# ---- design 1 ----
Figure 1. Wiring by layer (design 1).
Scale: 3 px per um.
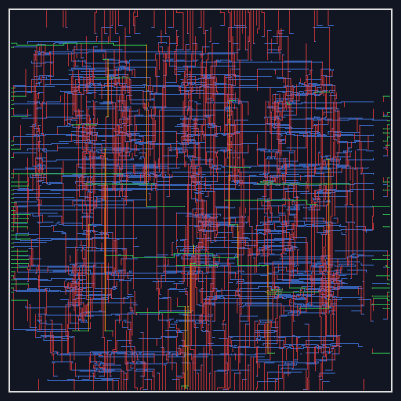

### config.mk
export PLATFORM = sky130hd
export DESIGN_NAME = if_fetch_stage
export DESIGN_NICKNAME = d
export VERILOG_FILES = /design/src/rtl/if_fetch_stage.sv
export SDC_FILE = /design/constraint.sdc
export NUM_CORES = 1
export LEC_CHECK = 0
export ABC_CLOCK_PERIOD_IN_PS = 11900
export CAP_MARGIN = 20
export CELL_PAD_IN_SITES_DETAIL_PLACEMENT = 0
export CELL_PAD_IN_SITES_GLOBAL_PLACEMENT = 1
export CORE_MARGIN = 2
export CORE_UTILIZATION = 34
export CTS_CLUSTER_SIZE = 16
export DETAILED_ROUTE_END_ITERATION = 16
export MAX_ROUTING_LAYER = met4
export PLACE_DENSITY_LB_ADDON = 0.1
export SLEW_MARGIN = 5
export SYNTH_ARGS = -nofsm -noshare
export SYNTH_HDL_FRONTEND = slang
export SYNTH_SLANG_ARGS = --single-unit
### constraint.sdc
create_clock -name clk -period 11.9 [get_ports clk]
set_clock_uncertainty 0.05 [all_clocks]
set_input_delay 1.19 -clock clk [delete_from_list [all_inputs] [get_ports clk]]
set_output_delay 1.19 -clock clk [all_outputs]
set_load 0.02 [all_outputs]
### src/rtl/if_fetch_stage.sv
// Instruction-fetch stage: owns the PC, fetches over a req/ack handshake and
// holds each instruction until decode accepts it. Optional macro: NPC_JR_EN.
module if_fetch_stage #(
  parameter logic [31:0] RESET_PC = 32'h0000_3000
) (
  input  logic        clk,
  input  logic        rst,
  output logic        imem_req,
  output logic [31:0] imem_addr,
  input  logic        imem_ack,
  input  logic [31:0] imem_rdata,
  output logic [31:0] instr,
  output logic        instr_valid,
  input  logic        id_ready,
  input  logic [1:0]  npc_op,
  input  logic [31:0] rs_data,
  output logic [31:0] pc_out,
  output logic [31:0] pc_plus4
);

  typedef enum logic [1:0] {
    S_IDLE  = 2'd0,
    S_FETCH = 2'd1,
    S_VALID = 2'd2
  } state_t;

  localparam logic [1:0] NPC_PLUS4  = 2'b00;
  localparam logic [1:0] NPC_BRANCH = 2'b01;
  localparam logic [1:0] NPC_JUMP   = 2'b10;
  localparam logic [1:0] NPC_JR     = 2'b11;

  state_t      state;
  state_t      state_nxt;
  logic [31:0] pc;
  logic [31:0] instr_q;
  logic [31:0] pc_inc;
  logic [31:0] br_off;
  logic [31:0] npc;
  logic        fetch_done;
  logic        accept;

  assign fetch_done = (state == S_FETCH) && imem_ack;
  assign accept     = (state == S_VALID) && id_ready;

  // NOTE: state registers use non-blocking assignments so every flop samples
  // pre-edge values; blocking here would create order-dependent simulation.
  always_ff @(posedge clk) begin
    if (rst) begin
      state   <= S_IDLE;
      pc      <= RESET_PC;
      instr_q <= '0;
    end else begin
      state <= state_nxt;
      if (fetch_done) begin
        instr_q <= imem_rdata;
      end
      if (accept) begin
        pc <= npc;
      end
    end
  end

  // NOTE: every output of a combinational block gets a default first, so no
  // path leaves it unassigned and no latch is inferred.
  always_comb begin
    state_nxt = state;
    unique case (state)
      S_IDLE:  state_nxt = S_FETCH;
      S_FETCH: if (imem_ack) state_nxt = S_VALID;
      S_VALID: if (id_ready) state_nxt = S_FETCH;
      default: state_nxt = S_IDLE;
    endcase
  end

  // Next-PC arithmetic wraps modulo 2^32 by construction of the 32-bit adders.
  assign pc_inc = pc + 32'd4;
  assign br_off = {{14{instr_q[15]}}, instr_q[15:0], 2'b00};

`ifdef NPC_JR_EN
  always_comb begin
    npc = pc_inc;
    unique case (npc_op)
      NPC_PLUS4:  npc = pc_inc;
      NPC_BRANCH: npc = pc_inc + br_off;
      NPC_JUMP:   npc = {pc_inc[31:28], instr_q[25:0], 2'b00};
      NPC_JR:     npc = rs_data;
      default:    npc = pc_inc;
    endcase
  end
`else
  // rs_data has no consumer without jr support; fold it into a named sink.
  logic unused_rs_data;
  assign unused_rs_data = ^rs_data;

  always_comb begin
    npc = pc_inc;
    unique case (npc_op)
      NPC_PLUS4:  npc = pc_inc;
      NPC_BRANCH: npc = pc_inc + br_off;
      NPC_JUMP:   npc = {pc_inc[31:28], instr_q[25:0], 2'b00};
      NPC_JR:     npc = pc_inc;
      default:    npc = pc_inc;
    endcase
  end
`endif

  // pc only moves on accept, so it is both the fetch address and the PC of
  // the held instruction.
  assign imem_req    = (state == S_FETCH);
  assign imem_addr   = pc;
  assign instr       = instr_q;
  assign instr_valid = (state == S_VALID);
  assign pc_out      = pc;
  assign pc_plus4    = pc_inc;

endmodule
# ---- design 2 ----
===== src/rtl/imm_alu_arbiter_if.sv =====
// imm_alu_arbiter_if
// Bundles every non-clock signal of the immediate-ALU arbiter: the two
// requester channels, the ALU operand/result bus and the tagged response
// channel.
//   slave  : the arbiter itself.
//   master : its environment (both requesters, the shared ALU and the
//            response consumer).
// Signal summary:
//   req_valid/req_ready [1:0]       per-requester valid/ready, bit i = requester i
//   reqN_instr/reqN_rs1/reqN_imm    requester N operands
//   alu_instr/alu_in1/alu_imm       registered operands driven to the ALU
//   alu_out                         combinational ALU result
//   rsp_valid/rsp_ready             response handshake
//   rsp_id/rsp_data                 owning requester and captured result
//   busy                            arbiter is not idle
interface imm_alu_arbiter_if #(
    parameter int DATA_W = 32
);
    logic [1:0]        req_valid;
    logic [1:0]        req_ready;
    logic [31:0]       req0_instr;
    logic [DATA_W-1:0] req0_rs1;
    logic [DATA_W-1:0] req0_imm;
    logic [31:0]       req1_instr;
    logic [DATA_W-1:0] req1_rs1;
    logic [DATA_W-1:0] req1_imm;
    logic [31:0]       alu_instr;
    logic [DATA_W-1:0] alu_in1;
    logic [DATA_W-1:0] alu_imm;
    logic [DATA_W-1:0] alu_out;
    logic              rsp_valid;
    logic              rsp_ready;
    logic              rsp_id;
    logic [DATA_W-1:0] rsp_data;
    logic              busy;

    modport slave (
        input  req_valid, req0_instr, req0_rs1, req0_imm,
               req1_instr, req1_rs1, req1_imm, alu_out, rsp_ready,
        output req_ready, alu_instr, alu_in1, alu_imm,
               rsp_valid, rsp_id, rsp_data, busy
    );

    modport master (
        output req_valid, req0_instr, req0_rs1, req0_imm,
               req1_instr, req1_rs1, req1_imm, alu_out, rsp_ready,
        input  req_ready, alu_instr, alu_in1, alu_imm,
               rsp_valid, rsp_id, rsp_data, busy
    );
endinterface


===== src/rtl/imm_alu_arbiter.sv =====
// imm_alu_arbiter
// Time-shares one combinational immediate-type ALU between two requesters.
// One operation is in flight at a time: a round-robin grant accepts a
// request, its operands are registered onto the ALU for EXEC_CYCLES cycles,
// the result is captured and then offered on a single response channel
// tagged with the owning requester.
// Ports:
//   clk    rising-edge clock
//   rst_n  asynchronous active-low reset
//   bus    imm_alu_arbiter_if.slave (requests, ALU bus, response, busy)
// Parameters:
//   DATA_W       operand/result width
//   EXEC_CYCLES  ALU settle time in cycles, legal range 1..15
module imm_alu_arbiter #(
    parameter int DATA_W      = 32,
    parameter int EXEC_CYCLES = 1
) (
    input  logic              clk,
    input  logic              rst_n,
    imm_alu_arbiter_if.slave  bus
);

    typedef enum logic [1:0] {
        IDLE = 2'd0,
        EXEC = 2'd1,
        RESP = 2'd2
    } state_t;

    localparam logic [3:0] EXEC_LOAD = 4'(EXEC_CYCLES - 1);

    state_t            state_reg, state_next;
    logic              ptr_reg, ptr_next;
    logic [3:0]        cnt_reg, cnt_next;
    logic [31:0]       alu_instr_reg, alu_instr_next;
    logic [DATA_W-1:0] alu_in1_reg, alu_in1_next;
    logic [DATA_W-1:0] alu_imm_reg, alu_imm_next;
    logic [DATA_W-1:0] rsp_data_reg, rsp_data_next;
    logic              rsp_id_reg, rsp_id_next;
    logic              rsp_valid_reg, rsp_valid_next;

    logic              grant;
    logic              idle;
    logic [1:0]        ready;

    // A lone valid wins outright; the pointer only breaks ties.
    always_comb begin
        grant = ptr_reg;
        case (bus.req_valid)
            2'b01:   grant = 1'b0;
            2'b10:   grant = 1'b1;
            default: grant = ptr_reg;
        endcase
    end

    assign idle = (state_reg == IDLE);

    // Ready is purely a function of state, pointer and valids (never of
    // rsp_ready) and is held low while reset is asserted.
    for (genvar gi = 0; gi < 2; gi++) begin : g_ready
        assign ready[gi] = rst_n & idle & bus.req_valid[gi] & (grant == 1'(gi));
    end

    always_comb begin
        state_next     = state_reg;
        ptr_next       = ptr_reg;
        cnt_next       = cnt_reg;
        alu_instr_next = alu_instr_reg;
        alu_in1_next   = alu_in1_reg;
        alu_imm_next   = alu_imm_reg;
        rsp_data_next  = rsp_data_reg;
        rsp_id_next    = rsp_id_reg;
        rsp_valid_next = rsp_valid_reg;

        case (state_reg)
            IDLE: begin
                if (|ready) begin
                    alu_instr_next = grant ? bus.req1_instr : bus.req0_instr;
                    alu_in1_next   = grant ? bus.req1_rs1   : bus.req0_rs1;
                    alu_imm_next   = grant ? bus.req1_imm   : bus.req0_imm;
                    rsp_id_next    = grant;
                    // Priority only rotates on an actual accept.
                    ptr_next       = ~grant;
                    cnt_next       = EXEC_LOAD;
                    state_next     = EXEC;
                end
            end
            EXEC: begin
                if (cnt_reg != 4'd0) begin
                    cnt_next = cnt_reg - 4'd1;
                end else begin
                    rsp_data_next  = bus.alu_out;
                    rsp_valid_next = 1'b1;
                    state_next     = RESP;
                end
            end
            RESP: begin
                // No bypass: a new accept waits for the next IDLE cycle.
                if (bus.rsp_ready) begin
                    rsp_valid_next = 1'b0;
                    state_next     = IDLE;
                end
            end
            default: begin
                state_next = IDLE;
            end
        endcase
    end

    always_ff @(posedge clk or negedge rst_n) begin
        if (!rst_n) begin
            state_reg     <= IDLE;
            ptr_reg       <= 1'b0;
            cnt_reg       <= 4'd0;
            alu_instr_reg <= '0;
            alu_in1_reg   <= '0;
            alu_imm_reg   <= '0;
            rsp_data_reg  <= '0;
            rsp_id_reg    <= 1'b0;
            rsp_valid_reg <= 1'b0;
        end else begin
            state_reg     <= state_next;
            ptr_reg       <= ptr_next;
            cnt_reg       <= cnt_next;
            alu_instr_reg <= alu_instr_next;
            alu_in1_reg   <= alu_in1_next;
            alu_imm_reg   <= alu_imm_next;
            rsp_data_reg  <= rsp_data_next;
            rsp_id_reg    <= rsp_id_next;
            rsp_valid_reg <= rsp_valid_next;
        end
    end

    assign bus.req_ready = ready;
    assign bus.alu_instr = alu_instr_reg;
    assign bus.alu_in1   = alu_in1_reg;
    assign bus.alu_imm   = alu_imm_reg;
    assign bus.rsp_valid = rsp_valid_reg;
    assign bus.rsp_id    = rsp_id_reg;
    assign bus.rsp_data  = rsp_data_reg;
    assign bus.busy      = ~idle;

endmodule


===== src/flat_wrapper.sv =====
// flat-port wrapper written by rule: the top's interface ports become plain ports
module imm_alu_arbiter_flat 
#(
    parameter int DATA_W      = 32,
    parameter int EXEC_CYCLES = 1
)
  (clk, rst_n, bus_req_valid, bus_req0_instr, bus_req0_rs1, bus_req0_imm, bus_req1_instr, bus_req1_rs1, bus_req1_imm, bus_alu_out, bus_rsp_ready, bus_req_ready, bus_alu_instr, bus_alu_in1, bus_alu_imm, bus_rsp_valid, bus_rsp_id, bus_rsp_data, bus_busy);
  imm_alu_arbiter_if #(.DATA_W(DATA_W)) bus_i ();
  input  logic clk;
  input  logic rst_n;
  input wire logic [$bits(bus_i.req_valid)-1:0] bus_req_valid;
  input wire logic [$bits(bus_i.req0_instr)-1:0] bus_req0_instr;
  input wire logic [$bits(bus_i.req0_rs1)-1:0] bus_req0_rs1;
  input wire logic [$bits(bus_i.req0_imm)-1:0] bus_req0_imm;
  input wire logic [$bits(bus_i.req1_instr)-1:0] bus_req1_instr;
  input wire logic [$bits(bus_i.req1_rs1)-1:0] bus_req1_rs1;
  input wire logic [$bits(bus_i.req1_imm)-1:0] bus_req1_imm;
  input wire logic [$bits(bus_i.alu_out)-1:0] bus_alu_out;
  input wire logic [$bits(bus_i.rsp_ready)-1:0] bus_rsp_ready;
  output wire logic [$bits(bus_i.req_ready)-1:0] bus_req_ready;
  output wire logic [$bits(bus_i.alu_instr)-1:0] bus_alu_instr;
  output wire logic [$bits(bus_i.alu_in1)-1:0] bus_alu_in1;
  output wire logic [$bits(bus_i.alu_imm)-1:0] bus_alu_imm;
  output wire logic [$bits(bus_i.rsp_valid)-1:0] bus_rsp_valid;
  output wire logic [$bits(bus_i.rsp_id)-1:0] bus_rsp_id;
  output wire logic [$bits(bus_i.rsp_data)-1:0] bus_rsp_data;
  output wire logic [$bits(bus_i.busy)-1:0] bus_busy;
  assign bus_i.req_valid = bus_req_valid;
  assign bus_i.req0_instr = bus_req0_instr;
  assign bus_i.req0_rs1 = bus_req0_rs1;
  assign bus_i.req0_imm = bus_req0_imm;
  assign bus_i.req1_instr = bus_req1_instr;
  assign bus_i.req1_rs1 = bus_req1_rs1;
  assign bus_i.req1_imm = bus_req1_imm;
  assign bus_i.alu_out = bus_alu_out;
  assign bus_i.rsp_ready = bus_rsp_ready;
  assign bus_req_ready = bus_i.req_ready;
  assign bus_alu_instr = bus_i.alu_instr;
  assign bus_alu_in1 = bus_i.alu_in1;
  assign bus_alu_imm = bus_i.alu_imm;
  assign bus_rsp_valid = bus_i.rsp_valid;
  assign bus_rsp_id = bus_i.rsp_id;
  assign bus_rsp_data = bus_i.rsp_data;
  assign bus_busy = bus_i.busy;
  imm_alu_arbiter #(.DATA_W(DATA_W), .EXEC_CYCLES(EXEC_CYCLES)) u_core (.clk(clk), .rst_n(rst_n), .bus(bus_i));
endmodule

===== config.mk =====
export PLATFORM = sky130hd
export DESIGN_NAME = imm_alu_arbiter_flat
export DESIGN_NICKNAME = d
export VERILOG_FILES = /design/src/rtl/imm_alu_arbiter_if.sv /design/src/rtl/imm_alu_arbiter.sv /design/src/flat_wrapper.sv
export SDC_FILE = /design/constraint.sdc
export NUM_CORES = 1
export LEC_CHECK = 0
export CELL_PAD_IN_SITES_DETAIL_PLACEMENT = 1
export CELL_PAD_IN_SITES_GLOBAL_PLACEMENT = 1
export CORE_UTILIZATION = 28
export DETAILED_ROUTE_END_ITERATION = 8
export PLACE_DENSITY_LB_ADDON = 0.1
export SYNTH_ARGS = -nofsm -noshare
export SYNTH_HDL_FRONTEND = slang
export SYNTH_SLANG_ARGS = --single-unit

===== constraint.sdc =====
create_clock -name clk -period 4.3 [get_ports clk]
set_input_delay 0.43 -clock clk [delete_from_list [all_inputs] [get_ports clk]]
set_output_delay 0.43 -clock clk [all_outputs]
set_load 0.02 [all_outputs]


==> notes/layouts.md <==
Pictures saved along the way, in no particular order.

Logic cells by family.
shot_01.png
Scale: 3 px per um.
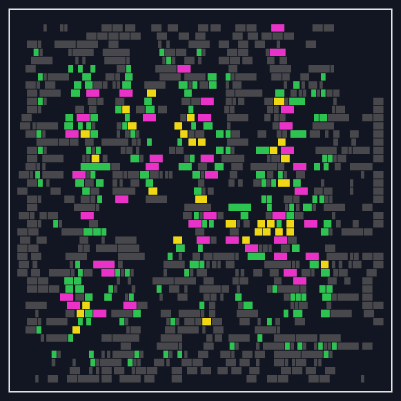
shot_02.png
Scale: 2 px per um.
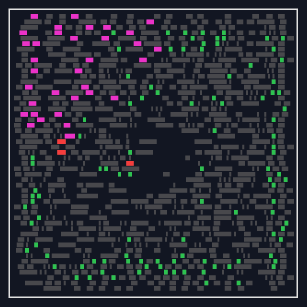
Design 2 is shot_02.png.
Design 1 is shot_01.png.
Of these, largest die: shot_02.png
Of these, most cells: shot_02.png

Key to shot_02.png:
- red: AND and OR gates (cells 3)
- green: inverting AOI/OAI gates (cells 103; where widely spread)
- magenta: multiplexers (cells 34; where north-west)

Figure 2. Wiring by layer (design 2).
Scale: 2 px per um.
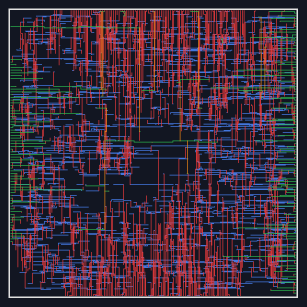
- green: metal 3 (wire length 1570 um)
- blue: metal 1 (wire length 8080 um)
- orange: metal 4 (wire length 389 um)
- red: metal 2 (wire length 11300 um)
all-layer global routing usage: 20.5%
detail-routed net length per standard cell: 18.2 um
final routed wirelength across all metal layers: 21.3 mm

==> out/summary.json, design 2 <==
{
  "maximum_number_of_pins_on_one_net_before_global_route_repair": {"value": 62},
  "status": {"value": "finished, final reports clean"},
  "drtPass1Iterations": {"value": 6},
  "finalSetupTns": {"value": 0, "unit": "ns"},
  "adder_share": {"value": 0.448, "unit": "%"},
  "maxSlewHeadroom": {"value": 45.7, "unit": "%"},
  "ys_seq_share": {"value": 61.3, "unit": "%"},
  "p_comb_share": {"value": 47.8, "unit": "%"},
  "ys_sh_xor": {"value": 0, "unit": "%"},
  "timing.critical_path.buf_inv": {"value": 4},
  "yosysWarnings": {"value": 0},
  "cell_at_the_slowest_stage_of_the_critical_path": {"value": "clkdlybuf4s50_1"},
  "crit_path_max_fanout": {"value": 24},
  "p_clk_share": {"value": 21.0, "unit": "%"},
  "top_usage_layer": {"value": "met2"},
  "clkbuf_count": {"value": 17},
  "power_density": {"value": 724, "unit": "nW/um2"},
  "area.share.combinational": {"value": 19.4, "unit": "%"},
  "wl_met3": {"value": 1.57, "unit": "mm"},
  "startpoint": {"value": "bus_req_valid[0]"},
  "total_of_cells_resized_after_clock_tree_synthesis": {"value": 0},
  "floorplan.die.height": {"value": 143, "unit": "um"},
  "drtIter0Drc": {"value": 145}
}
==> design 2: layout by cell type (no fill, tap or decap), drive strengths merged <==
cell type,instances
clkbuf,17
clkinv,4
and4bb,2
mux2i,1
clkinvlp,2
bufinv,3
nand2,9
clkdlybuf4s50,360
diode,1
nand3,3
nor2,198
or3b,1
inv,12
nand2b,3
dfrtp,137
mux2,33
nor4b,1
o22ai,99
nor2b,1
ha,2
buf,8
o21ai,3
a21oi,1
dlygate4sd3,1
==> design 2: Yosys cell counts (all sizes together) <==
cell	count	area, um2
mux2i	1	10.0
nor2	198	751
inv	6	22.5
ha	2	25.0
a21oi	1	5.00
nor2b	1	6.26
nand2	9	41.3
dfrtp	137	3430
nand3	3	15.0
o21ai	3	15.0
mux2	33	372
or3b	1	11.3
and4bb	2	25.0
o22ai	99	619
nand2b	3	18.8
buf	35	216
nor4b	1	8.76
==> design 2: metrics by stage <==
step | total power, uW | instances
floorplan | 3960 | 535
global placement | 5680 | 1133
detailed placement | 5810 | 1133
CTS | 7370 | 1166
global route | 7680 | 1166
finish | 7260 | 1167
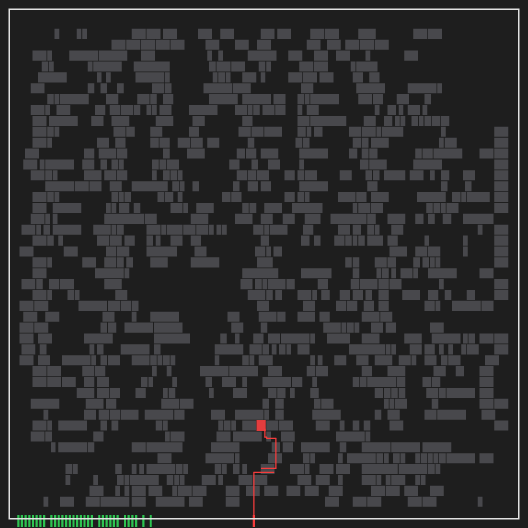
Figure 3: design 1, nets reached from selected ports.
Scale: 4 px per um.
- green: rs_data (bits 32; direction input; edge south; end cells 0)
- red: imem_req (bits 1; direction output; edge south; end cells 1; wire 32.4 um)
# IOs: 200
I/O Buffers: 161

About Figure 1:
- blue: metal 1 (wire length 7270 um)
- red: metal 2 (wire length 8190 um)
- green: metal 3 (wire length 573 um)
- orange: metal 4 (wire length 372 um)
all-layer global routing usage: 21.2%
final routed wirelength across all metal layers: 16.4 mm

==> out/summary.json, design 1 <==
{
  "setup.worst_path.class": {"value": "flip-flop to primary output"},
  "core_util_floorplan": {"value": 35.1, "unit": "%"},
  "maxSlewHeadroom": {"value": 33.9, "unit": "%"},
  "max_clock_freq": {"value": 0.222, "unit": "GHz"},
  "vdd.ir_drop.worst": {"value": 0.0547, "unit": "mV"},
  "num_antenna_cells": {"value": 0},
  "post-route-drc-count": {"value": 0},
  "wl_met3": {"value": 573, "unit": "um"},
  "cell_internal_pwr": {"value": 411, "unit": "uW"},
  "crit_path_max_fanout": {"value": 7},
  "async_reset_ff_share": {"value": 0, "unit": "%"},
  "top_signal_layer_used": {"value": "met4"},
  "power_density": {"value": 85.5, "unit": "nW/um2"},
  "p_comb_share": {"value": 18.9, "unit": "%"},
  "ys_sh_xor": {"value": 9.34, "unit": "%"},
  "syn-mean-instance-area": {"value": 7.80, "unit": "um2"},
  "synth_top_cell_by_count": {"value": "nand2_1"},
  "numCtsBuffers": {"value": 9},
  "max_stage_delay_on_crit_path": {"value": 0.67, "unit": "ns"},
  "final_layout_top_logic_cell": {"value": "clkdlybuf4s50_1"},
  "met1_length": {"value": 7.27, "unit": "mm"},
  "most_instantiated_logic_cells_after_routing": {"value": "clkdlybuf4s50_1 (160), nand2_1 (110), a21oi_1 (77)"},
  "status": {"value": "finished, final reports clean"},
  "synth_top_area_share": {"value": 24.9, "unit": "%"},
  "syn-instance-count": {"value": 660},
  "power.net_switching": {"value": 182, "unit": "uW"}
}
==> design 1: worst min-delay path, cell delays in order, from the launching register on <==
cell and delay [ns]:
dfxtp_1 0.31, nand2_1 0.05, a21oi_1 0.05
==> design 1: path summary, 6_finish.rpt <==
kind / start / endpoint / depth (start not counted)
min: instr[31] / instr[31] / 2
max: imem_addr[4] / pc_plus4[29] / 8
max reg2reg: imem_addr[9] / imem_addr[31] / 14
min reg2reg: instr[31] / instr[31] / 2
==> design 1: area by class of cell <==
cell class                      instances  area, um2  area share, %
Tap cell                              184        230           3.32
Inverter                               10       37.5          0.541
Multi-Input combinational cell        521       3450           49.7
Clock inverter                          7       47.5          0.685
Clock buffer                            9        225           3.25
Sequential cell                        64       1280           18.5
Timing Repair Buffer                  169       1670           24.0
==> design 1: metrics by stage <==
step	hold slack, ns	power [uW]	std cells	cell area, um2	setup WS (ns)
after floorplan	0.455	302	665	5160	7.53
after global placement	0.393	346	948	6660	7.50
after detailed placement	0.401	348	948	6660	7.46
after CTS	0.410	599	964	6940	7.36
after global routing	0.443	618	964	6940	7.08
final	0.411	593	964	6940	7.40
==> design 1: sequential cells by signal, indices dropped and copies added, names as in the netlist <==
signal     count
instr         32
imem_addr     30
state          2

# ---- design 3 ----
Figure 4. Sequential cells grouped by signal name (design 3).
Scale: 4 px per um.
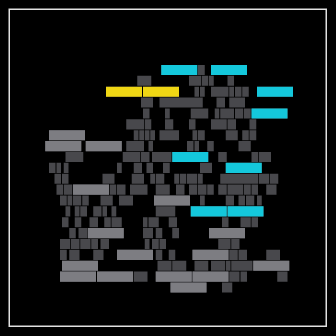

==> src/rtl/morse_pkg.sv <==
// Symbol codes shared with the decoder FSM, plus classifier state encodings.
package morse_pkg;

  localparam logic [1:0] SYM_NONE = 2'b00;
  localparam logic [1:0] SYM_DOT  = 2'b01;
  localparam logic [1:0] SYM_DASH = 2'b10;
  localparam logic [1:0] SYM_EOC  = 2'b11;

  typedef enum logic [1:0] {
    IDLE  = 2'b00,
    MARK  = 2'b01,
    SPACE = 2'b10
  } state_e;

endpackage

==> src/rtl/morse_symbol_classifier_key_debounce.sv <==
// Two-flop synchroniser followed by a tick-paced debouncer for the key line.
module key_debounce #(
  parameter int unsigned DEBOUNCE = 2
) (
  input  logic clk,
  input  logic rst,
  input  logic tick,
  input  logic din,
  output logic dout
);

  localparam int unsigned DB_W = $clog2(DEBOUNCE + 1);

  logic            r_sync1;
  logic            r_sync2;
  logic            r_key_db;
  logic [DB_W-1:0] r_db_cnt;
  logic [DB_W-1:0] w_db_cnt_inc;

  assign w_db_cnt_inc = r_db_cnt + DB_W'(1);
  assign dout         = r_key_db;

  // Bring the asynchronous key into the clk domain.
  always_ff @(posedge clk or negedge rst) begin
    if (!rst) begin
      r_sync1 <= 1'b0;
      r_sync2 <= 1'b0;
    end else begin
      r_sync1 <= din;
      r_sync2 <= r_sync1;
    end
  end

  // Flip the debounced key only after DEBOUNCE consecutive disagreeing ticks.
  always_ff @(posedge clk or negedge rst) begin
    if (!rst) begin
      r_key_db <= 1'b0;
      r_db_cnt <= '0;
    end else if (tick) begin
      if (r_sync2 != r_key_db) begin
        if (w_db_cnt_inc == DB_W'(DEBOUNCE)) begin
          r_key_db <= ~r_key_db;
          r_db_cnt <= '0;
        end else begin
          r_db_cnt <= w_db_cnt_inc;
        end
      end else begin
        r_db_cnt <= '0;
      end
    end
  end

endmodule

==> src/rtl/morse_symbol_classifier.sv <==
// Turns the debounced key into dot/dash/end-of-character codes, one per tick.
module morse_symbol_classifier
  import morse_pkg::*;
#(
  parameter int unsigned CNT_W    = 8,
  parameter int unsigned DEBOUNCE = 2,
  parameter int unsigned DASH_MIN = 3,
  parameter int unsigned CHAR_GAP = 3
) (
  input  logic       clk,
  input  logic       rst,
  input  logic       tick,
  input  logic       serial_inp,
  output logic [1:0] parallel_out,
  output logic       sym_valid
);

  logic             w_key_db;
  logic [CNT_W-1:0] w_len_inc;
  logic [CNT_W-1:0] w_gap_inc;

  state_e           r_state;
  logic [CNT_W-1:0] r_len;
  logic [CNT_W-1:0] r_gap;
  logic [1:0]       r_code;
  logic             r_sym_valid;

  key_debounce #(
    .DEBOUNCE (DEBOUNCE)
  ) u_key_debounce (
    .clk  (clk),
    .rst  (rst),
    .tick (tick),
    .din  (serial_inp),
    .dout (w_key_db)
  );

  // Saturating increments so long marks/spaces never wrap.
  assign w_len_inc = (r_len == {CNT_W{1'b1}}) ? r_len : r_len + CNT_W'(1);
  assign w_gap_inc = (r_gap == {CNT_W{1'b1}}) ? r_gap : r_gap + CNT_W'(1);

  assign parallel_out = r_code;
  assign sym_valid    = r_sym_valid;

  // Classifier FSM: advances on tick only; code held for a full tick interval.
  always_ff @(posedge clk or negedge rst) begin
    if (!rst) begin
      r_state     <= IDLE;
      r_len       <= '0;
      r_gap       <= '0;
      r_code      <= SYM_NONE;
      r_sym_valid <= 1'b0;
    end else begin
      r_sym_valid <= 1'b0;
      if (tick) begin
        r_code <= SYM_NONE;
        case (r_state)
          IDLE: begin
            if (w_key_db) begin
              r_state <= MARK;
              r_len   <= CNT_W'(1);
            end
          end
          MARK: begin
            if (w_key_db) begin
              r_len <= w_len_inc;
            end else begin
              r_code      <= (r_len < CNT_W'(DASH_MIN)) ? SYM_DOT : SYM_DASH;
              r_sym_valid <= 1'b1;
              r_state     <= SPACE;
              r_gap       <= CNT_W'(1);
            end
          end
          SPACE: begin
            if (w_key_db) begin
              r_state <= MARK;
              r_len   <= CNT_W'(1);
            end else begin
              r_gap <= w_gap_inc;
              if (w_gap_inc == CNT_W'(CHAR_GAP)) begin
                r_code      <= SYM_EOC;
                r_sym_valid <= 1'b1;
                r_state     <= IDLE;
              end
            end
          end
          default: r_state <= IDLE;
        endcase
      end
    end
  end

endmodule

==> config.mk <==
export PLATFORM = sky130hd
export DESIGN_NAME = morse_symbol_classifier
export DESIGN_NICKNAME = d
export VERILOG_FILES = /design/src/rtl/morse_pkg.sv /design/src/rtl/morse_symbol_classifier_key_debounce.sv /design/src/rtl/morse_symbol_classifier.sv
export SDC_FILE = /design/constraint.sdc
export NUM_CORES = 1
export LEC_CHECK = 0
export CELL_PAD_IN_SITES_DETAIL_PLACEMENT = 0
export CELL_PAD_IN_SITES_GLOBAL_PLACEMENT = 1
export CORE_MARGIN = 8
export CORE_UTILIZATION = 40
export DETAILED_ROUTE_END_ITERATION = 10
export MAX_ROUTING_LAYER = met4
export PLACE_DENSITY = 0.74
export SYNTH_ARGS = -nofsm -noshare
export SYNTH_HDL_FRONTEND = slang
export SYNTH_HIERARCHICAL = 1
export SYNTH_SLANG_ARGS = --single-unit
==> constraint.sdc <==
create_clock -name clk -period 5.1 [get_ports clk]
set_input_delay 0.51 -clock clk [delete_from_list [all_inputs] [get_ports clk]]
set_output_delay 0.51 -clock clk [all_outputs]
set_load 0.05 [all_outputs]
# ---- design 4 ----
<file path="src/rtl/ddr2_v10_1_sequencer_mailbox_rfile.sv">
// Avalon-MM register file and mailbox shared by the sequencer NIOS and the JTAG debug master.
// Zero-wait writes with byte enables, one-wait registered reads, RX/TX pending flags and a step counter.
module ddr2_v10_1_sequencer_mailbox_rfile #(
   parameter int AVL_DATA_WIDTH = 32,
   parameter int AVL_ADDR_WIDTH = 16,
   parameter int NUM_REGS       = 8,
   parameter int SEL_BITS       = 3
) (
   input  logic                        avl_clk,
   input  logic                        avl_reset_n,
   input  logic [AVL_ADDR_WIDTH-1:0]   avl_address,
   input  logic                        avl_write,
   input  logic [AVL_DATA_WIDTH-1:0]   avl_writedata,
   input  logic [AVL_DATA_WIDTH/8-1:0] avl_byteenable,
   input  logic                        avl_read,
   output logic [AVL_DATA_WIDTH-1:0]   avl_readdata,
   output logic                        avl_waitrequest,
   output logic                        rx_pending,
   output logic                        tx_pending,
   output logic [7:0]                  step_count
);

   localparam int IDX_W = $clog2(NUM_REGS);
   localparam int BE_W  = AVL_DATA_WIDTH / 8;

   localparam logic [IDX_W-1:0] IDX_RX     = IDX_W'(0);
   localparam logic [IDX_W-1:0] IDX_STEP   = IDX_W'(1);
   localparam logic [IDX_W-1:0] IDX_TX     = IDX_W'(4);
   localparam logic [IDX_W-1:0] IDX_STATUS = IDX_W'(5);
   localparam logic [IDX_W-1:0] IDX_CTRL   = IDX_W'(6);

   typedef enum logic [0:0] {
      ST_IDLE    = 1'b0,
      ST_RD_DATA = 1'b1
   } state_t;

   function automatic logic [AVL_DATA_WIDTH-1:0] merge_bytes(
      input logic [AVL_DATA_WIDTH-1:0] old_word,
      input logic [AVL_DATA_WIDTH-1:0] new_word,
      input logic [BE_W-1:0]           be
   );
      logic [AVL_DATA_WIDTH-1:0] res;
      for (int b = 0; b < BE_W; b++) begin
         res[b*8 +: 8] = be[b] ? new_word[b*8 +: 8] : old_word[b*8 +: 8];
      end
      return res;
   endfunction

   state_t                    state_r;
   state_t                    next_state_s;
   logic                      rd_load_s;
   logic [AVL_DATA_WIDTH-1:0] regs_r [NUM_REGS];
   logic [AVL_DATA_WIDTH-1:0] rd_data_s;
   logic [AVL_DATA_WIDTH-1:0] status_s;
   logic                      sel_s;
   logic [IDX_W-1:0]          idx_s;
   logic                      wr_s;
   logic                      any_be_s;
   logic                      ctrl_clr_rx_s;
   logic                      ctrl_clr_tx_s;
   logic                      unused_addr_s;

   // Address decode: only the selector field and the index bits matter.
   assign sel_s         = (avl_address[AVL_ADDR_WIDTH-1 -: SEL_BITS] == {SEL_BITS{1'b0}});
   assign idx_s         = avl_address[IDX_W-1:0];
   assign unused_addr_s = ^avl_address;
   assign wr_s          = avl_write & sel_s;
   assign any_be_s      = |avl_byteenable;
   assign ctrl_clr_rx_s = wr_s & (idx_s == IDX_CTRL) & avl_byteenable[0] & avl_writedata[0];
   assign ctrl_clr_tx_s = wr_s & (idx_s == IDX_CTRL) & avl_byteenable[0] & avl_writedata[1];

   // Read FSM state register.
   always_ff @(posedge avl_clk) begin
      if (!avl_reset_n) begin
         state_r <= ST_IDLE;
      end else begin
         state_r <= next_state_s;
      end
   end

   // Read FSM next state; a write alongside a read in IDLE wins and the read is ignored.
   always_comb begin
      next_state_s    = state_r;
      avl_waitrequest = 1'b0;
      rd_load_s       = 1'b0;
      case (state_r)
         ST_IDLE: begin
            if (avl_read && !avl_write) begin
               avl_waitrequest = 1'b1;
               rd_load_s       = 1'b1;
               next_state_s    = ST_RD_DATA;
            end else begin
               next_state_s    = ST_IDLE;
            end
         end
         ST_RD_DATA: next_state_s = ST_IDLE;
         default:    next_state_s = ST_IDLE;
      endcase
   end

   // Read-data multiplexer, including the synthesized STATUS word.
   always_comb begin
      status_s       = '0;
      status_s[0]    = rx_pending;
      status_s[1]    = tx_pending;
      status_s[15:8] = step_count;
      rd_data_s      = '0;
      if (!sel_s) begin
         rd_data_s = '0;
      end else begin
         case (idx_s)
            IDX_STATUS: rd_data_s = status_s;
            IDX_CTRL:   rd_data_s = '0;
            default:    rd_data_s = regs_r[idx_s];
         endcase
      end
   end

   // Register array writes; STATUS and CTRL have no storage behind them.
   always_ff @(posedge avl_clk) begin
      if (!avl_reset_n) begin
         for (int i = 0; i < NUM_REGS; i++) begin
            regs_r[i] <= '0;
         end
      end else if (wr_s && (idx_s != IDX_STATUS) && (idx_s != IDX_CTRL)) begin
         regs_r[idx_s] <= merge_bytes(regs_r[idx_s], avl_writedata, avl_byteenable);
      end
   end

   // Pending flags and step counter.
   always_ff @(posedge avl_clk) begin
      if (!avl_reset_n) begin
         rx_pending <= 1'b0;
         tx_pending <= 1'b0;
         step_count <= 8'd0;
      end else begin
         if (wr_s && any_be_s && (idx_s == IDX_RX)) begin
            rx_pending <= 1'b1;
         end else if (ctrl_clr_rx_s) begin
            rx_pending <= 1'b0;
         end
         if (wr_s && any_be_s && (idx_s == IDX_TX)) begin
            tx_pending <= 1'b1;
         end else if (ctrl_clr_tx_s) begin
            tx_pending <= 1'b0;
         end
         if (wr_s && any_be_s && (idx_s == IDX_STEP)) begin
            step_count <= step_count + 8'd1;
         end
      end
   end

   // Registered read data; holds until the next read is loaded.
   always_ff @(posedge avl_clk) begin
      if (!avl_reset_n) begin
         avl_readdata <= '0;
      end else if (rd_load_s) begin
         avl_readdata <= rd_data_s;
      end
   end

endmodule

</file>
<file path="config.mk">
export PLATFORM = sky130hd
export DESIGN_NAME = ddr2_v10_1_sequencer_mailbox_rfile
export DESIGN_NICKNAME = d
export VERILOG_FILES = /design/src/rtl/ddr2_v10_1_sequencer_mailbox_rfile.sv
export SDC_FILE = /design/constraint.sdc
export NUM_CORES = 1
export LEC_CHECK = 0
export CORE_UTILIZATION = 60
export DETAILED_ROUTE_END_ITERATION = 10
export GPL_TIMING_DRIVEN = 0
export MAX_ROUTING_LAYER = met4
export PLACE_DENSITY = 0.81
export SYNTH_ARGS = -nofsm -noshare
export SYNTH_HDL_FRONTEND = slang
export SYNTH_SLANG_ARGS = --single-unit
export TNS_END_PERCENT = 30
</file>
<file path="constraint.sdc">
create_clock -name avl_clk -period 7.75 [get_ports avl_clk]
set_clock_uncertainty 0.1 [all_clocks]
set_input_delay 0.775 -clock avl_clk [delete_from_list [all_inputs] [get_ports avl_clk]]
set_output_delay 0.775 -clock avl_clk [all_outputs]
set_load 0.01 [all_outputs]
</file>
# ---- design 5 ----
**config.mk**
```make
export PLATFORM = sky130hd
export DESIGN_NAME = pico_bus_router
export DESIGN_NICKNAME = d
export VERILOG_FILES = /design/src/rtl/pico_bus_router.sv
export SDC_FILE = /design/constraint.sdc
export NUM_CORES = 1
export LEC_CHECK = 0
export ABC_AREA = 1
export CAP_MARGIN = 20
export CORE_ASPECT_RATIO = 1.2
export CORE_MARGIN = 3
export CORE_UTILIZATION = 53
export DETAILED_ROUTE_END_ITERATION = 12
export PLACE_DENSITY_LB_ADDON = 0.25
export SLEW_MARGIN = 20
export SYNTH_ARGS = -nofsm -noshare
export SYNTH_HDL_FRONTEND = slang
export SYNTH_SLANG_ARGS = --single-unit
```
**constraint.sdc**
```tcl
create_clock -name clk -period 2.8 [get_ports clk]
set_input_delay 0.56 -clock clk [delete_from_list [all_inputs] [get_ports clk]]
set_output_delay 0.56 -clock clk [all_outputs]
set_load 0.02 [all_outputs]
```
**src/rtl/pico_bus_router.sv**
```systemverilog
// Router between the Pico parallel bus and NUM_SRC pixel sources: control register file,
// registered LCD source select and a capture FIFO drained over the same bus.
module pico_bus_router #(
    parameter int DATA_W      = 8,
    parameter int NUM_SRC     = 4,
    parameter int FIFO_DEPTH  = 16,
    parameter int SYNC_STAGES = 2
) (
    input  logic                      clk,
    input  logic                      rst,
    input  logic                      bus_cs_n,
    input  logic                      bus_wr_n,
    input  logic                      bus_rd_n,
    input  logic                      bus_cd,
    input  logic [DATA_W-1:0]         bus_din,
    output logic [DATA_W-1:0]         bus_dout,
    output logic                      bus_oe,
    input  logic [NUM_SRC*DATA_W-1:0] src_data,
    input  logic [NUM_SRC-1:0]        src_valid,
    output logic [DATA_W-1:0]         lcd_data,
    output logic                      lcd_valid,
    output logic                      cap_ovf
);
    localparam int SEL_W = (NUM_SRC > 1) ? $clog2(NUM_SRC) : 1;
    localparam int PTR_W = $clog2(FIFO_DEPTH);
    localparam int LVL_W = PTR_W + 1;

    localparam logic [DATA_W-1:0] A_CTRL  = DATA_W'(0);
    localparam logic [DATA_W-1:0] A_LSEL  = DATA_W'(1);
    localparam logic [DATA_W-1:0] A_CSEL  = DATA_W'(2);
    localparam logic [DATA_W-1:0] A_STAT  = DATA_W'(3);
    localparam logic [DATA_W-1:0] A_FDATA = DATA_W'(4);
    localparam logic [DATA_W-1:0] A_LEVEL = DATA_W'(5);

    // Strobe synchronisers idle high so reset never manufactures an edge.
    logic [SYNC_STAGES-1:0]             cs_sync, wr_sync, rd_sync, cd_sync;
    logic [SYNC_STAGES-1:0][DATA_W-1:0] din_sync;
    logic                               wr_q, rd_q;

    always_ff @(posedge clk) begin
        if (!rst) begin
            cs_sync  <= '1;
            wr_sync  <= '1;
            rd_sync  <= '1;
            cd_sync  <= '1;
            din_sync <= '0;
            wr_q     <= 1'b1;
            rd_q     <= 1'b1;
        end else begin
            cs_sync  <= {cs_sync[SYNC_STAGES-2:0], bus_cs_n};
            wr_sync  <= {wr_sync[SYNC_STAGES-2:0], bus_wr_n};
            rd_sync  <= {rd_sync[SYNC_STAGES-2:0], bus_rd_n};
            cd_sync  <= {cd_sync[SYNC_STAGES-2:0], bus_cd};
            din_sync <= {din_sync[SYNC_STAGES-2:0], bus_din};
            wr_q     <= wr_sync[SYNC_STAGES-1];
            rd_q     <= rd_sync[SYNC_STAGES-1];
        end
    end

    logic              cs_s, wr_s, rd_s, cd_s;
    logic [DATA_W-1:0] din_s;
    assign cs_s  = cs_sync[SYNC_STAGES-1];
    assign wr_s  = wr_sync[SYNC_STAGES-1];
    assign rd_s  = rd_sync[SYNC_STAGES-1];
    assign cd_s  = cd_sync[SYNC_STAGES-1];
    assign din_s = din_sync[SYNC_STAGES-1];

    logic              wr_commit, data_wr, rd_start, rd_end, rd_fdata;
    logic [DATA_W-1:0] addr_q, lsel, csel, rdata;
    logic              cap_en, flush, stat_clr;

    assign wr_commit = wr_s & ~wr_q & ~cs_s;
    assign data_wr   = wr_commit & ~cd_s;
    assign rd_start  = ~rd_s & rd_q & ~cs_s;
    assign rd_end    = rd_s & ~rd_q & bus_oe;
    assign flush     = data_wr && (addr_q == A_CTRL) && din_s[1];
    assign stat_clr  = data_wr && (addr_q == A_STAT) && din_s[2];

    always_ff @(posedge clk) begin
        if (!rst) begin
            addr_q <= '0;
            cap_en <= 1'b0;
            lsel   <= '0;
            csel   <= '0;
        end else if (wr_commit) begin
            if (cd_s) begin
                addr_q <= din_s;
            end else begin
                case (addr_q)
                    A_CTRL:  cap_en <= din_s[0];
                    A_LSEL:  lsel   <= din_s;
                    A_CSEL:  csel   <= din_s;
                    default: ;
                endcase
            end
        end
    end

    // Channel 0 is the Pico itself: each committed data write is one sample.
    logic [NUM_SRC-1:0][DATA_W-1:0] ch_data;
    logic [NUM_SRC-1:0]             ch_valid;
    always_comb begin
        ch_data     = src_data;
        ch_valid    = src_valid;
        ch_data[0]  = din_s;
        ch_valid[0] = data_wr;
    end

    logic lsel_ok, csel_ok;
    assign lsel_ok = lsel < DATA_W'(NUM_SRC);
    assign csel_ok = csel < DATA_W'(NUM_SRC);

    always_ff @(posedge clk) begin
        if (!rst) begin
            lcd_data  <= '0;
            lcd_valid <= 1'b0;
        end else if (lsel_ok) begin
            lcd_data  <= ch_data[lsel[SEL_W-1:0]];
            lcd_valid <= ch_valid[lsel[SEL_W-1:0]];
        end else begin
            lcd_data  <= '0;
            lcd_valid <= 1'b0;
        end
    end

    logic [DATA_W-1:0] mem [FIFO_DEPTH];
    logic [PTR_W-1:0]  wptr, rptr;
    logic [LVL_W-1:0]  level;
    logic              empty, full, push_req, pop_req, push_ok, pop_ok, drop;

    assign empty    = (level == '0);
    assign full     = (level == LVL_W'(FIFO_DEPTH));
    assign push_req = cap_en && csel_ok && ch_valid[csel[SEL_W-1:0]];
    assign pop_req  = rd_end && rd_fdata;
    assign pop_ok   = pop_req && !empty && !flush;
    // A full FIFO still accepts a push when a pop frees the slot that same cycle.
    assign push_ok  = push_req && !flush && (!full || pop_ok);
    assign drop     = push_req && !flush && full && !pop_ok;

    always_ff @(posedge clk) begin
        if (push_ok) mem[wptr] <= ch_data[csel[SEL_W-1:0]];
    end

    always_ff @(posedge clk) begin
        if (!rst) begin
            wptr    <= '0;
            rptr    <= '0;
            level   <= '0;
            cap_ovf <= 1'b0;
        end else begin
            if (flush) begin
                wptr  <= '0;
                rptr  <= '0;
                level <= '0;
            end else begin
                if (push_ok) wptr <= wptr + 1'b1;
                if (pop_ok)  rptr <= rptr + 1'b1;
                if (push_ok && !pop_ok)      level <= level + 1'b1;
                else if (pop_ok && !push_ok) level <= level - 1'b1;
            end
            if (stat_clr)  cap_ovf <= 1'b0;
            else if (drop) cap_ovf <= 1'b1;
        end
    end

    always_comb begin
        rdata = '0;
        case (addr_q)
            A_CTRL:  rdata[0]   = cap_en;
            A_LSEL:  rdata      = lsel;
            A_CSEL:  rdata      = csel;
            A_STAT:  rdata[2:0] = {cap_ovf, full, empty};
            A_FDATA: if (!empty) rdata = mem[rptr];
            A_LEVEL: rdata      = DATA_W'(level);
            default: ;
        endcase
    end

    // Read data is latched at strobe start and held; the FIFO pops only when it ends.
    always_ff @(posedge clk) begin
        if (!rst) begin
            bus_dout <= '0;
            bus_oe   <= 1'b0;
            rd_fdata <= 1'b0;
        end else if (rd_start) begin
            bus_dout <= rdata;
            bus_oe   <= 1'b1;
            rd_fdata <= (addr_q == A_FDATA);
        end else if (rd_end) begin
            bus_oe   <= 1'b0;
            rd_fdata <= 1'b0;
        end
    end
endmodule

```
# ---- design 6 ----
### src/rtl/handshake_sender.sv
// handshake_sender: serial transmitter for handshake frames (sync word + 8-bit header + 4 check bits).
// Optional inter-frame gap enabled by defining HND_SENDER_GAP_EN.
module handshake_sender #(
  parameter int unsigned              SYNC_BITS    = 11,
  parameter logic [SYNC_BITS-1:0]     SYNC_WORD    = 11'b11100010010,
  parameter int unsigned              CLKS_PER_BIT = 4,
  parameter int unsigned              GAP_BITS     = 8
) (
  input  logic       clk,
  input  logic       rst_l,
  input  logic       game_active,
  input  logic       send_ack,
  input  logic       ack_seqnum,
  input  logic       send_lost,
  output logic       serial_out_h,
  output logic       busy,
  output logic       send_done,
  output logic [3:0] frames_sent
);

  localparam int unsigned ENC_BITS = 12;
  localparam int unsigned SHIFT_W  = SYNC_BITS + ENC_BITS - 1;
  localparam int unsigned MAX_BITS = (SYNC_BITS > ENC_BITS)
                                     ? ((SYNC_BITS > GAP_BITS) ? SYNC_BITS : GAP_BITS)
                                     : ((ENC_BITS > GAP_BITS) ? ENC_BITS : GAP_BITS);
  localparam int unsigned BIT_W    = $clog2(MAX_BITS);
  localparam int unsigned BAUD_W   = (CLKS_PER_BIT > 1) ? $clog2(CLKS_PER_BIT) : 1;

  typedef enum logic [1:0] {
    ST_IDLE = 2'd0,
    ST_SYNC = 2'd1,
    ST_HEAD = 2'd2,
    ST_GAP  = 2'd3
  } state_e;

  state_e               state_q, state_d;
  logic [BAUD_W-1:0]    baud_q, baud_d;
  logic [BIT_W-1:0]     bit_q, bit_d;
  logic [SHIFT_W-1:0]   shreg_q, shreg_d;
  logic                 line_q, line_d;
  logic                 busy_q, busy_d;
  logic                 done_q, done_d;
  logic [3:0]           cnt_q, cnt_d;
  logic                 pend_ack_q, pend_ack_d;
  logic                 pend_lost_q, pend_lost_d;
  logic                 seq_q, seq_d;
  logic                 req_ack_c, req_lost_c;
  logic                 bit_end_c;
  logic                 launch_c;
  logic [ENC_BITS-1:0]  enc_c;

  // Header {4{seq},4{pid}} followed by nibble-xor check bits.
  function automatic logic [ENC_BITS-1:0] encode(input logic seq, input logic pid);
    logic [7:0] hdr;
    hdr = {{4{seq}}, {4{pid}}};
    return {hdr, hdr[7:4] ^ hdr[3:0]};
  endfunction

  assign req_ack_c  = send_ack & game_active;
  assign req_lost_c = send_lost & game_active;
  assign bit_end_c  = (baud_q == BAUD_W'(CLKS_PER_BIT - 1));

  assign serial_out_h = line_q;
  assign busy         = busy_q;
  assign send_done    = done_q;
  assign frames_sent  = cnt_q;

  // State, baud/bit counters, shift register, request queue and outputs.
  always_ff @(posedge clk or negedge rst_l) begin
    if (!rst_l) begin
      state_q     <= ST_IDLE;
      baud_q      <= '0;
      bit_q       <= '0;
      shreg_q     <= '0;
      line_q      <= 1'b0;
      busy_q      <= 1'b0;
      done_q      <= 1'b0;
      cnt_q       <= '0;
      pend_ack_q  <= 1'b0;
      pend_lost_q <= 1'b0;
      seq_q       <= 1'b0;
    end else begin
      state_q     <= state_d;
      baud_q      <= baud_d;
      bit_q       <= bit_d;
      shreg_q     <= shreg_d;
      line_q      <= line_d;
      busy_q      <= busy_d;
      done_q      <= done_d;
      cnt_q       <= cnt_d;
      pend_ack_q  <= pend_ack_d;
      pend_lost_q <= pend_lost_d;
      seq_q       <= seq_d;
    end
  end

  // Next-state: request capture, bit timing, frame end and launch of the next queued frame.
  always_comb begin
    state_d     = state_q;
    baud_d      = baud_q;
    bit_d       = bit_q;
    shreg_d     = shreg_q;
    line_d      = line_q;
    busy_d      = busy_q;
    done_d      = 1'b0;
    cnt_d       = cnt_q;
    pend_ack_d  = pend_ack_q | req_ack_c;
    pend_lost_d = pend_lost_q | req_lost_c;
    seq_d       = req_ack_c ? ack_seqnum : seq_q;
    launch_c    = 1'b0;
    enc_c       = '0;

    if (!game_active) begin
      // Abort: drop everything, including the frame counter.
      state_d     = ST_IDLE;
      baud_d      = '0;
      bit_d       = '0;
      line_d      = 1'b0;
      busy_d      = 1'b0;
      cnt_d       = '0;
      pend_ack_d  = 1'b0;
      pend_lost_d = 1'b0;
    end else begin
      case (state_q)
        ST_IDLE: begin
          line_d   = 1'b0;
          busy_d   = 1'b0;
          launch_c = pend_ack_d | pend_lost_d;
        end
        ST_SYNC, ST_HEAD: begin
          if (!bit_end_c) begin
            baud_d = baud_q + BAUD_W'(1);
          end else begin
            baud_d  = '0;
            line_d  = shreg_q[SHIFT_W-1];
            shreg_d = {shreg_q[SHIFT_W-2:0], 1'b0};
            if ((state_q == ST_SYNC) && (bit_q == BIT_W'(SYNC_BITS - 1))) begin
              state_d = ST_HEAD;
              bit_d   = '0;
            end else if ((state_q == ST_HEAD) && (bit_q == BIT_W'(ENC_BITS - 1))) begin
              done_d = 1'b1;
              cnt_d  = cnt_q + 4'd1;
              bit_d  = '0;
              line_d = 1'b0;
`ifdef HND_SENDER_GAP_EN
              state_d = ST_GAP;
`else
              state_d  = ST_IDLE;
              busy_d   = 1'b0;
              launch_c = pend_ack_d | pend_lost_d;
`endif
            end else begin
              bit_d = bit_q + BIT_W'(1);
            end
          end
        end
`ifdef HND_SENDER_GAP_EN
        ST_GAP: begin
          line_d = 1'b0;
          if (!bit_end_c) begin
            baud_d = baud_q + BAUD_W'(1);
          end else begin
            baud_d = '0;
            if (bit_q == BIT_W'(GAP_BITS - 1)) begin
              bit_d    = '0;
              state_d  = ST_IDLE;
              busy_d   = 1'b0;
              launch_c = pend_ack_d | pend_lost_d;
            end else begin
              bit_d = bit_q + BIT_W'(1);
            end
          end
        end
`endif
        default: begin
          state_d = ST_IDLE;
          line_d  = 1'b0;
          busy_d  = 1'b0;
        end
      endcase
    end

    // Launch: lost has priority; first sync bit goes on the line next cycle.
    if (launch_c) begin
      if (pend_lost_d) begin
        enc_c       = encode(1'b0, 1'b0);
        pend_lost_d = 1'b0;
      end else begin
        enc_c      = encode(seq_d, 1'b1);
        pend_ack_d = 1'b0;
      end
      state_d = ST_SYNC;
      baud_d  = '0;
      bit_d   = '0;
      busy_d  = 1'b1;
      line_d  = SYNC_WORD[SYNC_BITS-1];
      shreg_d = {SYNC_WORD[SYNC_BITS-2:0], enc_c};
    end
  end

endmodule
### config.mk
export PLATFORM = sky130hd
export DESIGN_NAME = handshake_sender
export DESIGN_NICKNAME = d
export VERILOG_FILES = /design/src/rtl/handshake_sender.sv
export SDC_FILE = /design/constraint.sdc
export NUM_CORES = 1
export LEC_CHECK = 0
export ABC_CLOCK_PERIOD_IN_PS = 5400
export CELL_PAD_IN_SITES_DETAIL_PLACEMENT = 1
export CELL_PAD_IN_SITES_GLOBAL_PLACEMENT = 2
export CORE_MARGIN = 1.5
export CORE_UTILIZATION = 41
export DETAILED_ROUTE_END_ITERATION = 16
export PLACE_DENSITY = 0.92
export SLEW_MARGIN = 20
export SYNTH_ARGS = -nofsm -noshare
export SYNTH_HDL_FRONTEND = slang
export SYNTH_SLANG_ARGS = --single-unit
### constraint.sdc
create_clock -name clk -period 5.4 [get_ports clk]
set_clock_uncertainty 0.1 [all_clocks]
set_input_delay 1.08 -clock clk [delete_from_list [all_inputs] [get_ports clk]]
set_output_delay 1.08 -clock clk [all_outputs]
set_load 0.02 [all_outputs]
Figure 5. Sequential cells grouped by signal name (design 5).
Scale: 2 px per um.
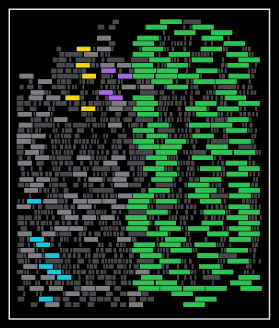
- green: mem (sequential cells 128)
- yellow: level (sequential cells 5)
- purple: rptr (sequential cells 4; where north)
- cyan: din_s (sequential cells 8; where south-west)

==> out/summary.json, design 5 <==
{
  "vdd.ir_drop.worst": {"value": 0.417, "unit": "mV"},
  "ys_dominant_reg_cell": {"value": "edfxtp_1"},
  "design_area": {"value": 11500, "unit": "um2"},
  "status": {"value": "finished, final reports clean"},
  "area.sequential": {"value": 5610, "unit": "um2"},
  "post_cts_hold_buffer_count": {"value": 0},
  "synth_top_area_share": {"value": 39.7, "unit": "%"},
  "cts_max_path_buffers": {"value": 3},
  "post_layout_nonfiller_instances": {"value": 1403},
  "core_region_area": {"value": 17700, "unit": "um2"},
  "clkbuf_count": {"value": 33},
  "max_stage_delay_on_crit_path": {"value": 0.32, "unit": "ns"},
  "route.vias.total": {"value": 7360},
  "period_needed": {"value": 2.59, "unit": "ns"},
  "post_layout_util": {"value": 65.0, "unit": "%"},
  "numCtsBuffers": {"value": 22},
  "logic_gates": {"value": 654},
  "area.share.sequential": {"value": 48.7, "unit": "%"},
  "io-pin-count": {"value": 69}
}
-- design 5: layer usage --
metal  up-vias  GRT usage [%]  wire length (um)
met2       224           42.2             12100
met4         0           7.13               624
met3        52           3.13              1060
met1      3403           27.8              9150
met5         -              0                 0
li1       3681              -                 -
-- design 5: power by group --
group | switching (uW) | internal (uW) | leakage (uW) | total (uW)
clock | 1140 | 1800 | 0.000360 | 2940
combinational | 96.0 | 83.1 | 0.00242 | 179
sequential | 11.3 | 3370 | 0.00207 | 3380
total | 1250 | 5250 | 0.00485 | 6500
-- design 5: path summary, 6_finish.rpt --
kind	startpoint	to	slack (ns)	cells after the start
setup / recovery	wr_sync[1]	level[3]	0.21	18
hold / removal	rd_sync[0]	rd_sync[1]	0.41	1
setup reg to reg	wr_sync[1]	level[3]	0.21	18
hold reg to reg	rd_sync[0]	rd_sync[1]	0.41	1
-- design 5: cells by family after synthesis --
family	share of synthesized area [%]
simple gates	23.7
flops	57.9
buf+inv	8.52
compound gates	7.83
xor+xnor	0.723
fa+ha+maj	1.37
-- design 5: repair_timing --
item / CTS / global route
setup buffers: 0 / 1
endpoints found under the setup margin: 0 / 2
gates resized: 0 / 7
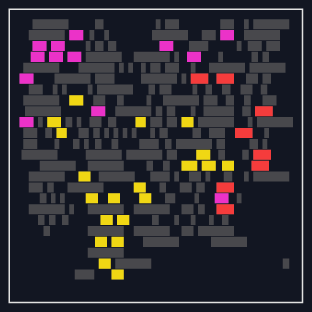
Figure 6: design 6, logic cells by family.
Scale: 4 px per um.
- red: adder and majority cells (cells 8)
- yellow: AND-OR and OR-AND gates (cells 20)
- magenta: multiplexers (cells 13)

==> out/summary.json, design 6 <==
{
  "tritoncts": {"value": "done"},
  "core_util_floorplan": {"value": 42.4, "unit": "%"},
  "final_layout_size_suffix_gt1_share": {"value": 5.45, "unit": "%"},
  "status": {"value": "finished, final reports clean"},
  "max_clock_freq": {"value": 0.333, "unit": "GHz"},
  "maxCapViolCount": {"value": 0},
  "row_count": {"value": 25},
  "grt_setup_unrepaired": {"value": "false"},
  "grt-ovfl-total": {"value": 0},
  "globalRouteMet3Util": {"value": 4.28, "unit": "%"},
  "synth_chip_area": {"value": 2000, "unit": "um2"},
  "maximum_number_of_pins_on_one_net_before_global_route_repair": {"value": 41},
  "timing.critical_path.buf_inv": {"value": 1},
  "hold_path.startpoint": {"value": "shreg_q[20]"},
  "cp_num_cells": {"value": 5},
  "pg_seq": {"value": 347, "unit": "uW"},
  "whs_endpoint": {"value": "shreg_q[21]"},
  "cp_data_arrival_time": {"value": 3.14, "unit": "ns"},
  "post_layout_nonfiller_instances": {"value": 269},
  "route.met2.wl": {"value": 2.42, "unit": "mm"},
  "design_area": {"value": 2240, "unit": "um2"},
  "cp-end-kind": {"value": "flip-flop"},
  "critPathLaunchType": {"value": "primary input"},
  "adder_share": {"value": 4.99, "unit": "%"},
  "power.net_switching": {"value": 191, "unit": "uW"},
  "post_synth_instance_area": {"value": 2000, "unit": "um2"}
}
design 6: cell type report:
type,count,area [um2]
clock inverter,1,5.00
inverter,10,37.5
timing repair buffer,12,115
multi-input combinational,133,928
sequential,40,1000
fill,536,2480
tap,67,83.8
clock buffer,6,72.6
design 6: layout by cell type, fill, tap and decap left out, types with 2 or more instances in the layout:
master,n
nand2b_1,3
nor3_1,4
a21oi_1,7
inv_1,10
nand3_1,8
a22o_1,7
xor2_1,2
o22a_1,4
a32o_1,2
clkbuf_8,5
o211ai_1,2
o21ai_0,8
nor2_1,16
clkdlybuf4s50_1,11
o2111ai_1,2
mux2i_1,13
or3_1,2
o221ai_1,2
a31oi_1,5
a21o_1,2
dfrtp_1,40
ha_1,8
nand4_1,2
nand2_1,15
design 6: worst register-to-register path: cells and delay by family, from the launching register on:
family,cells,cell delay (ns)
DFF,1,0.43
buffers and inverters,1,0.09
and+or+nand+nor,1,0.33
AOI/OAI and AO/OA,3,1.05
adders and majority gates,1,0.51
design 6: state kept, by name (all words and copies together), names as in the netlist, 2 cells and up:
name,count
baud_q,2
bit_q,4
frames_sent,4
shreg_q,22
state_q,2
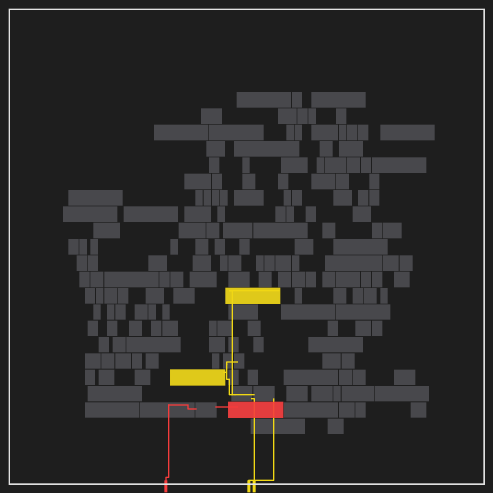
Figure 7: design 3, nets reached from selected ports.
Scale: 6 px per um.
- yellow: parallel_out (bits 2; direction output; edge south; end cells 2; wire 70.6 um)
- red: serial_inp (bits 1; direction input; edge south; end cells 1; wire 22.2 um)
# IOs: 7
I/O Buffers: 6

## Picture notes: Figure 4
- yellow: r_state (sequential cells 2)
- cyan: r_gap (sequential cells 8)
sequential fraction of total cell area: 37.2%
Sequential Area: 651 um2
power in sequential cells: 329 uW

==> out/summary.json, design 3 <==
{
  "sw_frac_of_total": {"value": 40.6, "unit": "%"},
  "edf_count": {"value": 0},
  "p_comb_share": {"value": 42.1, "unit": "%"},
  "globalRouteMet3Util": {"value": 1.92, "unit": "%"},
  "share_of_synthesized_area_spent_on_multiplexers": {"value": 1.58, "unit": "%"},
  "cts_max_path_buffers": {"value": 2},
  "maximum_number_of_pins_on_one_net_before_global_route_repair": {"value": 27},
  "drtIter0Drc": {"value": 52},
  "synth.cells.most_frequent": {"value": "dfrtp_1 (26), o21ai_0 (13), nand2_1 (12), nor2_1 (12), o21ai_1 (12)"},
  "floorplan.die.height": {"value": 78.9, "unit": "um"},
  "ys_dominant_reg_cell": {"value": "dfrtp_1"},
  "clock_skew": {"value": 0.00358, "unit": "ns"},
  "final-comb-area": {"value": 877, "unit": "um2"},
  "status": {"value": "finished, final reports clean"},
  "vdd.ir_drop.worst": {"value": 0.170, "unit": "mV"},
  "cell_at_the_slowest_stage_of_the_critical_path": {"value": "nor3b_1"},
  "total_of_cells_resized_after_clock_tree_synthesis": {"value": 0},
  "maxSlewHeadroom": {"value": 42.2, "unit": "%"}
}
design 3: path summary, 6_finish.rpt:
| kind | from | to | slack, ns | cells past startpoint |
|---|---|---|---|---|
| setup / recovery | tick | r_gap[1] | 2.90 | 4 |
| hold / removal | u_key_debounce/r_sync1 | u_key_debounce/r_sync2 | 0.36 | 0 |
| setup reg to reg | r_gap[0] | r_state[0] | 2.97 | 6 |
| hold reg to reg | u_key_debounce/r_sync1 | u_key_debounce/r_sync2 | 0.36 | 0 |
| max in group asynchronous | rst | r_gap[0] | 4.24 | 2 |
| min in group asynchronous | rst | u_key_debounce/dout | 0.60 | 2 |
design 3: stage by stage:
step | setup WS (ns) | instance area, um2
2_1_floorplan | 3.13 | 1580
3_3_place_gp | 2.69 | 1680
3_5_place_dp | 2.62 | 1680
4_1_cts | 2.92 | 1750
5_1_grt | 2.72 | 1750
6_report | 2.90 | 1750
design 3: sequential cells by signal, summed over array words and instances (netlist names):
name and flops:
parallel_out 2, r_state 2, r_len 8, u_key_debounce/dout 1, u_key_debounce/r_sync2 1, u_key_debounce/r_sync1 1, u_key_debounce/r_db_cnt 2, r_gap 8
sym_valid 1
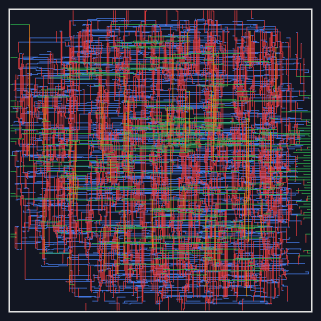
Figure 8: design 4, wiring by layer.
Scale: 2 px per um.
- orange: metal 4 (wire length 1000 um)
- blue: metal 1 (wire length 13600 um)
- red: metal 2 (wire length 16400 um)
- green: metal 3 (wire length 3530 um)
detail-routed net length per standard cell: 23.5 um
all-layer global routing usage: 32.3%
final routed wirelength across all metal layers: 34.6 mm
total number of vias: 9270

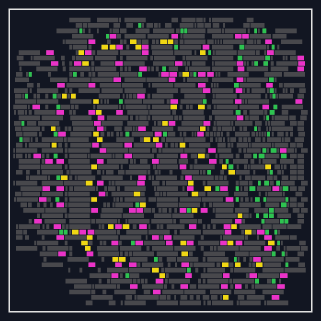
Figure 9: design 4, logic cells by family.
Scale: 2 px per um.
- yellow: AND-OR and OR-AND gates (cells 60)
- magenta: multiplexers (cells 130; where widely spread)
- green: inverting AOI/OAI gates (cells 88; where widely spread)

==> out/summary.json, design 4 <==
{
  "status": {"value": "finished, final reports clean"},
  "post-route-drc-count": {"value": 0},
  "post-cts-setup-buffer-count": {"value": 0},
  "tritoncts": {"value": "done"},
  "share_of_synthesized_area_spent_on_multiplexers": {"value": 10.4, "unit": "%"},
  "netlist.top_cell.by_area": {"value": "edfxtp_1"},
  "power_consumed_by_combinational_cells": {"value": 319, "unit": "uW"},
  "synth_chip_area": {"value": 13200, "unit": "um2"},
  "p_comb_share": {"value": 8.8, "unit": "%"},
  "grt_setup_unrepaired": {"value": "false"},
  "area.share.sequential": {"value": 54.1, "unit": "%"},
  "post_synth_instance_area": {"value": 13200, "unit": "um2"},
  "timing.final.crit_share": {"value": 51.2, "unit": "%"},
  "num_antenna_cells": {"value": 1},
  "min_delay_worst_type": {"value": "flip-flop to flip-flop"},
  "timing_hold_violations_final": {"value": 0},
  "vias_in_the_first_global_route": {"value": 9302},
  "topCellsByArea": {"value": "edfxtp_1 (58%), dfxtp_1 (6.5%), nor3_1 (6.3%), mux2i_1 (5.6%), mux2_2 (4.8%)"},
  "period_needed": {"value": 3.96, "unit": "ns"}
}
## design 4: per-stage QoR
stage / util [%] / total power (uW)
2_1_floorplan: - / 2050
3_3_place_gp: 68.9 / 2160
3_5_place_dp: 69.5 / 2170
4_1_cts: 74.2 / 3590
5_1_grt: 74.3 / 3690
6_report: 74.3 / 3610
## design 4: path summary, 6_finish.rpt
kind	startpoint	to	slack [ns]	depth (start not counted)
min reg2reg	avl_readdata[7]	avl_readdata[7]	0.35	2
min	avl_readdata[7]	avl_readdata[7]	0.35	2
max	avl_address[1]	regs_r[4][8]	3.79	6
max reg2reg	state_r	avl_readdata[18]	5.30	7
## design 4: worst max-delay path, stage by stage
cell,delay (ns)
clkdlybuf4s50_1,0.54
nor2_1,0.64
buf_2,0.40
nand3_1,0.37
clkbuf_1,0.46
nand2_2,0.83
## design 4: per-layer routing
layer	vias up	global-route usage [%]	routed length [um]	share of wire (%)
li1	4105	-	-	-
met1	4513	41.9	13600	39
met2	556	50.8	16400	47
met3	96	6.18	3530	10
met4	0	12.0	1000	2.9
met5	-	-	0	0
## design 4: sequential cells by signal (all words and copies together) (netlist names)
signal	flops
state_r	1
rx_pending	1
step_count	8
regs_r	256
tx_pending	1
avl_readdata	32

==> screenshots <==
Clock nets.
Plate I
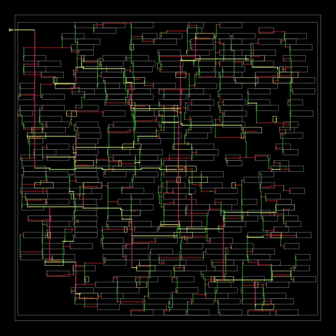
Plate II
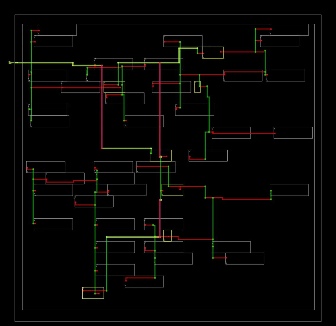
Plate III
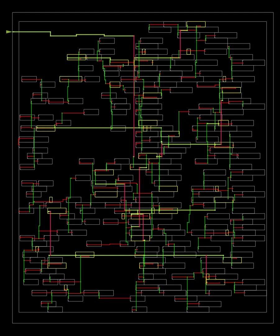
Plate III is design 5.
Plate I is design 4.
Plate II is design 6.
Of these, fewest sequential cells: Plate II
Of these, most clock buffers: Plate I



==> notes/layouts.md <==
Pictures saved along the way, in no particular order.

Sequential cells grouped by signal name.
picture 1
Scale: 2 px per um.
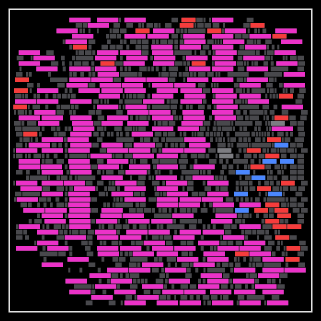
picture 2
Scale: 2 px per um.
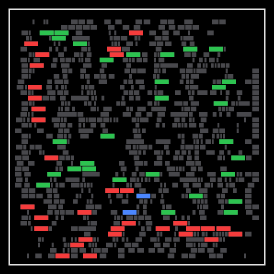
picture 3
Scale: 2 px per um.
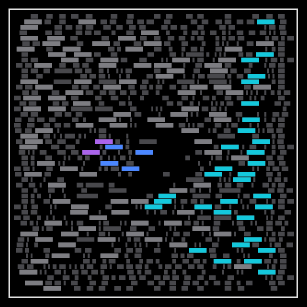
picture 4
Scale: 4 px per um.
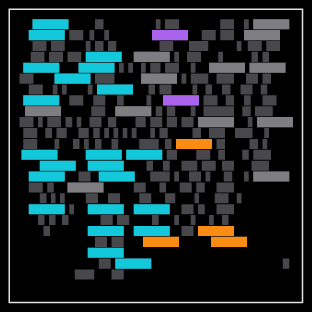
| picture | from |
|---|---|
| picture 2 | design 1 |
| picture 1 | design 4 |
| picture 4 | design 6 |
| picture 3 | design 2 |

Key to picture 2:
- blue: state (sequential cells 2)
- green: imem_addr (sequential cells 30; where widely spread)
- red: instr (sequential cells 32; where widely spread)


==> layout pictures side by side <==
Nets reached from selected ports.
image #1
Scale: 6 px per um.
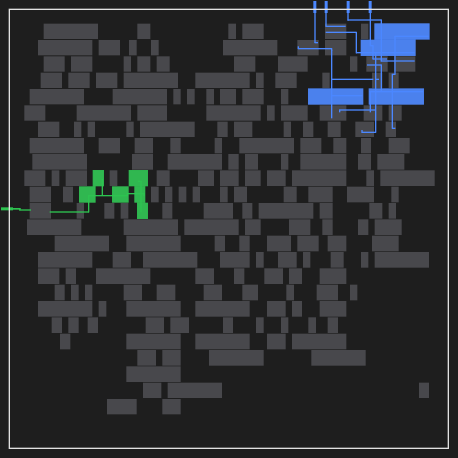
image #2
Scale: 3 px per um.
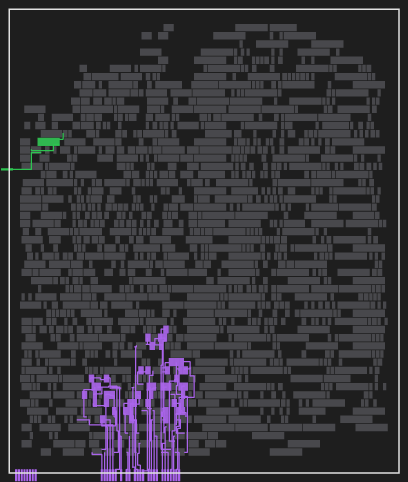
image #3
Scale: 3 px per um.
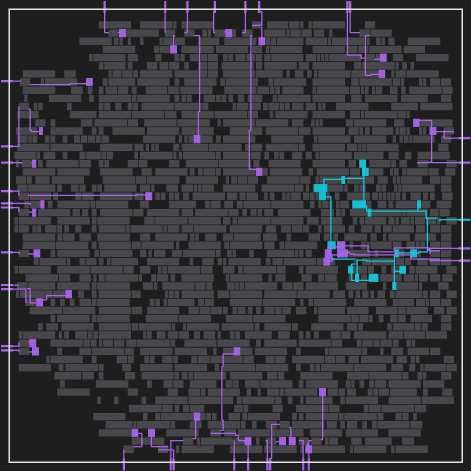
image #4
Scale: 3 px per um.
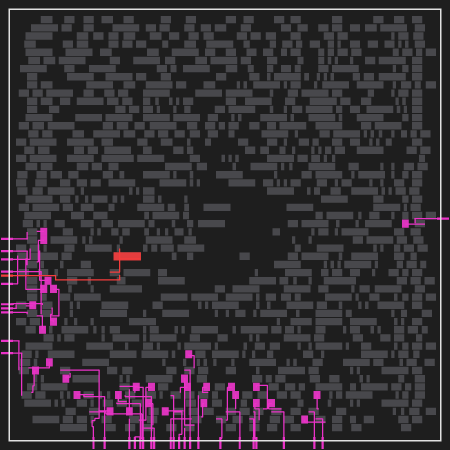
- fewest cells: image #1
- smallest die: image #1
design 2 -> image #4
design 4 -> image #3
design 5 -> image #2
design 6 -> image #1

Power and IR drop assume default switching activity.
